==================== pheromone_table_writer
[config.mk]
export PLATFORM = sky130hd
export DESIGN_NAME = pheromone_table_writer
export DESIGN_NICKNAME = d
export VERILOG_FILES = /design/src/rtl/pheromone_table_writer.sv
export SDC_FILE = /design/constraint.sdc
export NUM_CORES = 1
export LEC_CHECK = 0
export ABC_AREA = 0
export CORE_MARGIN = 2
export CORE_UTILIZATION = 45
export DETAILED_ROUTE_END_ITERATION = 10
export PLACE_DENSITY_LB_ADDON = 0.2
export SYNTH_ARGS = -nofsm -noshare
export SYNTH_HDL_FRONTEND = slang
export SYNTH_SLANG_ARGS = --single-unit
[constraint.sdc]
create_clock -name clk -period 4.9 [get_ports clk]
set_input_delay 0.735 -clock clk [delete_from_list [all_inputs] [get_ports clk]]
set_output_delay 0.735 -clock clk [all_outputs]
set_load 0.05 [all_outputs]
[src/rtl/pheromone_table_writer.sv]
// Pheromone table owner: arbitrates reinforcement requests, applies
// saturating read-modify-write updates and runs periodic evaporation.
//
// Ports:
//   clk, reset_n        clock, asynchronous active-low reset
//   i_update            per-input-port request, held until acked
//   i_x_dest, i_y_dest  destination coordinates of each request
//   o_update_ack        one-hot grant, combinational in the request cycle
//   o_pheromones        registered table [dest row][out port-1]
//   o_evap_active       high while draining or evaporating
//   o_busy              write stage valid or evaporation active

`ifndef N
`define N 5
`endif
`ifndef X_NODES
`define X_NODES 4
`endif
`ifndef Y_NODES
`define Y_NODES 4
`endif
`ifndef NODES
`define NODES 16
`endif
`ifndef PH_TABLE_DEPTH
`define PH_TABLE_DEPTH 4
`endif
`ifndef PH_MIN_VALUE
`define PH_MIN_VALUE 0
`endif
`ifndef PH_MAX_VALUE
`define PH_MAX_VALUE 15
`endif

module pheromone_table_writer #(
   parameter int X_LOC       = 0,
   parameter int Y_LOC       = 0,
   parameter int EVAP_PERIOD = 1024,
   parameter int PH_INIT     = `PH_MIN_VALUE
) (
   input  logic clk,
   input  logic reset_n,
   input  logic [0:`N-1] i_update,
   input  logic [0:`N-1][$clog2(`X_NODES)-1:0] i_x_dest,
   input  logic [0:`N-1][$clog2(`Y_NODES)-1:0] i_y_dest,
   output logic [0:`N-1] o_update_ack,
   output logic [0:`NODES-1][0:`N-2][`PH_TABLE_DEPTH-1:0] o_pheromones,
   output logic o_evap_active,
   output logic o_busy
);

   localparam int N     = `N;
   localparam int NODES = `NODES;
   localparam int DEPTH = `PH_TABLE_DEPTH;
   localparam int PW    = (N > 1) ? $clog2(N) : 1;
   localparam int RW    = (NODES > 1) ? $clog2(NODES) : 1;
   localparam int RFW   = $clog2(`X_NODES * `Y_NODES) + 2;
   localparam int CW    = $clog2(EVAP_PERIOD);

   localparam logic [DEPTH-1:0] PH_MIN = DEPTH'(`PH_MIN_VALUE);
   localparam logic [DEPTH-1:0] PH_MAX = DEPTH'(`PH_MAX_VALUE);
   localparam logic [DEPTH-1:0] PH_TGT = DEPTH'(PH_INIT);

   // Coordinates are informational only; reject nonsense at elaboration.
   if (EVAP_PERIOD < 2 || X_LOC < 0 || Y_LOC < 0) begin : g_param_chk
      $error("pheromone_table_writer: bad parameter value");
   end

   typedef enum logic [1:0] {IDLE, DRAIN, EVAP} state_t;

   state_t state;
   state_t state_nxt;

   logic [0:NODES-1][0:N-2][DEPTH-1:0] tbl;

   logic [PW-1:0]  rr_ptr;
   logic [PW-1:0]  gnt;
   logic           gnt_vld;
   logic [RFW-1:0] row_full;

   logic           wr_valid;
   logic [RW-1:0]  wr_row;
   logic [PW-1:0]  wr_parent;

   logic [CW-1:0]  cnt;
   logic           cnt_wrap;
   logic [RW-1:0]  ev_row;
   logic           ev_last;

   // Round-robin search starting at rr_ptr; grants only in IDLE.
   always_comb begin
      int idx;
      gnt     = '0;
      gnt_vld = 1'b0;
      idx     = 0;
      for (int k = 0; k < N; k++) begin
         idx = int'(rr_ptr) + k;
         if (idx >= N) idx = idx - N;
         if (!gnt_vld && state == IDLE && i_update[idx]) begin
            gnt_vld = 1'b1;
            gnt     = PW'(idx);
         end
      end
   end

   // Ack is suppressed while reset is asserted.
   always_comb begin
      o_update_ack = '0;
      if (gnt_vld && reset_n) o_update_ack[gnt] = 1'b1;
   end

   assign row_full = RFW'(i_y_dest[gnt]) * RFW'(`X_NODES)
                   + RFW'(i_x_dest[gnt]);

   assign cnt_wrap = (cnt == CW'(EVAP_PERIOD - 1));
   assign ev_last  = (ev_row == RW'(NODES - 1));

   always_ff @(posedge clk or negedge reset_n) begin
      if (!reset_n) state <= IDLE;
      else          state <= state_nxt;
   end

   always_comb begin
      state_nxt = state;
      unique case (state)
         IDLE:    if (cnt_wrap) state_nxt = DRAIN;
         DRAIN:   state_nxt = EVAP;
         EVAP:    if (ev_last) state_nxt = IDLE;
         default: state_nxt = IDLE;
      endcase
   end

   always_ff @(posedge clk or negedge reset_n) begin
      if (!reset_n) begin
         for (int r = 0; r < NODES; r++)
            for (int j = 0; j < N-1; j++)
               tbl[r][j] <= PH_TGT;
         rr_ptr    <= '0;
         wr_valid  <= 1'b0;
         wr_row    <= '0;
         wr_parent <= '0;
         cnt       <= '0;
         ev_row    <= '0;
      end else begin
         // Out-of-range rows are acked but never written.
         wr_valid <= gnt_vld && (row_full < RFW'(NODES));
         if (gnt_vld) begin
            wr_row    <= row_full[RW-1:0];
            wr_parent <= gnt;
            rr_ptr    <= (int'(gnt) == N-1) ? '0 : gnt + 1'b1;
         end

         if (state == IDLE)
            cnt <= cnt_wrap ? '0 : cnt + 1'b1;

         if (state == EVAP)
            ev_row <= ev_last ? '0 : ev_row + 1'b1;

         // DRAIN guarantees the write stage is empty during EVAP.
         if (wr_valid) begin
            for (int j = 0; j < N-1; j++) begin
               if (j + 1 == int'(wr_parent))
                  tbl[wr_row][j] <= (tbl[wr_row][j] >= PH_MAX) ?
                                    PH_MAX : tbl[wr_row][j] + 1'b1;
               else
                  tbl[wr_row][j] <= (tbl[wr_row][j] <= PH_MIN) ?
                                    PH_MIN : tbl[wr_row][j] - 1'b1;
            end
         end else if (state == EVAP) begin
            for (int j = 0; j < N-1; j++) begin
               if (tbl[ev_row][j] > PH_TGT)
                  tbl[ev_row][j] <= tbl[ev_row][j] - 1'b1;
               else if (tbl[ev_row][j] < PH_TGT)
                  tbl[ev_row][j] <= tbl[ev_row][j] + 1'b1;
            end
         end
      end
   end

   assign o_pheromones  = tbl;
   assign o_evap_active = (state != IDLE);
   assign o_busy        = wr_valid | o_evap_active;

endmodule

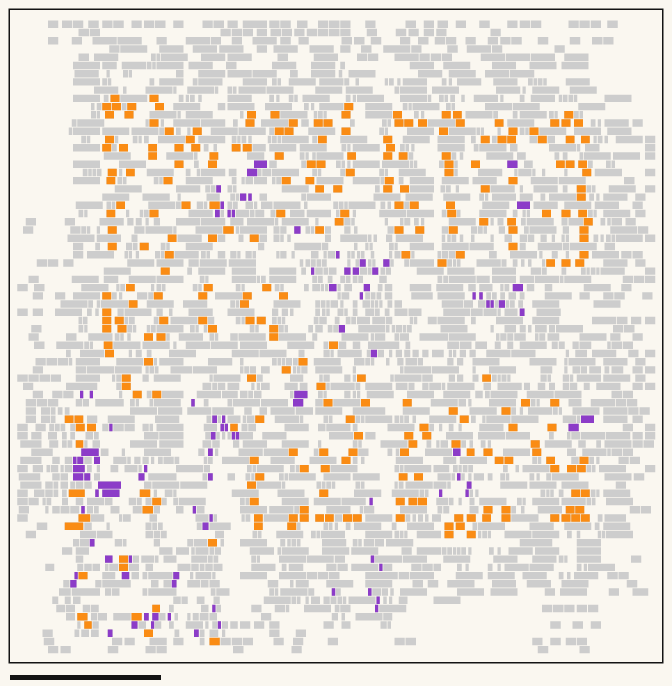
*Gate-type map, pheromone_table_writer*
Bar = 50 microns.
Purple is NOR gates, cells 93. Orange is AND-OR and OR-AND gates, cells 266, where spread over the die.

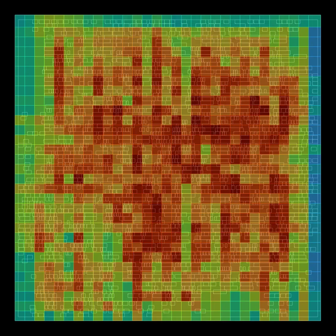
*Track usage over the die, pheromone_table_writer*
layer with the highest usage: met2
met3 GRT Util: 0.0767
Total GRT Usage: 0.332

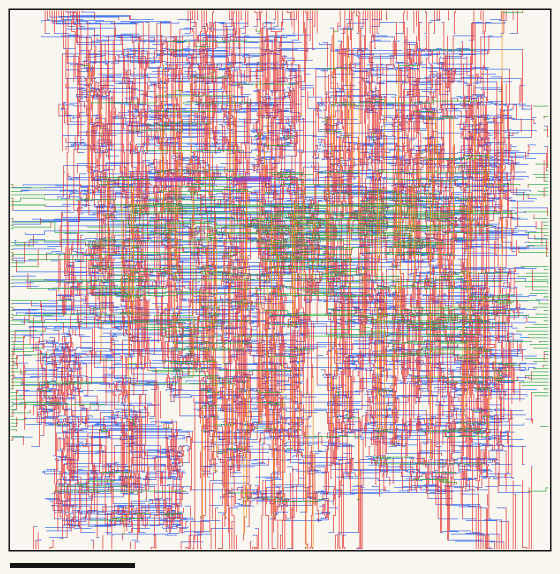
*Routed metal, one colour a layer, pheromone_table_writer*
Bar = 50 microns.
Purple is met5, wire length 27.6 microns. Red is met2, wire length 36.7 mm. Orange is met4, wire length 4170 microns. Green is met3, wire length 7560 microns. Blue is met1, wire length 29.7 mm.
DR vias: 18800
WL per Instance: 27.0 microns
final wirelength: 78.1 mm

==> through the flow <==
| step | TNS (ns) | area, sq um |
|---|---|---|
| floorplan | -0.240 | 20100 |
| global placement | 0 | 23900 |
| detailed placement | 0 | 23900 |
| CTS | 0 | 25000 |
| global route | -0.0335 | 25100 |
| finish | 0 | 25100 |
==> metal layers <==
layer  part of all wire  vias up
li1                   -     8145
met1               0.38     9266
met2               0.47     1114
met3              0.097      262
met4              0.053        4
met5            0.00035        -
==> results.json <==
{
  "yosysSeqAreaShare": 0.352,
  "crit_end": "o_update_ack[0]",
  "p_comb_frac": 0.591,
  "cts_buffer_depth": 3,
  "cts_sinks": 283,
  "dominant_cells": "multi-input combinational cells",
  "skew_ns": 0.0161,
  "fillers": 3761,
  "netlist_instances": 2002,
  "power_switching_mw": 6.49,
  "fin_cells": 2899,
  "path_buffers": 4,
  "path_depth": 15,
  "drcViolationCount": 0,
  "r2r_setup_slack_ns": 0.70,
  "p_int_mw": 7.14,
  "combGateArea_sq_mm": 0.0123,
  "cts_setup_buffers": 0,
  "cts_root_buffer": "clkbuf_16",
  "post-route-min-period_ns": 4.73,
  "required_ns": 4.16,
  "met2_usage": 0.532,
  "slew_headroom": 0.224,
  "drt_iter0_drc": 2270,
  "status": "finished, final reports clean",
  "cts_tree": "done",
  "crit_arrival_ns": 4.00,
  "combinationalPower_mw": 8.06,
  "power_frac_seq": 0.217,
  "n_all_buffers": 378,
  "mostFrequentLayoutCell": "nand2_1",
  "postLayoutCoreUtil": 0.568,
  "seq-power_mw": 2.96,
  "largest_area_cell": "dfrtp_1",
  "register_area_sq_mm": 0.00709
}

==================== rr_out_allocator_flat
[config.mk]
export PLATFORM = sky130hd
export DESIGN_NAME = rr_out_allocator_flat
export DESIGN_NICKNAME = d
export VERILOG_FILES = /design/src/rtl/rr_out_allocator_if.sv /design/src/rtl/rr_out_allocator.sv /design/src/flat_wrapper.sv
export SDC_FILE = /design/constraint.sdc
export NUM_CORES = 1
export LEC_CHECK = 0
export CAP_MARGIN = 0
export CORE_ASPECT_RATIO = 1.4
export CORE_UTILIZATION = 51
export CTS_CLUSTER_DIAMETER = 40
export DETAILED_ROUTE_END_ITERATION = 10
export PLACE_DENSITY = 0.93
export SETUP_SLACK_MARGIN = 0.2
export SLEW_MARGIN = 0
export SYNTH_ARGS = -nofsm -noshare
export SYNTH_HDL_FRONTEND = slang
export SYNTH_SLANG_ARGS = --single-unit
export TNS_END_PERCENT = 10
[constraint.sdc]
create_clock -name clk -period 5.8 [get_ports clk]
set_input_delay 1.74 -clock clk [delete_from_list [all_inputs] [get_ports clk]]
set_output_delay 1.74 -clock clk [all_outputs]
set_load 0.05 [all_outputs]
[src/rtl/rr_out_allocator_if.sv]
// Flit-side handshake bundle between the input channels, the output mux and the
// per-output allocator. The slave modport is the allocator's view.
interface rr_out_allocator_if #(
  parameter int unsigned PORTS = 4,
  parameter int unsigned ADR_W = $clog2(PORTS)
);
  logic [PORTS-1:0][3:0] in_ch_hdr_msn;
  logic                  out_rdy;
  logic [PORTS-1:0]      sel;
  logic                  shift;
  logic                  busy;
  logic [ADR_W-1:0]      owner;
  logic                  err_timeout;

  modport master (
    output in_ch_hdr_msn, out_rdy,
    input  sel, shift, busy, owner, err_timeout
  );

  modport slave (
    input  in_ch_hdr_msn, out_rdy,
    output sel, shift, busy, owner, err_timeout
  );
endinterface

[src/rtl/rr_out_allocator.sv]
// Per-output round-robin allocator: grants a header to one input, holds the output
// for that packet's payload, and reclaims the port if a packet runs too long.
module rr_out_allocator #(
  parameter int unsigned PORTS   = 4,
  parameter int unsigned ADR_W   = $clog2(PORTS),
  parameter int unsigned MAX_PKT = 16
) (
  input  logic             clk,
  input  logic             rst,
  input  logic [ADR_W-1:0] r_adr,
  rr_out_allocator_if.slave bus
);

  localparam int unsigned CNT_W = 8;
  localparam int unsigned IDX_W = ADR_W + 1;
  localparam logic [CNT_W-1:0] MAX_BEATS = CNT_W'(MAX_PKT);
  localparam logic [IDX_W-1:0] PORTS_X   = IDX_W'(PORTS);

  typedef enum logic {ST_IDLE, ST_BUSY} state_e;

  state_e           state_q, state_d;
  logic [ADR_W-1:0] rr_ptr_q, rr_ptr_d;
  logic [ADR_W-1:0] owner_q, owner_d;
  logic [CNT_W-1:0] beat_cnt_q, beat_cnt_d;

  logic [PORTS-1:0] req, pay;
  logic [ADR_W-1:0] winner;
  logic             found;
  logic [IDX_W-1:0] cand;
  logic [IDX_W-1:0] winner_inc;
  logic [ADR_W-1:0] winner_nxt;
  logic [PORTS-1:0] sel_c;
  logic             shift_c, busy_c, err_c;

  // Header/MSN decode per input channel
  always_comb begin
    req = '0;
    pay = '0;
    for (int unsigned i = 0; i < PORTS; i++) begin
      req[i] = (bus.in_ch_hdr_msn[i][3:2] == 2'b11) &&
               (ADR_W'(bus.in_ch_hdr_msn[i][1:0]) == r_adr);
      pay[i] = (bus.in_ch_hdr_msn[i][3:2] == 2'b10);
    end
  end

  // Round-robin search starting at rr_ptr, wrapping modulo PORTS
  always_comb begin
    winner = '0;
    found  = 1'b0;
    cand   = '0;
    for (int unsigned k = 0; k < PORTS; k++) begin
      cand = {1'b0, rr_ptr_q} + IDX_W'(k);
      if (cand >= PORTS_X) begin
        cand = cand - PORTS_X;
      end
      if (!found && req[cand[ADR_W-1:0]]) begin
        winner = cand[ADR_W-1:0];
        found  = 1'b1;
      end
    end
    winner_inc = {1'b0, winner} + IDX_W'(1);
    winner_nxt = (winner_inc >= PORTS_X) ? '0 : winner_inc[ADR_W-1:0];
  end

  // Next-state and combinational outputs; everything is forced idle during reset
  always_comb begin
    state_d    = state_q;
    rr_ptr_d   = rr_ptr_q;
    owner_d    = owner_q;
    beat_cnt_d = beat_cnt_q;
    sel_c      = '0;
    shift_c    = 1'b0;
    busy_c     = 1'b0;
    err_c      = 1'b0;
    if (!rst) begin
      unique case (state_q)
        ST_IDLE: begin
          if (found) begin
            sel_c[winner] = 1'b1;
            shift_c       = bus.out_rdy;
            if (bus.out_rdy) begin
              owner_d    = winner;
              rr_ptr_d   = winner_nxt;
              beat_cnt_d = '0;
              state_d    = ST_BUSY;
            end
          end
        end
        ST_BUSY: begin
          busy_c = 1'b1;
          if (!pay[owner_q]) begin
            state_d = ST_IDLE;
          end else if (beat_cnt_q >= MAX_BEATS) begin
            err_c   = 1'b1;
            state_d = ST_IDLE;
          end else begin
            sel_c[owner_q] = 1'b1;
            shift_c        = bus.out_rdy;
            if (bus.out_rdy) begin
              beat_cnt_d = beat_cnt_q + CNT_W'(1);
            end
          end
        end
        default: state_d = ST_IDLE;
      endcase
    end
  end

  always_ff @(posedge clk) begin
    if (rst) begin
      state_q    <= ST_IDLE;
      rr_ptr_q   <= '0;
      owner_q    <= '0;
      beat_cnt_q <= '0;
    end else begin
      state_q    <= state_d;
      rr_ptr_q   <= rr_ptr_d;
      owner_q    <= owner_d;
      beat_cnt_q <= beat_cnt_d;
    end
  end

  assign bus.sel         = sel_c;
  assign bus.shift       = shift_c;
  assign bus.busy        = busy_c;
  assign bus.owner       = owner_q;
  assign bus.err_timeout = err_c;

endmodule

[src/flat_wrapper.sv]
// flat-port wrapper written by rule: the top's interface ports become plain ports
module rr_out_allocator_flat 
#(
  parameter int unsigned PORTS   = 4,
  parameter int unsigned ADR_W   = $clog2(PORTS),
  parameter int unsigned MAX_PKT = 16
)
  (clk, rst, r_adr, bus_in_ch_hdr_msn, bus_out_rdy, bus_sel, bus_shift, bus_busy, bus_owner, bus_err_timeout);
  rr_out_allocator_if #(.PORTS(PORTS), .ADR_W(ADR_W)) bus_i ();
  input  logic clk;
  input  logic rst;
  input  logic [ADR_W-1:0] r_adr;
  input wire logic [$bits(bus_i.in_ch_hdr_msn)-1:0] bus_in_ch_hdr_msn;
  input wire logic [$bits(bus_i.out_rdy)-1:0] bus_out_rdy;
  output wire logic [$bits(bus_i.sel)-1:0] bus_sel;
  output wire logic [$bits(bus_i.shift)-1:0] bus_shift;
  output wire logic [$bits(bus_i.busy)-1:0] bus_busy;
  output wire logic [$bits(bus_i.owner)-1:0] bus_owner;
  output wire logic [$bits(bus_i.err_timeout)-1:0] bus_err_timeout;
  assign bus_i.in_ch_hdr_msn = bus_in_ch_hdr_msn;
  assign bus_i.out_rdy = bus_out_rdy;
  assign bus_sel = bus_i.sel;
  assign bus_shift = bus_i.shift;
  assign bus_busy = bus_i.busy;
  assign bus_owner = bus_i.owner;
  assign bus_err_timeout = bus_i.err_timeout;
  rr_out_allocator #(.PORTS(PORTS), .ADR_W(ADR_W), .MAX_PKT(MAX_PKT)) u_core (.clk(clk), .rst(rst), .r_adr(r_adr), .bus(bus_i));
endmodule
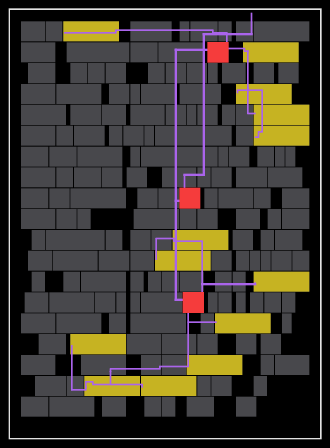
*Clock wires, drivers and flops, rr_out_allocator_flat*
Yellow is flip-flops, count 13. Red is cells driving clock nets, count 3. Purple is clock wires, length 189 microns.
There are 4 routed clock nets.

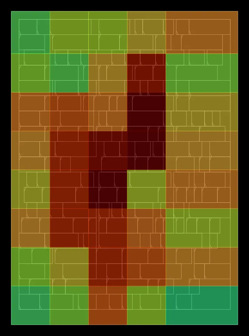
*Track usage over the die, rr_out_allocator_flat*
Finished Core Util: 0.862
met3 GRT Util: 0.0560

-- power breakdown --
| part | internal, mW | switching, mW |
|---|---|---|
| sequential | 0.0911 | 0.00465 |
| combinational | 0.0550 | 0.0581 |
| clock | 0.0257 | 0.0341 |
| total | 0.172 | 0.0968 |
-- cell families (layout without fill, tap and decap cells) --
logic type,count (synthesis),in the layout,synth area share
AND/OR/NAND/NOR,58,58,0.336
AND-OR/OR-AND,27,27,0.204
flip-flops,13,13,0.246
buffers and inverters,11,57,0.0427
XOR/XNOR,8,8,0.0664
adder cells (fa/ha/maj),7,7,0.0829
multiplexers,1,1,0.0213
==> results.json <==
{
  "rsz0062_at_grt": "true",
  "dr.pass1.iters": 4,
  "top_cells_by_count": "dfxtp_1, nand3_1, nor2_1",
  "cts_tree": "done",
  "netlist_instances": 125,
  "postSynthAreaPerCell_sq_um": 8.45,
  "cp-startpoint": "bus_in_ch_hdr_msn[0]",
  "drv_slew": 0,
  "comb-cell-share": 0.537,
  "top_layer": "met4",
  "drcViolationCount": 0,
  "yosysWarningCount": 0,
  "max_freq_mhz": 179,
  "path_depth": 10,
  "skew_ns": 0.00939,
  "grt_remaining_overflow": 0,
  "cp_cell_sequence": "dlygate4sd2_1 -> xor2_2 -> or3_4 -> o221a_4 -> o21ai_4 -> or2_4 -> ha_1 -> a32oi_2 -> nor2_2 -> buf_12",
  "topCellsByArea": "dfxtp_1, ha_1, xnor2_1",
  "fin_setup_tns_ns": 0,
  "hold_path_startpoint": "u_core.beat_cnt_q[6]",
  "crit_slowest_cell": "or3_4",
  "status": "finished, final reports clean",
  "slew_headroom": 0.667,
  "grt_max_degree": 19,
  "cts_setup_buffers": 6,
  "synthesis.area_sq_mm": 0.00106,
  "place_inst": 180,
  "dpl-instance-area_sq_mm": 0.00144,
  "drive_above_1_share": 0.368,
  "grt_pass1_vias": 1172,
  "wl_met1_mm": 1.38,
  "slowest_delay_ns": 0.39,
  "met3_length_microns": 223,
  "path_buffers": 2
}

==================== logic_exec_pipe_flat
<file path="config.mk">
export PLATFORM = sky130hd
export DESIGN_NAME = logic_exec_pipe_flat
export DESIGN_NICKNAME = d
export VERILOG_FILES = /design/src/rtl/logic_exec_pipe_pkg.sv /design/src/rtl/logic_exec_pipe_if.sv /design/src/rtl/logic_op_core.sv /design/src/rtl/logic_exec_pipe.sv /design/src/flat_wrapper.sv
export SDC_FILE = /design/constraint.sdc
export NUM_CORES = 1
export LEC_CHECK = 0
export CAP_MARGIN = 20
export CORE_MARGIN = 3
export CORE_UTILIZATION = 55
export CTS_BUF_LIST = sky130_fd_sc_hd__clkbuf_4
export CTS_CLUSTER_DIAMETER = 60
export CTS_CLUSTER_SIZE = 10
export DETAILED_ROUTE_END_ITERATION = 10
export HOLD_SLACK_MARGIN = 0.08
export PLACE_DENSITY = 0.86
export SLEW_MARGIN = 0
export SYNTH_ARGS = -nofsm -noshare
export SYNTH_HDL_FRONTEND = slang
export SYNTH_SLANG_ARGS = --single-unit
</file>
<file path="constraint.sdc">
create_clock -name clk -period 2.65 [get_ports clk]
set_clock_uncertainty 0.2 [all_clocks]
set_input_delay 0.53 -clock clk [delete_from_list [all_inputs] [get_ports clk]]
set_output_delay 0.53 -clock clk [all_outputs]
set_load 0.05 [all_outputs]
</file>
<file path="src/rtl/logic_exec_pipe_pkg.sv">
// Shared constants for the logical execute pipe: opcode encodings and default data width.
// Used by logic_exec_pipe, logic_exec_pipe_if and logic_op_core; no build options live here.
package logic_exec_pipe_pkg;

  localparam int LEP_WIDTH = 24;

  localparam logic [1:0] LOP_AND   = 2'b00;
  localparam logic [1:0] LOP_OR    = 2'b01;
  localparam logic [1:0] LOP_XOR   = 2'b10;
  localparam logic [1:0] LOP_PASSB = 2'b11;

endpackage

</file>
<file path="src/rtl/logic_exec_pipe_if.sv">
// Handshake bundle for logic_exec_pipe: operand side, result side and flush.
// Build option LOGIC_ZERO_FLAG_EN adds the out_zero result flag.
//
// Handshake: a beat transfers on a rising edge where valid && ready are both 1;
// the sender keeps valid and its payload stable until that edge, and ready may
// depend combinationally on state but never on the same side's valid.
interface logic_exec_pipe_if
  import logic_exec_pipe_pkg::*;
#(
  parameter int WIDTH = LEP_WIDTH
);
  logic             flush;
  logic             in_valid;
  logic             in_ready;
  logic [0:WIDTH-1] in_a;
  logic [0:WIDTH-1] in_b;
  logic [1:0]       in_op;
  logic             in_neg;
  logic             out_valid;
  logic             out_ready;
  logic [0:WIDTH-1] out_y;
`ifdef LOGIC_ZERO_FLAG_EN
  logic             out_zero;
`endif

  modport master (
    output flush, in_valid, in_a, in_b, in_op, in_neg, out_ready,
    input  in_ready, out_valid, out_y
`ifdef LOGIC_ZERO_FLAG_EN
    , input out_zero
`endif
  );

  modport slave (
    input  flush, in_valid, in_a, in_b, in_op, in_neg, out_ready,
    output in_ready, out_valid, out_y
`ifdef LOGIC_ZERO_FLAG_EN
    , output out_zero
`endif
  );

endinterface

</file>
<file path="src/rtl/logic_op_core.sv">
// Combinational logic core: AND/OR/XOR/pass-B per bit, optionally complemented.
module logic_op_core
  import logic_exec_pipe_pkg::*;
#(
  parameter int WIDTH = LEP_WIDTH
) (
  input  logic [0:WIDTH-1] a,
  input  logic [0:WIDTH-1] b,
  input  logic [1:0]       op,
  input  logic             neg,
  output logic [0:WIDTH-1] y
);

  logic [0:WIDTH-1] raw;

  always_comb begin
    raw = '0;
    case (op)
      LOP_AND:   raw = a & b;
      LOP_OR:    raw = a | b;
      LOP_XOR:   raw = a ^ b;
      LOP_PASSB: raw = b;
      default:   raw = b;
    endcase
    y = raw ^ {WIDTH{neg}};
  end

endmodule

</file>
<file path="src/rtl/logic_exec_pipe.sv">
// Two-stage logical execute unit: s1 holds the accepted op, s2 holds the result.
// Build option LOGIC_ZERO_FLAG_EN registers out_zero alongside out_y.
module logic_exec_pipe
  import logic_exec_pipe_pkg::*;
#(
  parameter int WIDTH = LEP_WIDTH
) (
  input  logic               clk,
  input  logic               rst_n,
  logic_exec_pipe_if.slave   bus
);

  logic             s1_valid;
  logic [0:WIDTH-1] s1_a;
  logic [0:WIDTH-1] s1_b;
  logic [1:0]       s1_op;
  logic             s1_neg;

  logic             out_valid_q;
  logic [0:WIDTH-1] out_y_q;
  logic [0:WIDTH-1] core_y;

  logic s2_free;
  logic s1_adv;
  logic in_ready;
  logic accept;

  assign s2_free  = !out_valid_q || bus.out_ready;
  assign s1_adv   = s1_valid && s2_free;
  assign in_ready = !bus.flush && (!s1_valid || s2_free);
  assign accept   = bus.in_valid && in_ready;

  assign bus.in_ready  = in_ready;
  assign bus.out_valid = out_valid_q;
  assign bus.out_y     = out_y_q;

  // Stage 1: a new accept wins over draining, which gives back-to-back throughput.
  always_ff @(posedge clk or negedge rst_n) begin
    if (!rst_n) begin
      s1_valid <= 1'b0;
      s1_a     <= '0;
      s1_b     <= '0;
      s1_op    <= LOP_AND;
      s1_neg   <= 1'b0;
    end else if (bus.flush) begin
      s1_valid <= 1'b0;
    end else if (accept) begin
      s1_valid <= 1'b1;
      s1_a     <= bus.in_a;
      s1_b     <= bus.in_b;
      s1_op    <= bus.in_op;
      s1_neg   <= bus.in_neg;
    end else if (s1_adv) begin
      s1_valid <= 1'b0;
    end
  end

  logic_op_core #(.WIDTH(WIDTH)) u_core (
    .a   (s1_a),
    .b   (s1_b),
    .op  (s1_op),
    .neg (s1_neg),
    .y   (core_y)
  );

  // Stage 2: result data only moves on s1_adv, so it is frozen during a stall.
  always_ff @(posedge clk or negedge rst_n) begin
    if (!rst_n) begin
      out_valid_q <= 1'b0;
      out_y_q     <= '0;
    end else if (bus.flush) begin
      out_valid_q <= 1'b0;
    end else if (s1_adv) begin
      out_valid_q <= 1'b1;
      out_y_q     <= core_y;
    end else if (bus.out_ready) begin
      out_valid_q <= 1'b0;
    end
  end

`ifdef LOGIC_ZERO_FLAG_EN
  logic out_zero_q;

  always_ff @(posedge clk or negedge rst_n) begin
    if (!rst_n) begin
      out_zero_q <= 1'b0;
    end else if (!bus.flush && s1_adv) begin
      out_zero_q <= (core_y == '0);
    end
  end

  assign bus.out_zero = out_zero_q;
`endif

endmodule

</file>
<file path="src/flat_wrapper.sv">
// flat-port wrapper written by rule: the top's interface ports become plain ports
module logic_exec_pipe_flat import logic_exec_pipe_pkg::*;
#(
  parameter int WIDTH = LEP_WIDTH
)
  (clk, rst_n, bus_flush, bus_in_valid, bus_in_a, bus_in_b, bus_in_op, bus_in_neg, bus_out_ready, bus_in_ready, bus_out_valid, bus_out_y);
  logic_exec_pipe_if #(.WIDTH(WIDTH)) bus_i ();
  input  logic clk;
  input  logic rst_n;
  input wire logic [$bits(bus_i.flush)-1:0] bus_flush;
  input wire logic [$bits(bus_i.in_valid)-1:0] bus_in_valid;
  input wire logic [$bits(bus_i.in_a)-1:0] bus_in_a;
  input wire logic [$bits(bus_i.in_b)-1:0] bus_in_b;
  input wire logic [$bits(bus_i.in_op)-1:0] bus_in_op;
  input wire logic [$bits(bus_i.in_neg)-1:0] bus_in_neg;
  input wire logic [$bits(bus_i.out_ready)-1:0] bus_out_ready;
  output wire logic [$bits(bus_i.in_ready)-1:0] bus_in_ready;
  output wire logic [$bits(bus_i.out_valid)-1:0] bus_out_valid;
  output wire logic [$bits(bus_i.out_y)-1:0] bus_out_y;
  assign bus_i.flush = bus_flush;
  assign bus_i.in_valid = bus_in_valid;
  assign bus_i.in_a = bus_in_a;
  assign bus_i.in_b = bus_in_b;
  assign bus_i.in_op = bus_in_op;
  assign bus_i.in_neg = bus_in_neg;
  assign bus_i.out_ready = bus_out_ready;
  assign bus_in_ready = bus_i.in_ready;
  assign bus_out_valid = bus_i.out_valid;
  assign bus_out_y = bus_i.out_y;
  logic_exec_pipe #(.WIDTH(WIDTH)) u_core (.clk(clk), .rst_n(rst_n), .bus(bus_i));
endmodule
</file>
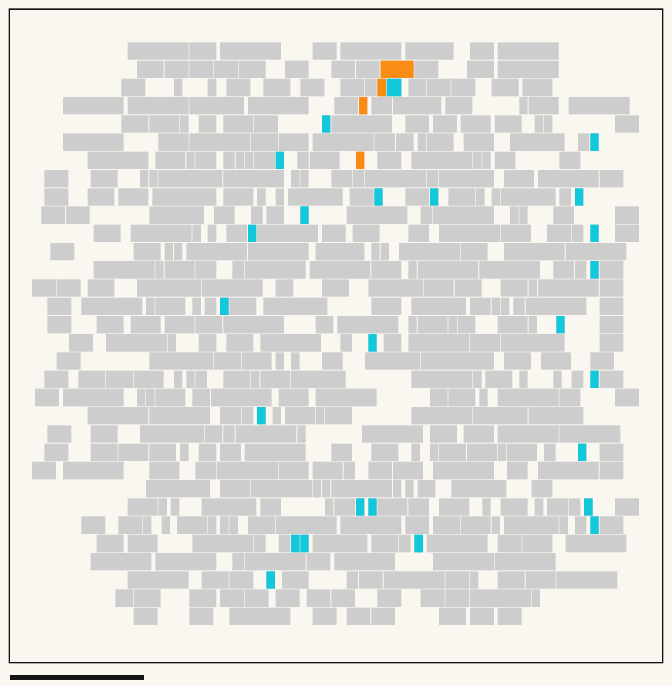
*Gate-type map, logic_exec_pipe_flat*
Bar = 20 microns.
Cyan is NAND gates, cells 25. Orange is NOR gates, cells 4, where top middle.
combinational share of cell area: 0.398
most numerous logic cell after layout: clkdlybuf4s50_1

==> results.json <==
{
  "status": "finished, final reports clean",
  "place_inst": 542,
  "clk_pin_slew_ns": 0.12,
  "ant_nets": 0,
  "place_congestion": 0.746,
  "hold_path_startpoint": "u_core.bus.out_y[15]",
  "p_leak_nw": 2.62,
  "cts_sinks": 77,
  "async_flop_share": 1.00,
  "synthSimpleGateAreaFrac": 0.0279,
  "num_vias": 2890,
  "fin_cells": 559,
  "slew_headroom": 0.574,
  "core_sq_mm": 0.00789,
  "startpoint_type": "flop",
  "dp_slack_ns": 0.321,
  "grt_usage": 0.193,
  "cts_setup_buffers": 0,
  "grt_pass1_vias": 3192,
  "xor_share": 0.0459,
  "cts_root_buffer": "clkbuf_4",
  "final_area_sq_mm": 0.00557,
  "slowest_delay_ns": 0.82,
  "most-common-layout-cells": "clkdlybuf4s50_1, dfrtp_1, inv_1, mux2_2, ha_1",
  "dpl-instance-area_sq_mm": 0.00544,
  "netlist.area_leader.share": 0.421,
  "ys_cells": 371,
  "ff2ff_path_depth": 4,
  "synthesis.area_sq_mm": 0.00458,
  "hold_viol": 0,
  "topCellsByArea": "dfrtp_1, ha_1, mux2_2",
  "clock.latency.late_pin_ns": 0.42,
  "rsz0062_at_grt": "false",
  "post-route-min-period_ns": 2.36,
  "largest_area_cell": "dfrtp_1",
  "crit_end": "bus_out_y[22]",
  "tightest_slew_ns": 0.639,
  "power_switching_mw": 1.63,
  "path_buffers": 1,
  "area_delta_synth_final_pct": 21.8,
  "p_int_mw": 2.57,
  "postLayoutCoreUtil": 0.707,
  "setup_slack_ns": 0.292,
  "cp-startpoint": "u_core.bus.out_y[1]",
  "fin_setup_tns_ns": 0,
  "yosysSeqAreaShare": 0.421,
  "ctsHoldBuffers": 1,
  "critical_path.top_delay_family": "buffers and inverters",
  "dr.pass1.iters": 4,
  "crit_arrival_ns": 1.63,
  "htreeDepth": 3,
  "ir_worst_vdd_mv": 0.315,
  "cts_buffer_depth": 2,
  "critPathMaxFanout": 2
}
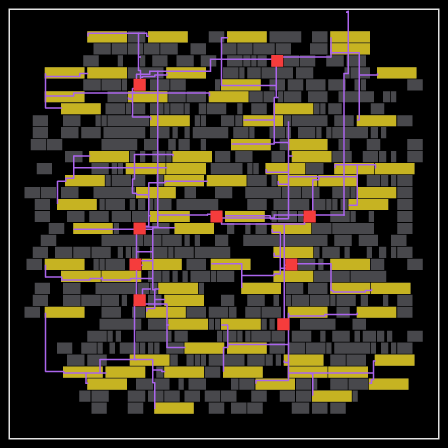
*Clock wires, drivers and flops, logic_exec_pipe_flat*
Red is cells driving clock nets, count 9. Yellow is flip-flops, count 77. Purple is clock wires, length 975 microns.
Position of the flops: spread over the die. There are 10 routed clock nets.

layout make-up:
type | count | area, sq um
tap | 102 | 128
inverter | 72 | 270
clock buffer | 9 | 67.6
clock inverter | 7 | 56.3
timing repair buffer | 89 | 906
sequential | 77 | 1930
fill | 564 | 2310
multi-input combinational | 203 | 2220
metal layers:
metal  vias up  track usage  share of wire
met2        55        0.361           0.55
met1      1441        0.216           0.40
met3         9       0.0359          0.032
li1       1385            -              -
met4         0       0.0745          0.016
met5         -            0              0

==================== onehot_decoder_pipe
### Clock wires, drivers and flops, onehot_decoder_pipe

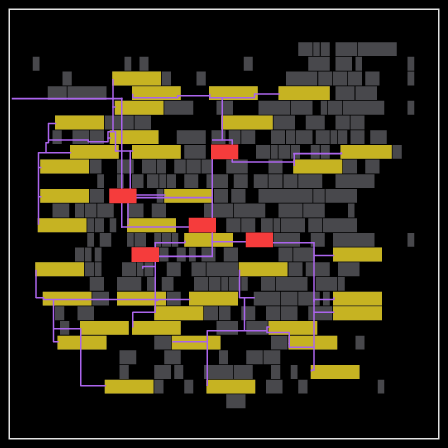
===== config.mk =====
export PLATFORM = sky130hd
export DESIGN_NAME = onehot_decoder_pipe
export DESIGN_NICKNAME = d
export VERILOG_FILES = /design/src/rtl/onehot_decoder_pipe.sv
export SDC_FILE = /design/constraint.sdc
export NUM_CORES = 1
export LEC_CHECK = 0
export CAP_MARGIN = 30
export CORE_MARGIN = 4
export CORE_UTILIZATION = 35
export CTS_CLUSTER_SIZE = 8
export DETAILED_ROUTE_END_ITERATION = 12
export SETUP_SLACK_MARGIN = 0.2
export SLEW_MARGIN = 10
export SYNTH_ARGS = -nofsm -noshare
export SYNTH_HDL_FRONTEND = slang
export SYNTH_SLANG_ARGS = --single-unit

===== constraint.sdc =====
create_clock -name clk -period 1.7 [get_ports clk]
set_clock_uncertainty 0.15 [all_clocks]
set_input_delay 0.425 -clock clk [delete_from_list [all_inputs] [get_ports clk]]
set_output_delay 0.425 -clock clk [all_outputs]
set_load 0.02 [all_outputs]

===== src/rtl/onehot_decoder_pipe.sv =====
// onehot_decoder_pipe
//   Pipelined binary-to-one-hot / thermometer decoder with valid/ready on
//   both sides, a one-entry skid register behind the output register, and
//   out-of-range detection with a saturating error counter.
//
// Ports
//   clk        in   rising-edge clock
//   rst_n      in   asynchronous active-low reset
//   in_valid   in   in_sel is valid
//   in_ready   out  block accepts in_sel this cycle (registered)
//   in_sel     in   SEL_W-bit binary select code
//   out_valid  out  out_dec / out_err are valid
//   out_ready  in   consumer takes the output this cycle
//   out_dec    out  OUT_W-bit decoded vector (inactive level when idle)
//   out_err    out  output came from a code >= OUT_W
//   clr_err    in   synchronous clear of err_cnt
//   err_cnt    out  saturating count of accepted out-of-range codes
module onehot_decoder_pipe #(
    parameter int SEL_W   = 4,
    parameter int OUT_W   = 16,
    parameter int MODE    = 0,
    parameter int ACT_LOW = 0
) (
    input  logic             clk,
    input  logic             rst_n,
    input  logic             in_valid,
    output logic             in_ready,
    input  logic [SEL_W-1:0] in_sel,
    output logic             out_valid,
    input  logic             out_ready,
    output logic [OUT_W-1:0] out_dec,
    output logic             out_err,
    input  logic             clr_err,
    output logic [7:0]       err_cnt
);

    localparam int unsigned      OUT_WU = OUT_W;
    localparam logic [OUT_W-1:0] INACT  = (ACT_LOW != 0) ? {OUT_W{1'b1}} : {OUT_W{1'b0}};

    typedef enum logic [1:0] {
        IDLE  = 2'd0,
        BUSY  = 2'd1,
        STALL = 2'd2
    } state_t;

    // Returns {err, vector}; out-of-range codes decode to the inactive level.
    function automatic logic [OUT_W:0] decode(input logic [SEL_W-1:0] sel);
        int unsigned      s;
        logic [OUT_W-1:0] v;
        logic             err;
        s   = 32'(sel);
        err = (s >= OUT_WU);
        v   = '0;
        for (int unsigned i = 0; i < OUT_WU; i++) begin
            if (MODE == 0) v[i] = (i == s);
            else           v[i] = (i <= s);
        end
        if (err)          v = '0;
        if (ACT_LOW != 0) v = ~v;
        return {err, v};
    endfunction

    state_t           state_q;
    logic             in_ready_q;
    logic             out_valid_q;
    logic [OUT_W-1:0] o_dec_q;
    logic             o_err_q;
    logic [OUT_W-1:0] s_dec_q;
    logic             s_err_q;
    logic [7:0]       err_cnt_q;
    logic [7:0]       err_cnt_d;

    logic [OUT_W-1:0] dec_d;
    logic             err_d;
    logic             in_fire;
    logic             out_fire;

    assign {err_d, dec_d} = decode(in_sel);
    assign in_fire  = in_valid && in_ready_q;
    assign out_fire = out_valid_q && out_ready;

    // Clear wins over increment, but a same-cycle bad code still counts once.
    always_comb begin
        err_cnt_d = err_cnt_q;
        if (clr_err)
            err_cnt_d = (in_fire && err_d) ? 8'd1 : 8'd0;
        else if (in_fire && err_d && (err_cnt_q != 8'hFF))
            err_cnt_d = err_cnt_q + 8'd1;
    end

    // The output register is reloaded with the inactive level whenever it
    // empties, so out_dec/out_err drive directly from flops.
    always_ff @(posedge clk or negedge rst_n) begin
        if (!rst_n) begin
            state_q     <= IDLE;
            in_ready_q  <= 1'b1;
            out_valid_q <= 1'b0;
            o_dec_q     <= INACT;
            o_err_q     <= 1'b0;
            s_dec_q     <= INACT;
            s_err_q     <= 1'b0;
            err_cnt_q   <= 8'd0;
        end else begin
            err_cnt_q <= err_cnt_d;
            case (state_q)
                IDLE: begin
                    if (in_fire) begin
                        o_dec_q     <= dec_d;
                        o_err_q     <= err_d;
                        out_valid_q <= 1'b1;
                        state_q     <= BUSY;
                    end
                end
                BUSY: begin
                    if (out_fire && in_fire) begin
                        o_dec_q <= dec_d;
                        o_err_q <= err_d;
                    end else if (out_fire) begin
                        o_dec_q     <= INACT;
                        o_err_q     <= 1'b0;
                        out_valid_q <= 1'b0;
                        state_q     <= IDLE;
                    end else if (in_fire) begin
                        s_dec_q    <= dec_d;
                        s_err_q    <= err_d;
                        in_ready_q <= 1'b0;
                        state_q    <= STALL;
                    end
                end
                STALL: begin
                    if (out_fire) begin
                        o_dec_q    <= s_dec_q;
                        o_err_q    <= s_err_q;
                        in_ready_q <= 1'b1;
                        state_q    <= BUSY;
                    end
                end
                default: begin
                    state_q     <= IDLE;
                    in_ready_q  <= 1'b1;
                    out_valid_q <= 1'b0;
                    o_dec_q     <= INACT;
                    o_err_q     <= 1'b0;
                end
            endcase
        end
    end

    assign in_ready  = in_ready_q;
    assign out_valid = out_valid_q;
    assign out_dec   = o_dec_q;
    assign out_err   = o_err_q;
    assign err_cnt   = err_cnt_q;

endmodule


==> results.json <==
{
  "power_switching_mw": 0.401,
  "drt_iter0_drc": 74,
  "hold_viol": 0,
  "crit_end": "out_dec[12]",
  "yosysMostFrequentCell": "dfrtp_1",
  "place_congestion": 0.846,
  "p_comb_frac": 0.098,
  "cap_violations": 0,
  "drive_above_1_share": 0.475,
  "seq-power_mw": 0.856,
  "core_sq_mm": 0.00482,
  "drcViolationCount": 0,
  "ff2ff_path_depth": 5,
  "io_pins": 36,
  "drv_slew": 0,
  "cts_root_buffer": "clkbuf_8",
  "ctsHoldBuffers": 0,
  "ys_sh_aoi": 0.275,
  "yosysWarningCount": 0,
  "htreeDepth": 2,
  "final_area_sq_mm": 0.00264,
  "cts_sinks": 36,
  "largest_area_cell": "dfrtp_1",
  "dpl-instance-area_sq_mm": 0.00231,
  "status": "finished, final reports clean",
  "die_x_microns": 79.3,
  "crit_arrival_ns": 1.76,
  "ys_ff": 36,
  "cts_buffer_depth": 2,
  "whs_ns": 0.341
}
Notes on 'Clock wires, drivers and flops' of onehot_decoder_pipe above:
Yellow is flip-flops, count 36. Red is cells driving clock nets, count 5. Purple is clock wires, length 458 microns.
There are 6 routed clock nets.
clk pwr: 0.631 mW
clk ins delay skew pair: 0.28 ns
Clock power frac: 0.383

final cells by class:
| type | count | area [sq um] | area share |
|---|---|---|---|
| Sequential cell | 36 | 905 | 0.342 |
| Timing Repair Buffer | 73 | 608 | 0.230 |
| Clock buffer | 7 | 86.3 | 0.0327 |
| Tap cell | 67 | 83.8 | 0.0317 |
| Clock inverter | 1 | 7.51 | 0.00284 |
| Multi-Input combinational cell | 123 | 952 | 0.360 |
metal layers:
layer	up-vias	track usage	wire length (microns)
li1	751	-	-
met1	809	0.217	2220
met2	51	0.254	2480
met3	10	0.0420	217
met4	0	0.0636	109
met5	-	0	0

==================== alarm_ctrl
### Routed metal, one colour a layer, alarm_ctrl

Bar = 20 microns.
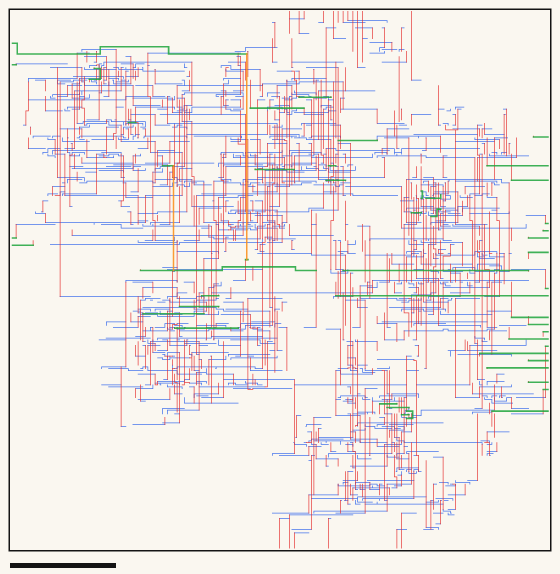
### Placement density heat map, alarm_ctrl

The die is cut into 10 by 10 equal tiles; dark blue is low, red is high, 0 to 100% covered.
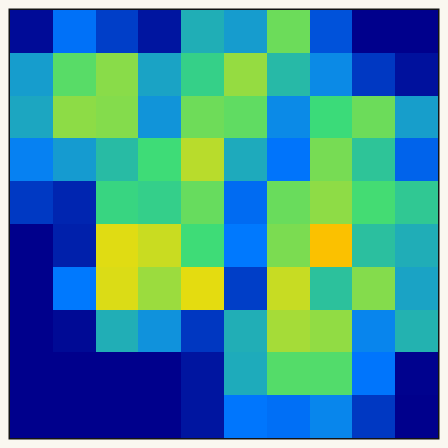
### Gate-type map, alarm_ctrl

Bar = 20 microns.
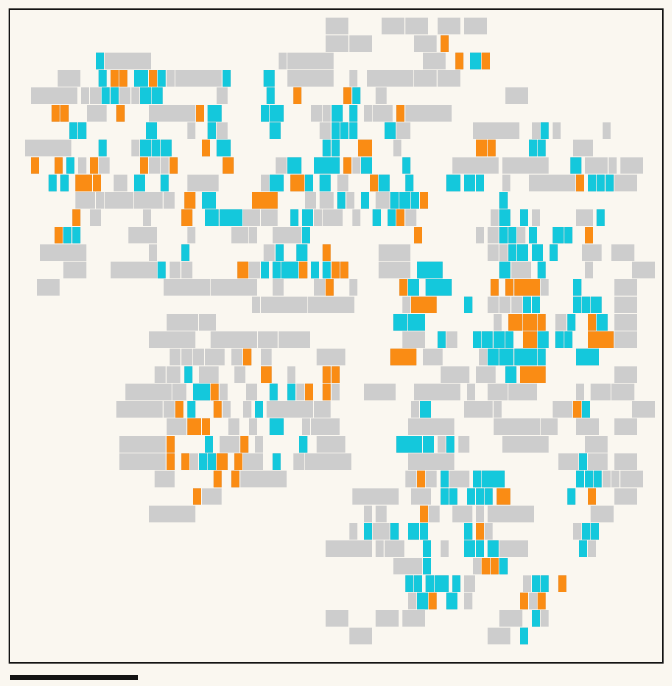
[src/rtl/alarm_pkg.sv]
// Shared types and constants for the alarm controller.
package alarm_pkg;

    localparam int HR_MAX  = 23;
    localparam int MIN_MAX = 59;
    localparam int HR_W    = 5;
    localparam int MIN_W   = 6;

    // Encoding is visible on LEDR, so the values are fixed.
    typedef enum logic [2:0] {
        DISARMED = 3'd0,
        SET_HR   = 3'd1,
        SET_MIN  = 3'd2,
        ARMED    = 3'd3,
        RINGING  = 3'd4,
        SNOOZE   = 3'd5
    } alarm_state_t;

endpackage

[src/rtl/mod_updown_cnt.sv]
// Modular up/down register: reset loads INIT, inc/dec wrap over 0..MAX.
module mod_updown_cnt #(
    parameter int MAX  = 23,
    parameter int W    = 5,
    parameter int INIT = 0
) (
    input  logic         CLOCK_50,
    input  logic         reset,
    input  logic         en,
    input  logic         up,
    input  logic         down,
    output logic [W-1:0] q
);

    // up and down together cancel; otherwise step with wrap-around.
    always_ff @(posedge CLOCK_50) begin
        if (reset)
            q <= W'(INIT);
        else if (en && up && !down)
            q <= (q == W'(MAX)) ? '0 : q + W'(1);
        else if (en && down && !up)
            q <= (q == '0) ? W'(MAX) : q - W'(1);
    end

endmodule

[src/rtl/alarm_ctrl.sv]
// Alarm controller: alarm time storage, edit/arm/ring/snooze sequencing.
module alarm_ctrl
    import alarm_pkg::*;
#(
    parameter int ALM_H_INIT = 6,
    parameter int ALM_M_INIT = 0,
    parameter int RING_SEC   = 60,
    parameter int SNOOZE_SEC = 300,
    parameter int MAX_SNOOZE = 3
) (
    input  logic             CLOCK_50,
    input  logic             reset,
    input  logic             tick_sec,
    input  logic             alm_pressed,
    input  logic             up_pressed,
    input  logic             down_pressed,
    input  logic             dismiss_pressed,
    input  logic [5:0]       seconds,
    input  logic [MIN_W-1:0] minutes,
    input  logic [HR_W-1:0]  hours,
    output logic [HR_W-1:0]  alarm_hours,
    output logic [MIN_W-1:0] alarm_minutes,
    output logic [2:0]       alarm_state,
    output logic             edit_active,
    output logic             disp_sel,
    output logic             ring,
    output logic             ring_blink
);

    localparam logic [7:0] RING_LD   = 8'(RING_SEC);
    localparam logic [9:0] SNOOZE_LD = 10'(SNOOZE_SEC);
    localparam logic [2:0] SN_MAX    = 3'(MAX_SNOOZE);

    alarm_state_t state, state_n;
    logic [7:0]   ring_cnt, ring_cnt_n;
    logic [9:0]   snooze_cnt, snooze_cnt_n;
    logic [2:0]   snooze_used, snooze_used_n;
    logic         blink_n;
    logic         match, match_d;

    // Alarm-mode key outranks up/down, so an edit step is dropped when both arrive.
    mod_updown_cnt #(.MAX(HR_MAX), .W(HR_W), .INIT(ALM_H_INIT)) u_hr (
        .CLOCK_50 (CLOCK_50),
        .reset    (reset),
        .en       (state == SET_HR && !alm_pressed),
        .up       (up_pressed),
        .down     (down_pressed),
        .q        (alarm_hours)
    );

    mod_updown_cnt #(.MAX(MIN_MAX), .W(MIN_W), .INIT(ALM_M_INIT)) u_min (
        .CLOCK_50 (CLOCK_50),
        .reset    (reset),
        .en       (state == SET_MIN && !alm_pressed),
        .up       (up_pressed),
        .down     (down_pressed),
        .q        (alarm_minutes)
    );

    assign match = (hours == alarm_hours) && (minutes == alarm_minutes) && (seconds == 6'd0);

    // State, counters and the match history register.
    always_ff @(posedge CLOCK_50) begin
        if (reset) begin
            state       <= DISARMED;
            ring_cnt    <= '0;
            snooze_cnt  <= '0;
            snooze_used <= '0;
            ring_blink  <= 1'b0;
            match_d     <= 1'b0;
        end else begin
            state       <= state_n;
            ring_cnt    <= ring_cnt_n;
            snooze_cnt  <= snooze_cnt_n;
            snooze_used <= snooze_used_n;
            ring_blink  <= blink_n;
            match_d     <= match;
        end
    end

    // Next state with priority alm > dismiss > up/down > tick expiry.
    always_comb begin
        state_n       = state;
        ring_cnt_n    = ring_cnt;
        snooze_cnt_n  = snooze_cnt;
        snooze_used_n = snooze_used;
        blink_n       = ring_blink;
        case (state)
            DISARMED: if (alm_pressed) state_n = SET_HR;
            SET_HR:   if (alm_pressed) state_n = SET_MIN;
            SET_MIN:  if (alm_pressed) state_n = ARMED;
            ARMED: begin
                if (alm_pressed)
                    state_n = DISARMED;
                else if (match && !match_d) begin
                    state_n       = RINGING;
                    ring_cnt_n    = RING_LD;
                    snooze_used_n = '0;
                    blink_n       = 1'b0;
                end
            end
            RINGING: begin
                if (alm_pressed)
                    state_n = DISARMED;
                else if (dismiss_pressed)
                    state_n = ARMED;
                else if ((up_pressed || down_pressed) && snooze_used < SN_MAX) begin
                    state_n       = SNOOZE;
                    snooze_cnt_n  = SNOOZE_LD;
                    snooze_used_n = snooze_used + 3'd1;
                end else if (tick_sec) begin
                    ring_cnt_n = (ring_cnt == '0) ? '0 : ring_cnt - 8'd1;
                    blink_n    = ~ring_blink;
                    if (ring_cnt <= 8'd1) state_n = ARMED;
                end
            end
            SNOOZE: begin
                if (alm_pressed)
                    state_n = DISARMED;
                else if (dismiss_pressed)
                    state_n = ARMED;
                else if (tick_sec) begin
                    snooze_cnt_n = (snooze_cnt == '0) ? '0 : snooze_cnt - 10'd1;
                    if (snooze_cnt <= 10'd1) begin
                        state_n    = RINGING;
                        ring_cnt_n = RING_LD;
                    end
                end
            end
            default: state_n = DISARMED;
        endcase
        // Blink only runs while ringing; any other state forces it low.
        if (state_n != RINGING) blink_n = 1'b0;
    end

    assign alarm_state = state;
    assign edit_active = (state == SET_HR) || (state == SET_MIN);
    assign disp_sel    = edit_active;
    assign ring        = (state == RINGING);

endmodule

[config.mk]
export PLATFORM = sky130hd
export DESIGN_NAME = alarm_ctrl
export DESIGN_NICKNAME = d
export VERILOG_FILES = /design/src/rtl/alarm_pkg.sv /design/src/rtl/mod_updown_cnt.sv /design/src/rtl/alarm_ctrl.sv
export SDC_FILE = /design/constraint.sdc
export NUM_CORES = 1
export LEC_CHECK = 0
export ABC_AREA = 1
export CORE_UTILIZATION = 30
export DETAILED_ROUTE_END_ITERATION = 8
export PLACE_DENSITY = 0.52
export SYNTH_ARGS = -nofsm -noshare
export SYNTH_HDL_FRONTEND = slang
export SYNTH_HIERARCHICAL = 1
export SYNTH_SLANG_ARGS = --single-unit
[constraint.sdc]
create_clock -name CLOCK_50 -period 3.3 [get_ports CLOCK_50]
set_clock_uncertainty 0.2 [all_clocks]
set_input_delay 0.495 -clock CLOCK_50 [delete_from_list [all_inputs] [get_ports CLOCK_50]]
set_output_delay 0.495 -clock CLOCK_50 [all_outputs]
set_load 0.05 [all_outputs]
==> results.json <==
{
  "grt_max_degree": 13,
  "ys_sh_aoi": 0.108,
  "netlist_instances": 478,
  "postSynthAreaPerCell_sq_um": 6.25,
  "ys.flop_type": "dfxtp_1",
  "ir_worst_vdd_mv": 0.0993,
  "hold_class": "flop to flop",
  "fin_cells": 653,
  "status": "finished, final reports clean",
  "fin_setup_tns_ns": 0,
  "ys_cells": 478,
  "clk_pin_slew_ns": 0.08,
  "dr.pass1.iters": 4,
  "post-route-min-period_ns": 2.78,
  "io_pins": 42,
  "cts_tree": "done",
  "synth_cell_type_count": 36,
  "yosysWarningCount": 6,
  "grt_pass1_wl_mm": 12.5,
  "p_comb_frac": 0.237,
  "cap_violations": 0,
  "die-area_sq_mm": 0.0104,
  "p_int_mw": 0.721,
  "yosysSeqAreaShare": 0.248,
  "area_delta_synth_final_pct": 20.4,
  "cts_buffer_depth": 2,
  "ctsHoldBuffers": 0,
  "nNonClkInverters": 69,
  "grt_util_met3": 0.0338,
  "synth_adder_area_share": 0.0503,
  "n_all_buffers": 45,
  "power.clock.fraction": 0.310,
  "grt_remaining_overflow": 0,
  "worst_path_most_repeated_cell": "inv_2",
  "p_sw_frac": 0.317,
  "largest_area_cell": "dfxtp_1",
  "top_layer": "met4",
  "htreeDepth": 2,
  "ys_area_sq_mm": 0.00299,
  "buf_share": 0.122
}
About 'Routed metal, one colour a layer' of alarm_ctrl:
Red is met2, wire length 3340 microns. Green is met3, wire length 357 microns. Orange is met4, wire length 58.5 microns. Blue is met1, wire length 3610 microns.

About 'Placement density heat map' of alarm_ctrl:
1.0% of the tiles are over 75% full. 16% of the tiles are nearly empty. The fullest tile reaches 78%. The mean over all tiles is 33%. The emptiest ninth of the die: bottom left.
Std-Cell Core Area: 0.00973 sq mm
Finished Core Util: 0.370
Init Core Util: 0.307

About 'Gate-type map' of alarm_ctrl:
Cyan is NAND gates, cells 180, where spread over the die. Orange is NOR gates, cells 89.

power groups by stage:
stage	sequential, mW	clock [mW]	combinational (mW)
2_1_floorplan	0.508	0	0.151
3_3_place_gp	0.490	0	0.250
4_1_cts	0.479	0.342	0.252
5_1_grt	0.482	0.360	0.278
6_report	0.479	0.327	0.250
3_5_place_dp	0.490	0	0.250
worst paths after layout:
check,end,cells past startpoint
setup / recovery,ring,5
hold / removal,snooze_used[2],2
setup reg to reg,ring_cnt[2],11
hold reg to reg,snooze_used[2],2

==================== fpu_sp_arbiter
### Placement density heat map, fpu_sp_arbiter

The die is cut into 15 by 15 equal tiles; dark blue is low, red is high, 0 to 100% covered.
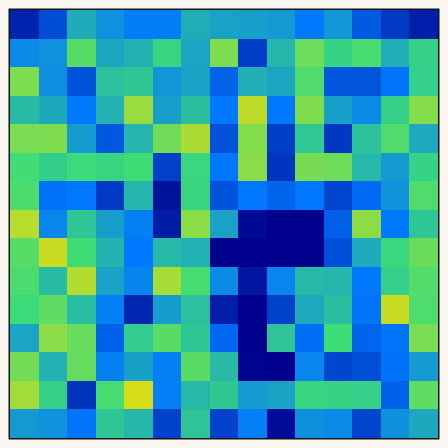
==> config.mk <==
export PLATFORM = sky130hd
export DESIGN_NAME = fpu_sp_arbiter
export DESIGN_NICKNAME = d
export VERILOG_FILES = /design/src/rtl/fpu_sp_pkg.sv /design/src/rtl/fpu_sp_arbiter_rr.sv /design/src/rtl/fpu_sp_arbiter.sv
export SDC_FILE = /design/constraint.sdc
export NUM_CORES = 1
export LEC_CHECK = 0
export CELL_PAD_IN_SITES_DETAIL_PLACEMENT = 0
export CELL_PAD_IN_SITES_GLOBAL_PLACEMENT = 2
export CORE_UTILIZATION = 22
export CTS_CLUSTER_DIAMETER = 60
export CTS_CLUSTER_SIZE = 24
export DETAILED_ROUTE_END_ITERATION = 12
export PLACE_DENSITY_LB_ADDON = 0.1
export SYNTH_ARGS = -nofsm -noshare
export SYNTH_HDL_FRONTEND = slang
export SYNTH_SLANG_ARGS = --single-unit
==> constraint.sdc <==
create_clock -name clk -period 2.91 [get_ports clk]
set_clock_uncertainty 0.15 [all_clocks]
set_input_delay 0.582 -clock clk [delete_from_list [all_inputs] [get_ports clk]]
set_output_delay 0.582 -clock clk [all_outputs]
set_load 0.02 [all_outputs]
==> src/rtl/fpu_sp_pkg.sv <==
// fpu_sp_pkg: opcodes, FSM state type and default width
// shared by the single-precision FPU arbiter slice.
package fpu_sp_pkg;

    localparam int WIDTH_DEF = 32;

    localparam logic [1:0] OP_ADD = 2'b00;
    localparam logic [1:0] OP_SUB = 2'b01;
    localparam logic [1:0] OP_MUL = 2'b10;
    localparam logic [1:0] OP_DIV = 2'b11;

    typedef enum logic [1:0] {
        IDLE,
        WAIT,
        RESP
    } state_t;

endpackage

==> src/rtl/fpu_sp_arbiter_rr.sv <==
// rr_arbiter: combinational round-robin pick, searching upward
// from the requester after last.
module rr_arbiter
    import fpu_sp_pkg::*;
#(
    parameter int NREQ = 2,
    parameter int IW   = $clog2(NREQ)
) (
    input  logic [NREQ-1:0] req,
    input  logic [IW-1:0]   last,
    output logic [NREQ-1:0] gnt,
    output logic [IW-1:0]   idx,
    output logic            any
);

    logic [IW-1:0] j;

    always_comb begin
        gnt = '0;
        idx = '0;
        any = 1'b0;
        j   = '0;
        for (int k = 1; k <= NREQ; k++) begin
            j = IW'((int'(last) + k) % NREQ);
            if (!any && req[j]) begin
                any    = 1'b1;
                gnt[j] = 1'b1;
                idx    = j;
            end
        end
    end

endmodule

==> src/rtl/fpu_sp_arbiter.sv <==
// fpu_sp_arbiter: shares one fpu_sp ALU between NREQ requesters
// with round-robin grant, timeout-protected wait and steered response.
module fpu_sp_arbiter
    import fpu_sp_pkg::*;
#(
    parameter int WIDTH    = WIDTH_DEF,
    parameter int NREQ     = 2,
    parameter int MIN_WAIT = 2,
    parameter int TIMEOUT  = 16,
    localparam int IW      = $clog2(NREQ)
) (
    input  logic                  clk,
    input  logic                  rst_n,
    input  logic [NREQ-1:0]       req_valid,
    output logic [NREQ-1:0]       req_ready,
    input  logic [NREQ*WIDTH-1:0] req_a,
    input  logic [NREQ*WIDTH-1:0] req_b,
    input  logic [NREQ*2-1:0]     req_op,
    output logic [NREQ-1:0]       rsp_valid,
    input  logic [NREQ-1:0]       rsp_ready,
    output logic [WIDTH-1:0]      rsp_result,
    output logic                  rsp_overflow,
    output logic                  rsp_underflow,
    output logic                  rsp_timeout,
    output logic [WIDTH-1:0]      fpu_a,
    output logic [WIDTH-1:0]      fpu_b,
    output logic [1:0]            fpu_op,
    input  logic [WIDTH-1:0]      fpu_result,
    input  logic                  fpu_ready,
    input  logic                  fpu_overflow,
    input  logic                  fpu_underflow,
    output logic                  busy,
    output logic [IW-1:0]         grant_id
);

    localparam int CW = $clog2(TIMEOUT + 1);
    localparam logic [CW-1:0] CMIN = CW'(MIN_WAIT);
    localparam logic [CW-1:0] CMAX = CW'(TIMEOUT);

    state_t        state;
    logic [CW-1:0] cnt;
    logic [IW-1:0] last;

    logic [NREQ-1:0] gnt;
    logic [IW-1:0]   win;
    logic            win_any;

    logic [WIDTH-1:0] a_arr  [NREQ];
    logic [WIDTH-1:0] b_arr  [NREQ];
    logic [1:0]       op_arr [NREQ];

    for (genvar g = 0; g < NREQ; g++) begin : g_unpack
        assign a_arr[g]  = req_a[g*WIDTH +: WIDTH];
        assign b_arr[g]  = req_b[g*WIDTH +: WIDTH];
        assign op_arr[g] = req_op[g*2 +: 2];
    end

    rr_arbiter #(
        .NREQ (NREQ),
        .IW   (IW)
    ) u_rr (
        .req  (req_valid),
        .last (last),
        .gnt  (gnt),
        .idx  (win),
        .any  (win_any)
    );

    assign req_ready = (state == IDLE) ? gnt : '0;
    assign busy      = (state != IDLE);

    // stale Ready from the previous op is masked until cnt reaches CMIN
    always_ff @(posedge clk or negedge rst_n) begin
        if (!rst_n) begin
            state         <= IDLE;
            cnt           <= '0;
            last          <= IW'(NREQ - 1);
            grant_id      <= '0;
            fpu_a         <= '0;
            fpu_b         <= '0;
            fpu_op        <= '0;
            rsp_valid     <= '0;
            rsp_result    <= '0;
            rsp_overflow  <= 1'b0;
            rsp_underflow <= 1'b0;
            rsp_timeout   <= 1'b0;
        end else begin
            unique case (state)
                IDLE: begin
                    if (win_any) begin
                        fpu_a    <= a_arr[win];
                        fpu_b    <= b_arr[win];
                        fpu_op   <= op_arr[win];
                        grant_id <= win;
                        cnt      <= '0;
                        state    <= WAIT;
                    end
                end
                WAIT: begin
                    if (cnt >= CMIN && fpu_ready) begin
                        rsp_result    <= fpu_result;
                        rsp_overflow  <= fpu_overflow;
                        rsp_underflow <= fpu_underflow;
                        rsp_timeout   <= 1'b0;
                        rsp_valid     <= NREQ'(1) << grant_id;
                        state         <= RESP;
                    end else if (cnt == CMAX) begin
                        rsp_result    <= '0;
                        rsp_overflow  <= 1'b0;
                        rsp_underflow <= 1'b0;
                        rsp_timeout   <= 1'b1;
                        rsp_valid     <= NREQ'(1) << grant_id;
                        state         <= RESP;
                    end else begin
                        cnt <= cnt + 1'b1;
                    end
                end
                RESP: begin
                    if (|(rsp_valid & rsp_ready)) begin
                        rsp_valid <= '0;
                        last      <= grant_id;
                        state     <= IDLE;
                    end
                end
                default: state <= IDLE;
            endcase
        end
    end

endmodule

==> results.json <==
{
  "status": "finished, final reports clean",
  "r2r_setup_slack_ns": 0.68,
  "cts_buffer_depth": 2,
  "yosysMostFrequentCell": "dfrtp_1",
  "reg.largest.list": "fpu_a x32, fpu_b x32, rsp_result x32",
  "drt_iter0_drc": 84,
  "grt_util_met3": 0.0491,
  "dpl-instance-area_sq_mm": 0.00794,
  "drive_above_1_share": 0.0430,
  "core_sq_mm": 0.0212,
  "p_leak_nw": 3.61,
  "hold_class": "input pin to async pin",
  "cts_buffers": 9,
  "yosysWarningCount": 0,
  "cts_root_buffer": "clkbuf_16",
  "wl_per_cell_microns": 15.8,
  "startpoint_type": "input pin",
  "critPathCaptureType": "output pin",
  "syn-num-nets": 602,
  "cts_sinks": 112,
  "postLayoutCoreUtil": 0.388,
  "drv_slew": 0,
  "cts_resized": 0,
  "grt_usage": 0.137,
  "timing.rr.end": "cnt[2]",
  "critPathMaxFanout": 2,
  "cp-startpoint": "req_valid[1]",
  "worst_path_most_repeated_cell": "clkdlybuf4s50_1",
  "setup_slack_ns": 0.0550,
  "crit_slowest_cell": "clkdlybuf4s50_1",
  "n_all_buffers": 288,
  "reg2reg_from": "cnt[0]",
  "ant_nets": 0,
  "dr.pass1.iters": 4,
  "most-common-layout-cells": "clkdlybuf4s50_1, dfrtp_1, o21ai_0, nand2_1, mux2i_1",
  "post-route-min-period_ns": 2.86,
  "fin_cells": 973,
  "tightest_slew_ns": 0.662,
  "largest_area_cell": "dfrtp_1",
  "required_ns": 2.18,
  "crit_end": "req_ready[1]",
  "grt_remaining_overflow": 0,
  "period_used_share": 0.981,
  "dp_slack_ns": 0.0277,
  "buf_share": 0.352,
  "nNetsFinal": 870,
  "area_delta_synth_final_pct": 71.7,
  "routed_wirelength_mm": 15.4,
  "dp_hpwl_mm": 10.9,
  "die_x_microns": 150,
  "met2_usage": 0.226,
  "avgViaCountPerCell": 4.27,
  "whs_ns": 0.125,
  "grt_pass1_vias": 4306,
  "top_cells_by_count": "dfrtp_1, o21ai_0, nand2_1",
  "p_per_area_mw_per_mm2": 390,
  "synthesis.area_sq_mm": 0.00480,
  "grt_busiest_layer": "met2",
  "die_h_microns": 150,
  "nNonClkInverters": 7,
  "seq_cells": 112,
  "tap_cells": 275,
  "register_area_sq_mm": 0.00280,
  "fp-row-count": 53,
  "insertedDiodeCount": 0,
  "fin_setup_tns_ns": 0
}
Notes on 'Placement density heat map' of fpu_sp_arbiter above:
The mean over all tiles is 35%. The fullest tile reaches 70%. 4.9% of the tiles are nearly empty.

power by group:
part / total [mW] / switching (mW) / internal (mW)
combinational: 0.360 / 0.109 / 0.251
sequential: 1.55 / 0 / 1.55
clock: 1.30 / 0.617 / 0.679
total: 3.21 / 0.726 / 2.48
metal layers:
metal  up-vias  part of all wire
met2       174              0.47
met1      1931              0.41
met5         -                 0
li1       2034                 -
met4         0             0.012
met3        11              0.11
logic make-up after synthesis:
kind of cell	synth area share
and+or+nand+nor	0.0764
adders and majority gates	0.00783
AOI/OAI and AO/OA	0.156
buffers and inverters	0.0329
DFF	0.585
muxes	0.142

==================== tlul_host_port
### Track usage over the die, tlul_host_port

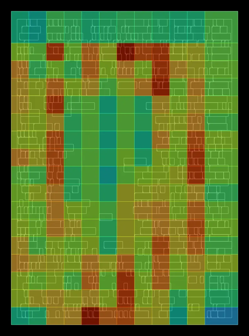
### Clock wires, drivers and flops, tlul_host_port

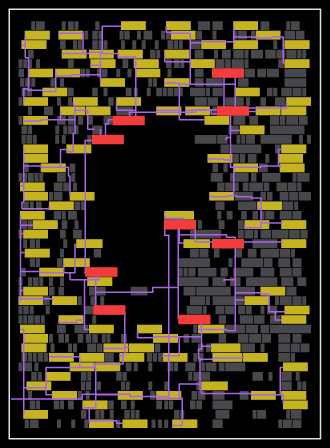
### Routed metal, one colour a layer, tlul_host_port

Bar = 20 microns.
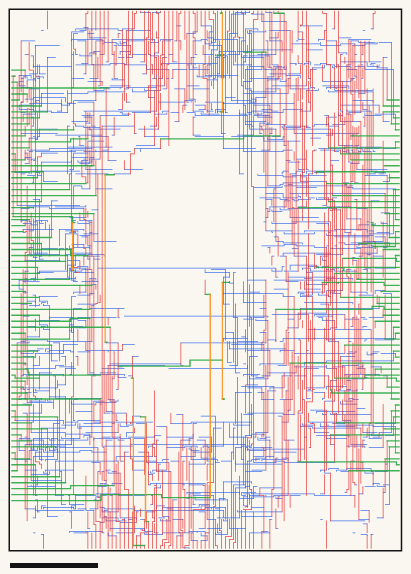
**src/rtl/tlul_host_port.sv**
```systemverilog
// Single-outstanding TL-UL initiator: host request port to Get/Put, D result back to host.
// Optional D-channel timeout and late-beat draining with `define TLH_TIMEOUT_EN.
module tlul_host_port #(
  parameter int TL_RS   = 4,
  parameter int TL_SZ   = 4,
  parameter int AW      = 32,
  parameter int TIMEOUT = 255
) (
  input  logic             tlh_clock_i,
  input  logic             tlh_reset_i,
  input  logic             req_valid,
  output logic             req_ready,
  input  logic             req_write,
  input  logic [AW-1:0]    req_address,
  input  logic [3:0]       req_mask,
  input  logic [31:0]      req_data,
  output logic             rsp_valid,
  input  logic             rsp_ready,
  output logic [31:0]      rsp_data,
  output logic             rsp_error,
  output logic [2:0]       tlh_a_opcode,
  output logic [2:0]       tlh_a_param,
  output logic [TL_SZ-1:0] tlh_a_size,
  output logic [TL_RS-1:0] tlh_a_source,
  output logic [AW-1:0]    tlh_a_address,
  output logic [3:0]       tlh_a_mask,
  output logic [31:0]      tlh_a_data,
  output logic             tlh_a_corrupt,
  output logic             tlh_a_valid,
  input  logic             tlh_a_ready,
  input  logic [2:0]       tlh_d_opcode,
  input  logic [1:0]       tlh_d_param,
  input  logic [TL_SZ-1:0] tlh_d_size,
  input  logic [TL_RS-1:0] tlh_d_source,
  input  logic             tlh_d_denied,
  input  logic [31:0]      tlh_d_data,
  input  logic             tlh_d_corrupt,
  input  logic             tlh_d_valid,
  output logic             tlh_d_ready
);

  localparam logic [1:0] S_IDLE = 2'd0;
  localparam logic [1:0] S_ADDR = 2'd1;
  localparam logic [1:0] S_RESP = 2'd2;
  localparam logic [1:0] S_DONE = 2'd3;

  logic [1:0]       state_q, state_d;
  logic [2:0]       op_q;
  logic [TL_SZ-1:0] size_q;
  logic [AW-1:0]    addr_q;
  logic [3:0]       mask_q;
  logic [31:0]      data_q;
  logic [TL_RS-1:0] src_q;
  logic [31:0]      rdata_q;
  logic             err_q;
  logic             req_hs, a_hs, d_hs, rd, d_err, tmo;
  logic             unused_d;

  assign unused_d = ^{tlh_d_param, tlh_d_size};

  assign req_ready     = state_q == S_IDLE;
  assign tlh_a_valid   = state_q == S_ADDR;
  assign rsp_valid     = state_q == S_DONE;
  assign tlh_a_opcode  = op_q;
  assign tlh_a_param   = 3'd0;
  assign tlh_a_size    = size_q;
  assign tlh_a_source  = src_q;
  assign tlh_a_address = addr_q;
  assign tlh_a_mask    = mask_q;
  assign tlh_a_data    = data_q;
  assign tlh_a_corrupt = 1'b0;
  assign rsp_data      = rdata_q;
  assign rsp_error     = err_q;

  assign req_hs = req_valid && state_q == S_IDLE;
  assign a_hs   = tlh_a_valid && tlh_a_ready;
  assign d_hs   = tlh_d_valid && state_q == S_RESP;
  assign rd     = op_q == 3'd4;

  // The counter has already advanced past the issued source by RESP.
  assign d_err = tlh_d_denied | tlh_d_corrupt
               | (tlh_d_source != (src_q - TL_RS'(1)))
               | (tlh_d_opcode != {2'b00, rd});

`ifdef TLH_TIMEOUT_EN
  localparam int CW = $clog2(TIMEOUT + 1);
  logic [CW-1:0] tmo_q;

  assign tmo = state_q == S_RESP && !tlh_d_valid
            && tmo_q == CW'(TIMEOUT - 1);
  // Open outside ADDR so late beats are drained rather than stalled.
  assign tlh_d_ready = state_q != S_ADDR;

  always_ff @(posedge tlh_clock_i) begin
    if (tlh_reset_i || state_q != S_RESP) tmo_q <= '0;
    else if (!tmo) tmo_q <= tmo_q + CW'(1);
  end
`else
  localparam int unused_tmo = TIMEOUT;
  assign tmo         = 1'b0;
  assign tlh_d_ready = state_q == S_RESP;
`endif

  always_comb begin
    state_d = state_q;
    unique case (state_q)
      S_IDLE: if (req_valid) state_d = S_ADDR;
      S_ADDR: if (tlh_a_ready) state_d = S_RESP;
      S_RESP: if (tlh_d_valid || tmo) state_d = S_DONE;
      S_DONE: if (rsp_ready) state_d = S_IDLE;
      default: state_d = S_IDLE;
    endcase
  end

  always_ff @(posedge tlh_clock_i) begin
    if (tlh_reset_i) begin
      state_q <= S_IDLE;
      op_q    <= '0;
      size_q  <= '0;
      addr_q  <= '0;
      mask_q  <= '0;
      data_q  <= '0;
      src_q   <= '0;
      rdata_q <= '0;
      err_q   <= 1'b0;
    end else begin
      state_q <= state_d;
      if (req_hs) begin
        op_q   <= !req_write ? 3'd4 : (req_mask == 4'hF ? 3'd0 : 3'd1);
        size_q <= TL_SZ'(2);
        addr_q <= {req_address[AW-1:2], 2'b00};
        mask_q <= req_write ? req_mask : 4'hF;
        data_q <= req_data;
      end
      if (a_hs) src_q <= src_q + TL_RS'(1);
      if (d_hs) begin
        err_q   <= d_err;
        rdata_q <= (rd && !d_err) ? tlh_d_data : 32'h0;
      end else if (tmo) begin
        err_q   <= 1'b1;
        rdata_q <= 32'h0;
      end
    end
  end

endmodule
```
**config.mk**
```make
export PLATFORM = sky130hd
export DESIGN_NAME = tlul_host_port
export DESIGN_NICKNAME = d
export VERILOG_FILES = /design/src/rtl/tlul_host_port.sv
export SDC_FILE = /design/constraint.sdc
export NUM_CORES = 1
export LEC_CHECK = 0
export CAP_MARGIN = 20
export CORE_ASPECT_RATIO = 1.4
export CORE_MARGIN = 2
export CORE_UTILIZATION = 45
export CTS_CLUSTER_DIAMETER = 80
export CTS_CLUSTER_SIZE = 30
export DETAILED_ROUTE_END_ITERATION = 7
export DONT_BUFFER_PORTS = 1
export GPL_TIMING_DRIVEN = 0
export PLACE_DENSITY = 0.66
export SYNTH_ARGS = -nofsm -noshare
export SYNTH_HDL_FRONTEND = slang
export SYNTH_SLANG_ARGS = --single-unit
```
**constraint.sdc**
```tcl
create_clock -name tlh_clock_i -period 1.61 [get_ports tlh_clock_i]
set_input_delay 0.4025 -clock tlh_clock_i [delete_from_list [all_inputs] [get_ports tlh_clock_i]]
set_output_delay 0.4025 -clock tlh_clock_i [all_outputs]
set_load 0.02 [all_outputs]
```
==> results.json <==
{
  "status": "finished, final reports clean",
  "drt_iter0_drc": 114,
  "htreeDepth": 3,
  "warnings": 40,
  "topCellsByArea": "dfxtp_1, nand2_1, a21oi_1",
  "post-route-min-period_ns": 1.60,
  "fin_setup_tns_ns": 0,
  "xor_share": 0.0223,
  "place_congestion": 0.777,
  "crit_end": "rsp_data[11]",
  "slowest_delay_ns": 0.44,
  "grt_pass1_wl_mm": 17.6,
  "p_int_mw": 5.43,
  "muxShareOfSynthArea": 0.00221,
  "crit_arrival_ns": 1.87,
  "die-area_sq_mm": 0.0109,
  "yosysMostFrequentCell": "nand2_1",
  "power_switching_mw": 3.41,
  "grt_pass1_vias": 3670,
  "synth_adder_area_share": 0.0165,
  "critPathKind": "flop to flop",
  "portBuffers": 0,
  "critPathCaptureType": "flop",
  "required_ns": 1.89,
  "whs_endpoint": "tlh_a_opcode[2]",
  "die_x_microns": 88.9,
  "cts_sinks": 108,
  "met3_length_mm": 1.26,
  "drive_above_1_share": 0.265,
  "postSynthAreaPerCell_sq_um": 8.26,
  "rsz0062_at_grt": "true",
  "postLayoutCoreUtil": 0.570,
  "netlist.area_leader.share": 0.477,
  "clk_pin_slew_ns": 0.07,
  "use_met1": 0.197,
  "drv_slew": 0,
  "most-common-layout-cells": "nand2_1, dfxtp_1, a21oi_1, nor3b_1, o21ai_2",
  "p_comb_frac": 0.320,
  "netlist_instances": 549,
  "wl_met2_mm": 6.59,
  "dp_slack_ns": -0.258,
  "power_leader": "sequential cells",
  "startpoint_type": "flop",
  "hold_class": "input pin to flop",
  "dpl-instance-area_sq_mm": 0.00475,
  "place_inst": 693,
  "hold_path_startpoint": "req_write",
  "critPathMaxFanout": 7,
  "setup-violations-final": 0,
  "combinationalPower_mw": 2.83,
  "p_leak_nw": 2.01,
  "power_mw": 8.84,
  "top_layer": "met4",
  "fin_cells": 723,
  "whs_ns": 0.142,
  "grt_max_degree": 19,
  "cp_cell_sequence": "inv_4 -> ha_4 -> xor2_2 -> xnor2_2 -> buf_6 -> clkbuf_16 -> nand3_2 -> o21ai_2",
  "reg2reg_from": "tlh_a_source[0]",
  "async_flop_share": 0,
  "num_vias": 3810,
  "nNetsFinal": 711
}
## Picture notes: 'Track usage over the die' of tlul_host_port
met2 usage: 0.381
Total GRT Usage: 0.205
layer with the highest usage: met2

## Picture notes: 'Clock wires, drivers and flops' of tlul_host_port
Purple is clock wires, length 1280 microns. Red is cells driving clock nets, count 9. Yellow is flip-flops, count 108.
Position of the flops: spread over the die. There are 10 routed clock nets.
clk pwr: 2.18 mW
Clock power frac: 0.246
clk ins delay skew pair: 0.34 ns
Layout Skew: 0.0121 ns

## Picture notes: 'Routed metal, one colour a layer' of tlul_host_port
Blue is met1, wire length 4060 microns. Orange is met4, wire length 206 microns. Green is met3, wire length 1260 microns. Red is met2, wire length 6590 microns.

-- area by class of cell --
class,instances,area [sq um]
fillers,897,4230
multi-input cells,392,2320
flip-flops and latches,108,2180
plain buffers,53,410
clock buffers,11,253
repair buffers,14,213
well taps,135,169
clock inverters,5,43.8
inverters,5,26.3
-- repair_timing --
action | CTS | global route
gates cloned | 3 | 2
setup endpoints to repair | 105 | 96
hold endpoints to repair | 0 | 0
buffers inserted | 8 | 1
resized | 43 | 62
pin swaps | 10 | 25

==================== stream_wr_sequencer_flat
### Routed metal, one colour a layer, stream_wr_sequencer_flat

Bar = 20 microns.
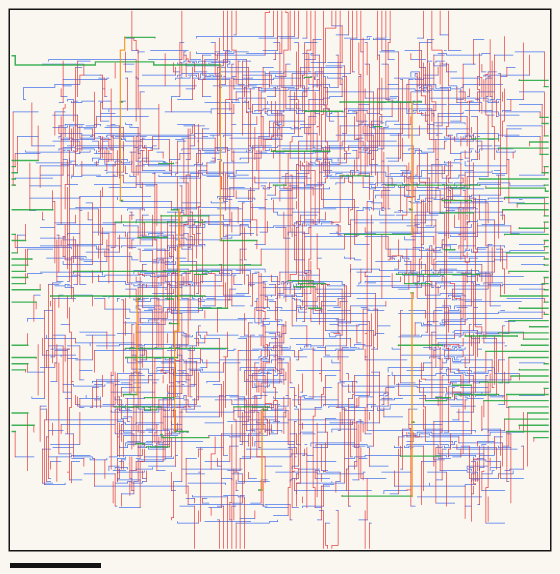
===== config.mk =====
export PLATFORM = sky130hd
export DESIGN_NAME = stream_wr_sequencer_flat
export DESIGN_NICKNAME = d
export VERILOG_FILES = /design/src/rtl/stream_wr_pkg.sv /design/src/rtl/stream_wr_if.sv /design/src/rtl/stream_wr_skid.sv /design/src/rtl/stream_wr_sequencer.sv /design/src/flat_wrapper.sv
export SDC_FILE = /design/constraint.sdc
export NUM_CORES = 1
export LEC_CHECK = 0
export CORE_MARGIN = 3
export CORE_UTILIZATION = 53
export CTS_CLUSTER_SIZE = 8
export DETAILED_ROUTE_END_ITERATION = 7
export PLACE_DENSITY = 0.77
export RECOVER_POWER = 50
export SYNTH_ARGS = -nofsm -noshare
export SYNTH_HDL_FRONTEND = slang
export SYNTH_SLANG_ARGS = --single-unit

===== constraint.sdc =====
create_clock -name axis_aclk -period 6.3 [get_ports axis_aclk]
set_input_delay 1.575 -clock axis_aclk [delete_from_list [all_inputs] [get_ports axis_aclk]]
set_output_delay 1.575 -clock axis_aclk [all_outputs]
set_load 0.01 [all_outputs]

===== src/rtl/stream_wr_pkg.sv =====
// Shared types and constants for the stream write sequencer.
// Imported by the interfaces, the skid buffer and the top.
package stream_wr_pkg;

  typedef enum logic [2:0] {
    S_IDLE,
    S_RUN,
    S_DRAIN,
    S_FLUSH,
    S_DONE
  } state_e;

  localparam int ERR_UNDER = 0;
  localparam int ERR_OVER  = 1;
  localparam int NUM_ERR   = 2;

  function automatic int strb_width(input int dw);
    return dw / 8;
  endfunction

endpackage


===== src/rtl/stream_wr_if.sv =====
// Input AXI-Stream bundle and memory write-port bundle.
// Both interfaces carry master/slave modports.
interface stream_wr_axis_if
  import stream_wr_pkg::*;
#(
  parameter int DATA_WIDTH = 32
) ();
  localparam int SW = strb_width(DATA_WIDTH);

  logic [DATA_WIDTH-1:0] tdata;
  logic [SW-1:0]         tstrb;
  logic                  tvalid;
  logic                  tlast;
  logic                  tready;

  modport master (
    output tdata, tstrb, tvalid, tlast,
    input  tready
  );
  modport slave (
    input  tdata, tstrb, tvalid, tlast,
    output tready
  );
endinterface

interface stream_wr_mem_if
  import stream_wr_pkg::*;
#(
  parameter int ADDR_WIDTH = 12,
  parameter int DATA_WIDTH = 32
) ();
  localparam int SW = strb_width(DATA_WIDTH);

  logic                  wr_en;
  logic [ADDR_WIDTH-1:0] wr_addr;
  logic [DATA_WIDTH-1:0] wr_tdata;
  logic [SW-1:0]         tstrb;
  logic                  tvalid;
  logic                  tlast;
  logic                  tready;

  modport master (
    output wr_en, wr_addr, wr_tdata,
    output tstrb, tvalid, tlast,
    input  tready
  );
  modport slave (
    input  wr_en, wr_addr, wr_tdata,
    input  tstrb, tvalid, tlast,
    output tready
  );
endinterface


===== src/rtl/stream_wr_skid.sv =====
// Two-entry skid buffer; head entry drives the output registers.
// Exposes next-cycle full/empty so the caller can register its ready.
module stream_wr_skid #(
  parameter int W = 48
) (
  input  logic         clk,
  input  logic         rst,
  input  logic         in_valid_i,
  input  logic [W-1:0] in_data_i,
  input  logic         out_ready_i,
  output logic         out_valid_o,
  output logic [W-1:0] out_data_o,
  output logic         full_d_o,
  output logic         empty_d_o
);

  logic [1:0]   cnt_q, cnt_d;
  logic [W-1:0] e0_q, e1_q;
  logic         pop;

  assign out_valid_o = (cnt_q != 2'd0);
  assign out_data_o  = e0_q;
  assign pop         = out_ready_i & out_valid_o;
  assign full_d_o    = (cnt_d == 2'd2);
  assign empty_d_o   = (cnt_d == 2'd0);

  always_comb begin
    cnt_d = cnt_q;
    case ({in_valid_i, pop})
      2'b10:   cnt_d = cnt_q + 2'd1;
      2'b01:   cnt_d = cnt_q - 2'd1;
      default: cnt_d = cnt_q;
    endcase
  end

  always_ff @(posedge clk or posedge rst) begin
    if (rst) begin
      cnt_q <= 2'd0;
      e0_q  <= '0;
      e1_q  <= '0;
    end else begin
      cnt_q <= cnt_d;
      // head only moves on a pop, or loads when it is free
      if (pop && cnt_q == 2'd2)
        e0_q <= e1_q;
      else if (in_valid_i &&
               (cnt_q == 2'd0 ||
                (pop && cnt_q == 2'd1)))
        e0_q <= in_data_i;
      if (in_valid_i &&
          (cnt_q == 2'd2 ||
           (cnt_q == 2'd1 && !pop)))
        e1_q <= in_data_i;
    end
  end

endmodule


===== src/rtl/stream_wr_sequencer.sv =====
// Packet-to-memory write sequencer with FSM and address counter.
// STREAM_WR_PKT_CNT_EN adds the completed-packet counter port.
module stream_wr_sequencer
  import stream_wr_pkg::*;
#(
  parameter int ADDR_WIDTH = 12,
  parameter int DATA_WIDTH = 32
`ifdef STREAM_WR_PKT_CNT_EN
  , parameter int PKT_CNT_WIDTH = 16
`endif
) (
  input  logic                  axis_aclk,
  input  logic                  axis_areset,
  input  logic                  cfg_start,
  input  logic [ADDR_WIDTH-1:0] cfg_base_addr,
  input  logic [ADDR_WIDTH:0]   cfg_len,
  stream_wr_axis_if.slave       s01_axis,
  stream_wr_mem_if.master       m01_axis,
  output logic                  busy,
  output logic                  done,
  output logic                  err_underflow,
  output logic                  err_overflow
`ifdef STREAM_WR_PKT_CNT_EN
  , output logic [PKT_CNT_WIDTH-1:0] pkt_cnt
`endif
);

  localparam int SW = strb_width(DATA_WIDTH);
  localparam int W  = ADDR_WIDTH + DATA_WIDTH + SW;

  state_e                state_q, state_d;
  logic [ADDR_WIDTH:0]   idx_q, idx_d, idx_inc;
  logic [ADDR_WIDTH:0]   len_q;
  logic [ADDR_WIDTH-1:0] base_q;
  logic [NUM_ERR-1:0]    err_q, err_d;
  logic                  tready_q, busy_q, done_q;
  logic                  acc, wr, push;
  logic                  sk_valid, sk_full_d, sk_empty_d;
  logic [W-1:0]          sk_in, sk_out;

  assign acc     = s01_axis.tvalid & tready_q;
  assign wr      = |s01_axis.tstrb;
  assign idx_inc = idx_q + (ADDR_WIDTH+1)'(1);
  assign sk_in   = {base_q + idx_q[ADDR_WIDTH-1:0],
                    s01_axis.tdata, s01_axis.tstrb};

  always_comb begin
    state_d = state_q;
    idx_d   = idx_q;
    err_d   = err_q;
    push    = 1'b0;
    unique case (state_q)
      S_IDLE: if (cfg_start) begin
        idx_d = '0;
        err_d = '0;
        if (cfg_len == '0) begin
          err_d[ERR_UNDER] = 1'b1;
          state_d = S_DONE;
        end else begin
          state_d = S_RUN;
        end
      end
      S_RUN: if (acc) begin
        if (wr) begin
          push  = 1'b1;
          idx_d = idx_inc;
          if (idx_inc == len_q) begin
            if (s01_axis.tlast) begin
              state_d = S_FLUSH;
            end else begin
              err_d[ERR_OVER] = 1'b1;
              state_d = S_DRAIN;
            end
          end else if (s01_axis.tlast) begin
            err_d[ERR_UNDER] = 1'b1;
            state_d = S_FLUSH;
          end
        end else if (s01_axis.tlast) begin
          // idx < len always holds in RUN, so this is short
          err_d[ERR_UNDER] = 1'b1;
          state_d = S_FLUSH;
        end
      end
      S_DRAIN: if (acc && s01_axis.tlast) state_d = S_FLUSH;
      S_FLUSH: if (sk_empty_d) state_d = S_DONE;
      S_DONE:  state_d = S_IDLE;
      default: state_d = S_IDLE;
    endcase
  end

  always_ff @(posedge axis_aclk or posedge axis_areset) begin
    if (axis_areset) begin
      state_q  <= S_IDLE;
      idx_q    <= '0;
      err_q    <= '0;
      base_q   <= '0;
      len_q    <= '0;
      tready_q <= 1'b0;
      busy_q   <= 1'b0;
      done_q   <= 1'b0;
    end else begin
      state_q <= state_d;
      idx_q   <= idx_d;
      err_q   <= err_d;
      if (state_q == S_IDLE && cfg_start) begin
        base_q <= cfg_base_addr;
        len_q  <= cfg_len;
      end
      tready_q <= (state_d == S_RUN ||
                   state_d == S_DRAIN) && !sk_full_d;
      busy_q   <= (state_d == S_RUN ||
                   state_d == S_DRAIN ||
                   state_d == S_FLUSH);
      done_q   <= (state_d == S_DONE);
    end
  end

  stream_wr_skid #(.W(W)) u_skid (
    .clk         (axis_aclk),
    .rst         (axis_areset),
    .in_valid_i  (push),
    .in_data_i   (sk_in),
    .out_ready_i (m01_axis.tready),
    .out_valid_o (sk_valid),
    .out_data_o  (sk_out),
    .full_d_o    (sk_full_d),
    .empty_d_o   (sk_empty_d)
  );

  assign {m01_axis.wr_addr,
          m01_axis.wr_tdata,
          m01_axis.tstrb}  = sk_out;
  assign m01_axis.wr_en    = sk_valid;
  assign m01_axis.tvalid   = sk_valid;
  assign m01_axis.tlast    = sk_valid;
  assign s01_axis.tready   = tready_q;
  assign busy              = busy_q;
  assign done              = done_q;
  assign err_underflow     = err_q[ERR_UNDER];
  assign err_overflow      = err_q[ERR_OVER];

`ifdef STREAM_WR_PKT_CNT_EN
  logic [PKT_CNT_WIDTH-1:0] pkt_q;

  always_ff @(posedge axis_aclk or posedge axis_areset) begin
    if (axis_areset)
      pkt_q <= '0;
    else if (state_d == S_DONE)
      pkt_q <= pkt_q + PKT_CNT_WIDTH'(1);
  end

  assign pkt_cnt = pkt_q;
`endif

endmodule


===== src/flat_wrapper.sv =====
// flat-port wrapper written by rule: the top's interface ports become plain ports
module stream_wr_sequencer_flat import stream_wr_pkg::*;
#(
  parameter int ADDR_WIDTH = 12,
  parameter int DATA_WIDTH = 32

)
  (axis_aclk, axis_areset, cfg_start, cfg_base_addr, cfg_len, busy, done, err_underflow, err_overflow, s01_axis_tdata, s01_axis_tstrb, s01_axis_tvalid, s01_axis_tlast, s01_axis_tready, m01_axis_wr_en, m01_axis_wr_addr, m01_axis_wr_tdata, m01_axis_tstrb, m01_axis_tvalid, m01_axis_tlast, m01_axis_tready);
  stream_wr_axis_if #(.DATA_WIDTH(DATA_WIDTH)) s01_axis_i ();
  stream_wr_mem_if #(.ADDR_WIDTH(ADDR_WIDTH), .DATA_WIDTH(DATA_WIDTH)) m01_axis_i ();
  input  logic axis_aclk;
  input  logic axis_areset;
  input  logic cfg_start;
  input  logic [ADDR_WIDTH-1:0] cfg_base_addr;
  input  logic [ADDR_WIDTH:0] cfg_len;
  output logic busy;
  output logic done;
  output logic err_underflow;
  output logic err_overflow;
  input wire logic [$bits(s01_axis_i.tdata)-1:0] s01_axis_tdata;
  input wire logic [$bits(s01_axis_i.tstrb)-1:0] s01_axis_tstrb;
  input wire logic [$bits(s01_axis_i.tvalid)-1:0] s01_axis_tvalid;
  input wire logic [$bits(s01_axis_i.tlast)-1:0] s01_axis_tlast;
  output wire logic [$bits(s01_axis_i.tready)-1:0] s01_axis_tready;
  output wire logic [$bits(m01_axis_i.wr_en)-1:0] m01_axis_wr_en;
  output wire logic [$bits(m01_axis_i.wr_addr)-1:0] m01_axis_wr_addr;
  output wire logic [$bits(m01_axis_i.wr_tdata)-1:0] m01_axis_wr_tdata;
  output wire logic [$bits(m01_axis_i.tstrb)-1:0] m01_axis_tstrb;
  output wire logic [$bits(m01_axis_i.tvalid)-1:0] m01_axis_tvalid;
  output wire logic [$bits(m01_axis_i.tlast)-1:0] m01_axis_tlast;
  input wire logic [$bits(m01_axis_i.tready)-1:0] m01_axis_tready;
  assign s01_axis_i.tdata = s01_axis_tdata;
  assign s01_axis_i.tstrb = s01_axis_tstrb;
  assign s01_axis_i.tvalid = s01_axis_tvalid;
  assign s01_axis_i.tlast = s01_axis_tlast;
  assign s01_axis_tready = s01_axis_i.tready;
  assign m01_axis_wr_en = m01_axis_i.wr_en;
  assign m01_axis_wr_addr = m01_axis_i.wr_addr;
  assign m01_axis_wr_tdata = m01_axis_i.wr_tdata;
  assign m01_axis_tstrb = m01_axis_i.tstrb;
  assign m01_axis_tvalid = m01_axis_i.tvalid;
  assign m01_axis_tlast = m01_axis_i.tlast;
  assign m01_axis_i.tready = m01_axis_tready;
  stream_wr_sequencer #(.ADDR_WIDTH(ADDR_WIDTH), .DATA_WIDTH(DATA_WIDTH)) u_core (.axis_aclk(axis_aclk), .axis_areset(axis_areset), .cfg_start(cfg_start), .cfg_base_addr(cfg_base_addr), .cfg_len(cfg_len), .s01_axis(s01_axis_i), .m01_axis(m01_axis_i), .busy(busy), .done(done), .err_underflow(err_underflow), .err_overflow(err_overflow));
endmodule

==> results.json <==
{
  "grt_busiest_layer": "met2",
  "grt_remaining_overflow": 0,
  "critPathMaxFanout": 99,
  "register_area_sq_mm": 0.00360,
  "place_congestion": 0.851,
  "holdPathStages": 2,
  "clk_pin_slew_ns": 0.05,
  "clock.latency.late_pin_ns": 0.41,
  "whs_ns": 0.473,
  "cts_setup_buffers": 0,
  "use_met1": 0.316,
  "crit_arrival_ns": 5.46,
  "rsz0062_at_grt": "false",
  "antenna_found_initial": 0,
  "cts_root_buffer": "clkbuf_16",
  "ys_ff": 144,
  "warnings": 29,
  "most-common-layout-cells": "nand2_1, dfrtp_1, nor2_1, clkdlybuf4s50_1, dlygate4sd3_1",
  "yosysSeqAreaShare": 0.530,
  "seq-power_mw": 1.59,
  "startpoint_type": "input pin",
  "routed_wirelength_mm": 16.0,
  "insertedDiodeCount": 0,
  "max_freq_mhz": 201,
  "yosysWarningCount": 0,
  "required_ns": 6.80,
  "top_cells_by_count": "nand2_1, dfrtp_1, nor2_1",
  "combinationalPower_mw": 1.56,
  "muxShareOfSynthArea": 0.0412,
  "cap_violations": 2,
  "drcViolationCount": 0,
  "wl_met2_mm": 7.80,
  "ys_cells": 716,
  "p_leak_nw": 3.94,
  "power_frac_seq": 0.386,
  "dpl-instance-area_sq_mm": 0.00815,
  "combGateArea_sq_mm": 0.00298,
  "critPathCaptureType": "async pin",
  "cts_resized": 0,
  "netlist_logic_family_top": "simple AND/OR/NAND/NOR gates",
  "nNetsFinal": 911,
  "drv_slew": 131,
  "postLayoutCoreUtil": 0.710,
  "cp-startpoint": "axis_areset",
  "topCellsByArea": "dfrtp_1, nand2_1, nor2_1",
  "path_buffers": 3,
  "yosysMostFrequentCell": "nand2_1",
  "die_x_microns": 119,
  "fin_setup_tns_ns": 0,
  "syn-num-nets": 801,
  "edf_count": 0,
  "hold_path_startpoint": "u_core.u_skid.e1_q[3]",
  "portBuffers": 122,
  "critPathKind": "input pin to async pin",
  "period_used_share": 0.788,
  "xor_share": 0.0348,
  "cp_cell_sequence": "clkdlybuf4s50_1 -> inv_1 -> buf_4",
  "die_h_microns": 119,
  "cts_tree": "done",
  "ctsHoldBuffers": 0,
  "dr.pass1.iters": 7,
  "path_depth": 3,
  "status": "finished, violations left",
  "violations": "capacitance limit, slew limit",
  "netlist.area_leader.share": 0.530
}
## Picture notes: 'Routed metal, one colour a layer' of stream_wr_sequencer_flat
Orange is met4, wire length 239 microns. Red is met2, wire length 7800 microns. Blue is met1, wire length 7090 microns. Green is met3, wire length 891 microns.
DR vias: 5580
WL per Instance: 15.9 microns
Total GRT Usage: 0.233

## area by class of cell
type / count / share of cell area
clock buffers: 21 / 0.0529
clock inverters: 10 / 0.0129
inverters: 16 / 0.00690
multi-input cells: 517 / 0.343
flip-flops and latches: 144 / 0.414
well taps: 168 / 0.0241
repair buffers: 130 / 0.147
## state kept, by name, summed over array words and instances (netlist names)
signal                    count
u_core.u_skid.cnt_q           2
u_core.len_q                 13
u_core.idx_q                 13
u_core.s01_axis.tready        1
u_core.busy                   1
u_core.err_q                  2
u_core.u_skid.out_data_o     48
u_core.state_q                3
u_core.u_skid.e1_q           48
u_core.done                   1
u_core.base_q                12

==================== washer_ctrl_param_flat
### Placement density heat map, washer_ctrl_param_flat

The die is cut into 9 by 9 equal tiles; dark blue is low, red is high, 0 to 100% covered.
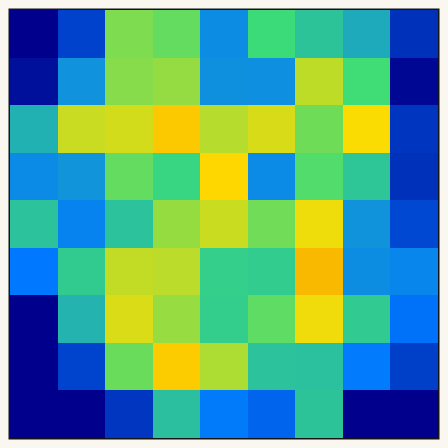
### Routed metal, one colour a layer, washer_ctrl_param_flat

Bar = 20 microns.
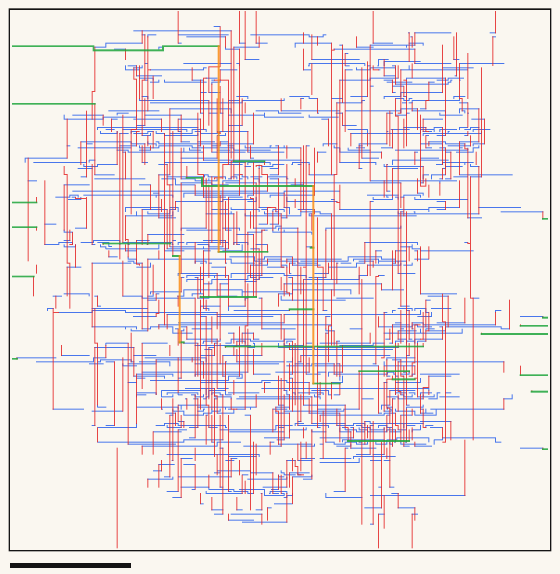
### Track usage over the die, washer_ctrl_param_flat

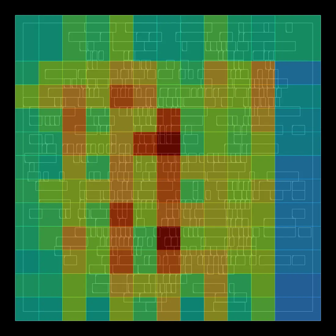
<file path="src/rtl/washer_ctrl_param_if.sv">
`default_nettype none
// ============================================================================
// Module      : washer_ctrl_param_if
// Description : Panel-side bundle for the washer sequencer. Groups the
//               time-base strobe, the debounced panel inputs and the
//               LED/lock/buzzer/remaining-time outputs.
//               master : panel/driver side (drives inputs, reads outputs)
//               slave  : sequencer side (reads inputs, drives outputs)
// Ports       : tick, start_stop, cycle_select, door_open (to sequencer)
//               led_cycle[1:0], led_state[3:0], door_lock, buzzer,
//               remaining[TW-1:0] (from sequencer)
// Revision    : 1.0 - initial release
// ============================================================================
interface washer_ctrl_param_if #(
   parameter int TW = 8
);
   logic          tick;
   logic          start_stop;
   logic          cycle_select;
   logic          door_open;
   logic [1:0]    led_cycle;
   logic [3:0]    led_state;
   logic          door_lock;
   logic          buzzer;
   logic [TW-1:0] remaining;

   modport master (
      output tick, start_stop, cycle_select, door_open,
      input  led_cycle, led_state, door_lock, buzzer, remaining
   );

   modport slave (
      input  tick, start_stop, cycle_select, door_open,
      output led_cycle, led_state, door_lock, buzzer, remaining
   );
endinterface
`default_nettype wire

</file>
<file path="src/rtl/washer_ctrl_param.sv">
`default_nettype none
// ============================================================================
// Module      : washer_ctrl_param
// Description : Washing-machine sequencer with tick time base, cycle-scaled
//               phase durations, RINSES rinse/drain passes, pause/resume that
//               keeps phase and remaining time, abort-to-drain and a timed
//               buzzer. Optional PREWASH phase enabled by macro WM_PREWASH_EN.
// Ports       : clk      - system clock, rising edge
//               reset_n  - asynchronous active-low reset
//               bus      - washer_ctrl_param_if.slave (panel inputs, LED /
//                          lock / buzzer / remaining-time outputs)
// Revision    : 1.0 - initial release
// ============================================================================
module washer_ctrl_param #(
   parameter int TW         = 8,
   parameter int RINSES     = 2,
   parameter int FILL_T     = 5,
   parameter int WASH_T     = 10,
   parameter int DRAIN_T    = 3,
   parameter int RINSE_T    = 5,
   parameter int SPIN_T     = 8,
   parameter int PREWASH_T  = 4,
   parameter int BUZZ_TICKS = 3
) (
   input  logic                 clk,
   input  logic                 reset_n,
   washer_ctrl_param_if.slave   bus
);

   localparam logic [3:0] c_st_idle     = 4'd0;
   localparam logic [3:0] c_st_prewash  = 4'd1;
   localparam logic [3:0] c_st_fill     = 4'd2;
   localparam logic [3:0] c_st_wash     = 4'd3;
   localparam logic [3:0] c_st_drain    = 4'd4;
   localparam logic [3:0] c_st_rinse    = 4'd5;
   localparam logic [3:0] c_st_spin     = 4'd6;
   localparam logic [3:0] c_st_paused   = 4'd7;
   localparam logic [3:0] c_st_complete = 4'd8;

   localparam logic [TW-1:0] c_rem_one   = TW'(1);
   localparam logic [TW-1:0] c_buzz_load = TW'(BUZZ_TICKS);

   // Duration = base * (cycle + 1), saturated to the timer width, never 0.
   function automatic logic [TW-1:0] phase_dur(input logic [3:0] st, input logic [1:0] cyc);
      longint base;
      longint prod;
      longint lim;
      case (st)
         c_st_prewash: base = longint'(PREWASH_T);
         c_st_fill:    base = longint'(FILL_T);
         c_st_wash:    base = longint'(WASH_T);
         c_st_drain:   base = longint'(DRAIN_T);
         c_st_rinse:   base = longint'(RINSE_T);
         c_st_spin:    base = longint'(SPIN_T);
         default:      base = 0;
      endcase
      prod = base * (longint'(cyc) + 1);
      lim  = (longint'(1) << TW) - 1;
      if (prod > lim) prod = lim;
      if (prod < 1)   prod = 1;
      return prod[TW-1:0];
   endfunction

   function automatic logic is_active(input logic [3:0] st);
      return (st >= c_st_prewash) && (st <= c_st_spin);
   endfunction

   logic          r_ss_q, r_cs_q, r_edge_en;
   logic          w_ss_edge, w_cs_edge;
   logic [3:0]    r_state, w_state;
   logic [3:0]    r_saved, w_saved;
   logic [TW-1:0] r_remaining, w_remaining;
   logic [1:0]    r_cycle, w_cycle;
   logic          r_abort, w_abort;
   logic [2:0]    r_rinse_cnt, w_rinse_cnt;
   logic [TW-1:0] r_buzz_cnt, w_buzz_cnt;
   logic          r_door_lock, r_buzzer;

   // r_edge_en stays low for the first cycle after reset so a button held
   // through reset is absorbed into the history register, not seen as a press.
   assign w_ss_edge = bus.start_stop   & ~r_ss_q & r_edge_en;
   assign w_cs_edge = bus.cycle_select & ~r_cs_q & r_edge_en;

   always_comb begin
      w_state     = r_state;
      w_saved     = r_saved;
      w_remaining = r_remaining;
      w_cycle     = r_cycle;
      w_abort     = r_abort;
      w_rinse_cnt = r_rinse_cnt;
      w_buzz_cnt  = r_buzz_cnt;

      case (r_state)
         c_st_idle: begin
            w_remaining = '0;
            if (w_ss_edge && !bus.door_open) begin
               w_rinse_cnt = '0;
               w_abort     = 1'b0;
`ifdef WM_PREWASH_EN
               w_state     = c_st_prewash;
`else
               w_state     = c_st_fill;
`endif
               w_remaining = phase_dur(w_state, r_cycle);
            end else if (w_cs_edge) begin
               w_cycle = (r_cycle == 2'd2) ? 2'd0 : r_cycle + 2'd1;
            end
         end

         c_st_prewash, c_st_fill, c_st_wash, c_st_drain, c_st_rinse, c_st_spin: begin
            // Pause requests take priority; a tick in the same cycle is dropped.
            if (w_ss_edge || bus.door_open) begin
               w_state = c_st_paused;
               w_saved = r_state;
            end else if (bus.tick) begin
               if (r_remaining > c_rem_one) begin
                  w_remaining = r_remaining - c_rem_one;
               end else begin
                  case (r_state)
                     c_st_prewash: w_state = c_st_fill;
                     c_st_fill:    w_state = c_st_wash;
                     c_st_wash:    w_state = c_st_drain;
                     c_st_rinse:   w_state = c_st_drain;
                     c_st_drain: begin
                        // The rinse counter separates the first drain from
                        // the post-rinse drains; an aborted run ends here.
                        if (r_abort) begin
                           w_state = c_st_complete;
                        end else if (int'(r_rinse_cnt) < RINSES) begin
                           w_state     = c_st_rinse;
                           w_rinse_cnt = r_rinse_cnt + 3'd1;
                        end else begin
                           w_state = c_st_spin;
                        end
                     end
                     default:      w_state = c_st_complete;
                  endcase
                  w_remaining = (w_state == c_st_complete) ? '0 : phase_dur(w_state, r_cycle);
               end
            end
         end

         c_st_paused: begin
            // Remaining is frozen here and doubles as the saved remaining time.
            if (w_cs_edge) begin
               w_state     = c_st_drain;
               w_remaining = phase_dur(c_st_drain, r_cycle);
               w_abort     = 1'b1;
            end else if (w_ss_edge && !bus.door_open) begin
               w_state = r_saved;
            end
         end

         c_st_complete: begin
            w_remaining = '0;
            if (w_ss_edge) begin
               w_state = c_st_idle;
               w_abort = 1'b0;
            end
         end

         default: begin
            w_state     = c_st_idle;
            w_remaining = '0;
         end
      endcase

      // Buzzer restarts on entry to PAUSED/COMPLETE, any other change silences it.
      if (w_state != r_state) begin
         w_buzz_cnt = ((w_state == c_st_paused) || (w_state == c_st_complete)) ? c_buzz_load : '0;
      end else if (bus.tick && (r_buzz_cnt != '0)) begin
         w_buzz_cnt = r_buzz_cnt - c_rem_one;
      end
   end

   always_ff @(posedge clk or negedge reset_n) begin
      if (!reset_n) begin
         r_ss_q      <= 1'b0;
         r_cs_q      <= 1'b0;
         r_edge_en   <= 1'b0;
         r_state     <= c_st_idle;
         r_saved     <= c_st_idle;
         r_remaining <= '0;
         r_cycle     <= 2'd0;
         r_abort     <= 1'b0;
         r_rinse_cnt <= 3'd0;
         r_buzz_cnt  <= '0;
         r_door_lock <= 1'b0;
         r_buzzer    <= 1'b0;
      end else begin
         r_ss_q      <= bus.start_stop;
         r_cs_q      <= bus.cycle_select;
         r_edge_en   <= 1'b1;
         r_state     <= w_state;
         r_saved     <= w_saved;
         r_remaining <= w_remaining;
         r_cycle     <= w_cycle;
         r_abort     <= w_abort;
         r_rinse_cnt <= w_rinse_cnt;
         r_buzz_cnt  <= w_buzz_cnt;
         r_door_lock <= is_active(w_state);
         r_buzzer    <= (w_buzz_cnt != '0);
      end
   end

   assign bus.led_cycle = r_cycle;
   assign bus.led_state = r_state;
   assign bus.remaining = r_remaining;
   assign bus.door_lock = r_door_lock;
   assign bus.buzzer    = r_buzzer;

endmodule
`default_nettype wire
</file>
<file path="src/flat_wrapper.sv">
// flat-port wrapper written by rule: the top's interface ports become plain ports
module washer_ctrl_param_flat 
#(
   parameter int TW         = 8,
   parameter int RINSES     = 2,
   parameter int FILL_T     = 5,
   parameter int WASH_T     = 10,
   parameter int DRAIN_T    = 3,
   parameter int RINSE_T    = 5,
   parameter int SPIN_T     = 8,
   parameter int PREWASH_T  = 4,
   parameter int BUZZ_TICKS = 3
)
  (clk, reset_n, bus_tick, bus_start_stop, bus_cycle_select, bus_door_open, bus_led_cycle, bus_led_state, bus_door_lock, bus_buzzer, bus_remaining);
  washer_ctrl_param_if #(.TW(TW)) bus_i ();
  input  logic clk;
  input  logic reset_n;
  input wire logic [$bits(bus_i.tick)-1:0] bus_tick;
  input wire logic [$bits(bus_i.start_stop)-1:0] bus_start_stop;
  input wire logic [$bits(bus_i.cycle_select)-1:0] bus_cycle_select;
  input wire logic [$bits(bus_i.door_open)-1:0] bus_door_open;
  output wire logic [$bits(bus_i.led_cycle)-1:0] bus_led_cycle;
  output wire logic [$bits(bus_i.led_state)-1:0] bus_led_state;
  output wire logic [$bits(bus_i.door_lock)-1:0] bus_door_lock;
  output wire logic [$bits(bus_i.buzzer)-1:0] bus_buzzer;
  output wire logic [$bits(bus_i.remaining)-1:0] bus_remaining;
  assign bus_i.tick = bus_tick;
  assign bus_i.start_stop = bus_start_stop;
  assign bus_i.cycle_select = bus_cycle_select;
  assign bus_i.door_open = bus_door_open;
  assign bus_led_cycle = bus_i.led_cycle;
  assign bus_led_state = bus_i.led_state;
  assign bus_door_lock = bus_i.door_lock;
  assign bus_buzzer = bus_i.buzzer;
  assign bus_remaining = bus_i.remaining;
  washer_ctrl_param #(.TW(TW), .RINSES(RINSES), .FILL_T(FILL_T), .WASH_T(WASH_T), .DRAIN_T(DRAIN_T), .RINSE_T(RINSE_T), .SPIN_T(SPIN_T), .PREWASH_T(PREWASH_T), .BUZZ_TICKS(BUZZ_TICKS)) u_core (.clk(clk), .reset_n(reset_n), .bus(bus_i));
endmodule
</file>
<file path="config.mk">
export PLATFORM = sky130hd
export DESIGN_NAME = washer_ctrl_param_flat
export DESIGN_NICKNAME = d
export VERILOG_FILES = /design/src/rtl/washer_ctrl_param_if.sv /design/src/rtl/washer_ctrl_param.sv /design/src/flat_wrapper.sv
export SDC_FILE = /design/constraint.sdc
export NUM_CORES = 1
export LEC_CHECK = 0
export ABC_AREA = 1
export ABC_CLOCK_PERIOD_IN_PS = 4510
export CORE_MARGIN = 2
export CORE_UTILIZATION = 40
export CTS_BUF_LIST = sky130_fd_sc_hd__clkbuf_16
export CTS_CLUSTER_DIAMETER = 100
export DETAILED_ROUTE_END_ITERATION = 8
export SLEW_MARGIN = 10
export SYNTH_ARGS = -nofsm -noshare
export SYNTH_HDL_FRONTEND = slang
export SYNTH_SLANG_ARGS = --single-unit
export TNS_END_PERCENT = 50
</file>
<file path="constraint.sdc">
create_clock -name clk -period 4.51 [get_ports clk]
set_input_delay 0.6765 -clock clk [delete_from_list [all_inputs] [get_ports clk]]
set_output_delay 0.6765 -clock clk [all_outputs]
set_load 0.005 [all_outputs]
</file>
==> results.json <==
{
  "critPathCaptureType": "flop",
  "setup-violations-final": 0,
  "status": "finished, final reports clean",
  "mostFrequentLayoutCell": "nand2_1",
  "nNetsFinal": 461,
  "area_delta_synth_final_pct": 15.7,
  "grt_busiest_layer": "met2",
  "most-common-layout-cells": "nand2_1, inv_1, nor2_1, dfrtp_1, o21ai_0",
  "rsz0062_at_grt": "false",
  "yosysWarningCount": 0,
  "clk_pin_slew_ns": 0.05,
  "hold_viol": 0,
  "crit_end": "u_core.bus.remaining[0]",
  "whs_endpoint": "u_core.r_saved[1]",
  "place_congestion": 0.926,
  "buf_share": 0.0610,
  "drcViolationCount": 0,
  "combGateArea_sq_mm": 0.00179,
  "comb-cell-share": 0.533,
  "ctsHoldBuffers": 0,
  "ff2ff_path_depth": 18,
  "n_all_buffers": 21,
  "ir_worst_vdd_mv": 0.319,
  "slew_headroom": 0.461,
  "met3_length_microns": 205,
  "dominant_cells": "multi-input combinational cells",
  "cts_sinks": 35,
  "ys_sh_aoi": 0.137,
  "clock.latency.late_pin_ns": 0.28,
  "core_sq_mm": 0.00714,
  "drv_slew": 0,
  "ys_cells": 404,
  "fin_setup_tns_ns": 0,
  "synthSimpleGateAreaFrac": 0.336,
  "dr.pass1.iters": 4,
  "grt_remaining_overflow": 0,
  "xor_share": 0.0301,
  "critPathKind": "flop to flop",
  "p_per_area_mw_per_mm2": 792,
  "timing.rr.end": "u_core.bus.remaining[0]",
  "startpoint_type": "flop",
  "hold_path_startpoint": "u_core.r_saved[1]",
  "cts_setup_buffers": 0,
  "post-route-min-period_ns": 3.67,
  "slowest_delay_ns": 0.54,
  "r2r_setup_slack_ns": 0.84,
  "cts_buffers": 5,
  "grt_util_met3": 0.0277,
  "dp_hpwl_mm": 5.29,
  "antenna_found_initial": 0,
  "async_flop_share": 1.00,
  "wl_met2_mm": 2.97,
  "ys.flop_type": "dfrtp_1",
  "insertedDiodeCount": 0,
  "seq_cells": 35,
  "netlist.area_leader.share": 0.301,
  "path_buffers": 2,
  "warnings": 33,
  "die-area_sq_mm": 0.00797,
  "worst_path_most_repeated_cell": "nand2_1",
  "ys_area_sq_mm": 0.00291,
  "initCoreUtil": 0.408,
  "grt_max_degree": 36,
  "place_inst": 522,
  "cts_buffer_depth": 2,
  "netlist_instances": 404
}
About 'Placement density heat map' of washer_ctrl_param_flat:
The fullest tile reaches 79%. The mean over all tiles is 41%. 9.9% of the tiles are nearly empty. The emptiest ninth of the die: bottom left. 4.9% of the tiles are over 75% full.

About 'Routed metal, one colour a layer' of washer_ctrl_param_flat:
Green is met3, wire length 206 microns. Red is met2, wire length 2970 microns. Blue is met1, wire length 3360 microns. Orange is met4, wire length 80.9 microns.
DR vias: 2574
final wirelength: 6.63 mm

About 'Track usage over the die' of washer_ctrl_param_flat:
WL per Instance: 12.5 microns
Finished Core Util: 0.472
Total GRT Usage: 0.177
met2 usage: 0.280

power groups by stage:
stage               sequential [mW]  combinational [mW]  clock (mW)
global placement              0.536                1.80           0
detailed placement            0.540                1.81           0
CTS                           0.535                1.82       0.337
global route                  0.554                2.06       0.348
finish                        0.535                1.80       0.328
floorplan                     0.523                1.35           0
per-stage QoR:
stage               instance area, sq um  setup slack [ns]  utilization  hold slack (ns)
finish                              3370             0.840        0.472            0.480
global route                        3370             0.461        0.472            0.529
CTS                                 3370             0.845        0.472            0.487
detailed placement                  3230             0.858        0.452            0.473
global placement                    3230             0.929        0.452            0.468
floorplan                           2910              1.11            -            0.381

==================== seq_scan_arb
### Placement density heat map, seq_scan_arb

The die is cut into 5 by 8 equal tiles; dark blue is low, red is high, 0 to 100% covered.
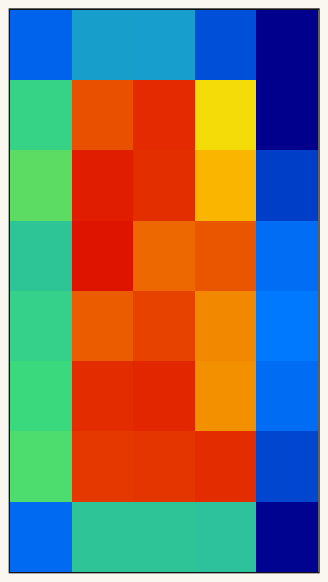
==> src/rtl/seq_scan_arb.sv <==
// Two-requester round-robin front end feeding an overlapping Moore 1101 scanner.
// Each granted word is scanned MSB-first and its hit count is returned with the winner's id.
module seq_scan_arb #(
    parameter int W  = 8,
    parameter int CW = 4
) (
    input  logic          clk,
    input  logic          rst,
    input  logic          req0_valid,
    input  logic [W-1:0]  req0_data,
    output logic          req0_ready,
    input  logic          req1_valid,
    input  logic [W-1:0]  req1_data,
    output logic          req1_ready,
    output logic          res_valid,
    input  logic          res_ready,
    output logic          res_id,
    output logic [CW-1:0] res_count,
    output logic          busy
);

    typedef enum logic [1:0] {IDLE, SHIFT, DONE} ctl_e;
    typedef enum logic [2:0] {ST_A, ST_B, ST_C, ST_D, ST_E} det_e;

    localparam int KW = $clog2(W);
    localparam logic [KW-1:0] LAST = KW'(W - 1);
    localparam logic [CW-1:0] CMAX = '1;

    ctl_e          state_q;
    det_e          det_q;
    det_e          det_d;
    logic [KW-1:0] cnt_q;
    logic [CW-1:0] hits_q;
    logic [W-1:0]  word_q;
    logic          id_q;
    logic          rr_q;
    logic          gnt0;
    logic          gnt1;

    function automatic det_e det_next(input det_e s, input logic x);
        case (s)
            ST_A:    det_next = x ? ST_B : ST_A;
            ST_B:    det_next = x ? ST_C : ST_A;
            ST_C:    det_next = x ? ST_C : ST_D;
            ST_D:    det_next = x ? ST_E : ST_A;
            ST_E:    det_next = x ? ST_C : ST_A;
            default: det_next = ST_A;
        endcase
    endfunction

    // The word register shifts left, so its MSB is always the next bit to scan.
    always_comb begin
        det_d = det_next(det_q, word_q[W-1]);
    end

    always_comb begin
        gnt0 = 1'b0;
        gnt1 = 1'b0;
        if (state_q == IDLE && !rst) begin
            gnt0 = req0_valid && (!req1_valid || !rr_q);
            gnt1 = req1_valid && (!req0_valid || rr_q);
        end
    end

    assign req0_ready = gnt0;
    assign req1_ready = gnt1;
    assign res_valid  = (state_q == DONE);
    assign busy       = (state_q != IDLE);
    assign res_id     = id_q;
    assign res_count  = hits_q;

    always_ff @(posedge clk or posedge rst) begin
        if (rst) begin
            state_q <= IDLE;
            det_q   <= ST_A;
            cnt_q   <= '0;
            hits_q  <= '0;
            word_q  <= '0;
            id_q    <= 1'b0;
            rr_q    <= 1'b0;
        end else begin
            case (state_q)
                IDLE: begin
                    if (gnt0 || gnt1) begin
                        word_q  <= gnt1 ? req1_data : req0_data;
                        id_q    <= gnt1;
                        rr_q    <= !gnt1;
                        det_q   <= ST_A;
                        hits_q  <= '0;
                        cnt_q   <= '0;
                        state_q <= SHIFT;
                    end
                end
                SHIFT: begin
                    det_q  <= det_d;
                    word_q <= word_q << 1;
                    cnt_q  <= cnt_q + KW'(1);
                    if (det_d == ST_E && hits_q != CMAX) begin
                        hits_q <= hits_q + CW'(1);
                    end
                    if (cnt_q == LAST) begin
                        state_q <= DONE;
                    end
                end
                DONE: begin
                    if (res_ready) begin
                        state_q <= IDLE;
                    end
                end
                default: state_q <= IDLE;
            endcase
        end
    end

endmodule

==> config.mk <==
export PLATFORM = sky130hd
export DESIGN_NAME = seq_scan_arb
export DESIGN_NICKNAME = d
export VERILOG_FILES = /design/src/rtl/seq_scan_arb.sv
export SDC_FILE = /design/constraint.sdc
export NUM_CORES = 1
export LEC_CHECK = 0
export ABC_AREA = 1
export CAP_MARGIN = 30
export CORE_ASPECT_RATIO = 2
export CORE_MARGIN = 4
export CORE_UTILIZATION = 46
export CTS_BUF_LIST = sky130_fd_sc_hd__clkbuf_8
export DETAILED_ROUTE_END_ITERATION = 10
export GPL_TIMING_DRIVEN = 0
export PLACE_DENSITY = 0.78
export SETUP_SLACK_MARGIN = 0.3
export SYNTH_ARGS = -nofsm -noshare
export SYNTH_HDL_FRONTEND = slang
export SYNTH_SLANG_ARGS = --single-unit
==> constraint.sdc <==
create_clock -name clk -period 1.27 [get_ports clk]
set_input_delay 0.1905 -clock clk [delete_from_list [all_inputs] [get_ports clk]]
set_output_delay 0.1905 -clock clk [all_outputs]
set_load 0.005 [all_outputs]
==> results.json <==
{
  "dr.pass1.iters": 4,
  "nNetsFinal": 264,
  "setup-violations-final": 25,
  "max_freq_mhz": 654,
  "synthesis.area_sq_mm": 0.00128,
  "core_sq_mm": 0.00260,
  "die-area_sq_mm": 0.00374,
  "regMostFlops": "word_q",
  "topCellsByArea": "dfrtp_1, nand2_1, nand3_1",
  "critical_path.top_delay_family": "simple AND/OR/NAND/NOR gates",
  "critPathMaxFanout": 6,
  "required_ns": 1.43,
  "cts_buffer_depth": 2,
  "power_leader": "combinational logic",
  "drt_iter0_drc": 91,
  "syn-num-nets": 196,
  "final_area_sq_mm": 0.00217,
  "clock.latency.late_pin_ns": 0.27,
  "use_met1": 0.255,
  "fin_setup_tns_ns": -3.61,
  "period_used_share": 1.20,
  "avgViaCountPerCell": 5.68,
  "mostFrequentLayoutCell": "nand2_1",
  "dp_hpwl_mm": 2.36,
  "netlist_instances": 172,
  "timing.rr.end": "word_q[3]",
  "hold_class": "input pin to async pin",
  "wl_met2_mm": 2.73,
  "p_int_mw": 2.69,
  "worst_path_most_repeated_cell": "nand2_1",
  "grt_remaining_overflow": 0,
  "largest_area_cell": "dfrtp_1",
  "postSynthAreaPerCell_sq_um": 7.43,
  "die_x_microns": 45.3,
  "ys_ff": 22,
  "wl_met1_mm": 1.89,
  "place_inst": 229,
  "startpoint_type": "flop",
  "fin_cells": 267,
  "power_frac_seq": 0.252,
  "power.clock.fraction": 0.111,
  "grt_pass1_wl_mm": 6.71,
  "violations": "setup timing",
  "async_flop_share": 1.00,
  "dpl-instance-area_sq_mm": 0.00165,
  "cts_sinks": 22,
  "combinationalPower_mw": 3.04,
  "cts_resized": 73,
  "insertedDiodeCount": 0,
  "crit_end": "word_q[3]",
  "ys.flop_type": "dfrtp_1",
  "io_pins": 30,
  "p_per_area_mw_per_mm2": 2200,
  "met2_usage": 0.464,
  "tightest_slew_ns": 0.314,
  "path_buffers": 2,
  "drive_above_1_share": 0.448,
  "status": "finished, violations left",
  "slew_headroom": 0.790,
  "die_h_microns": 82.6,
  "cp-startpoint": "state_q[0]",
  "hold_viol": 0,
  "area_delta_synth_final_pct": 69.6,
  "setup_slack_ns": -0.259,
  "routed_wirelength_mm": 5.02,
  "met3_length_microns": 193,
  "critPathCaptureType": "flop",
  "grt_pass1_vias": 1484,
  "fp-row-count": 26
}
## Picture notes: 'Placement density heat map' of seq_scan_arb
7.5% of the tiles are nearly empty. The mean over all tiles is 57%. The fullest tile reaches 98%. The emptiest ninth of the die: top right. The densest ninth of the die: middle.

-- final cells by class --
cell class	count	area, sq um
buffer	4	52.6
sequential	22	551
inverter	10	56.3
multi-input combinational	137	852
clock buffer	4	55.1
timing repair buffer	61	561
fill	126	434
tap	28	35.0
timing repair inverter	1	6.26
-- cells by family after synthesis --
kind of cell / Yosys count / share of synthesized area
buffers and inverters: 14 / 0.0538
AND/OR/NAND/NOR: 124 / 0.430
XOR/XNOR: 2 / 0.0137
flip-flops: 22 / 0.431
AND-OR/OR-AND: 7 / 0.0431
adder cells (fa/ha/maj): 3 / 0.0294


## Gallery

Track usage over the die.
picture 1
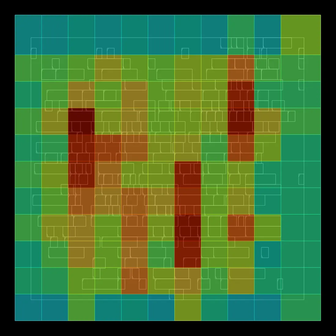
picture 2
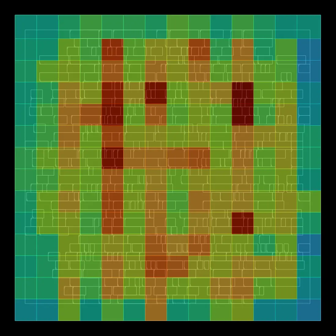
picture 3
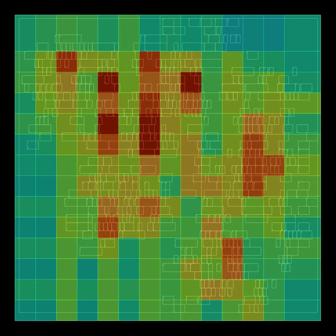
picture 4
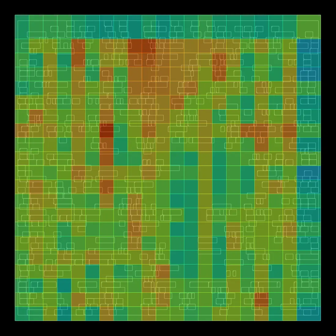
picture 5
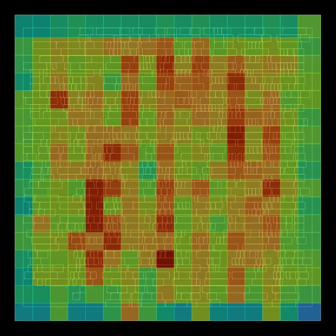
- picture 3 = alarm_ctrl
- picture 2 = logic_exec_pipe_flat
- picture 1 = onehot_decoder_pipe
- picture 5 = stream_wr_sequencer_flat
- picture 4 = fpu_sp_arbiter
- least wire per cell: picture 3
- highest track usage: picture 5


## Gallery

Clock wires, drivers and flops.
Plate I
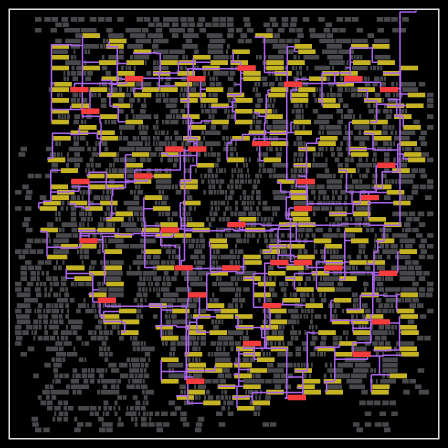
Plate II
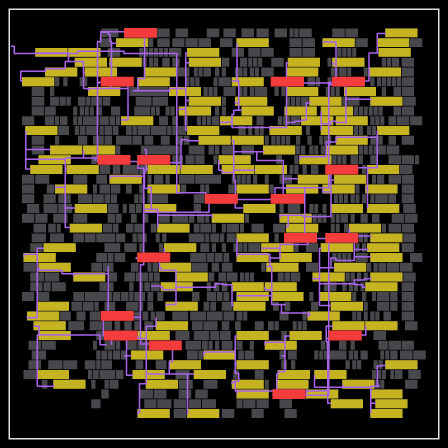
Plate III
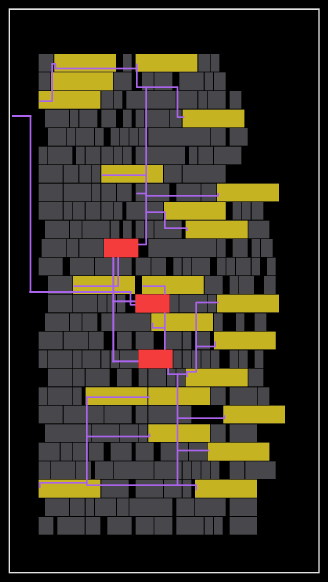
Plate IV
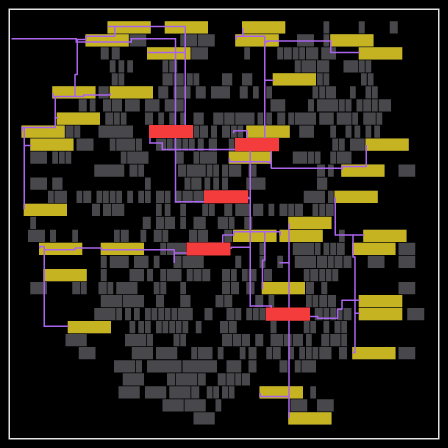
Plate V
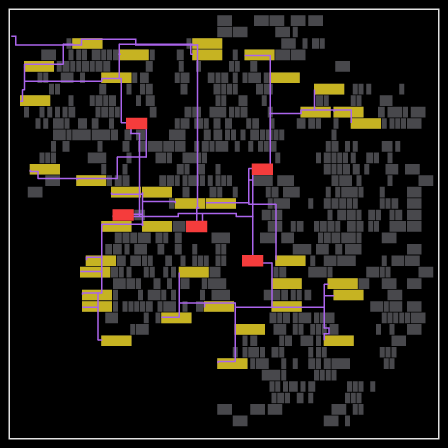
Plate VI
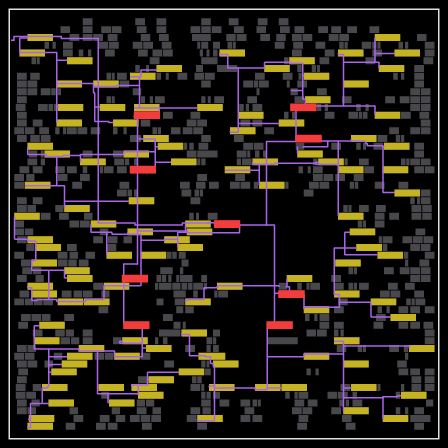
The one with the most sequential cells is Plate I.
- stream_wr_sequencer_flat = Plate II
- pheromone_table_writer = Plate I
- fpu_sp_arbiter = Plate VI
- alarm_ctrl = Plate V
- washer_ctrl_param_flat = Plate IV
- seq_scan_arb = Plate III

Key to Plate II:
Red is cells driving clock nets, count 17. Yellow is flip-flops, count 144. Purple is clock wires, length 1620 microns.
Position of the flops: spread over the die. There are 18 routed clock nets.

Power is estimated from default activity; no workload was simulated.
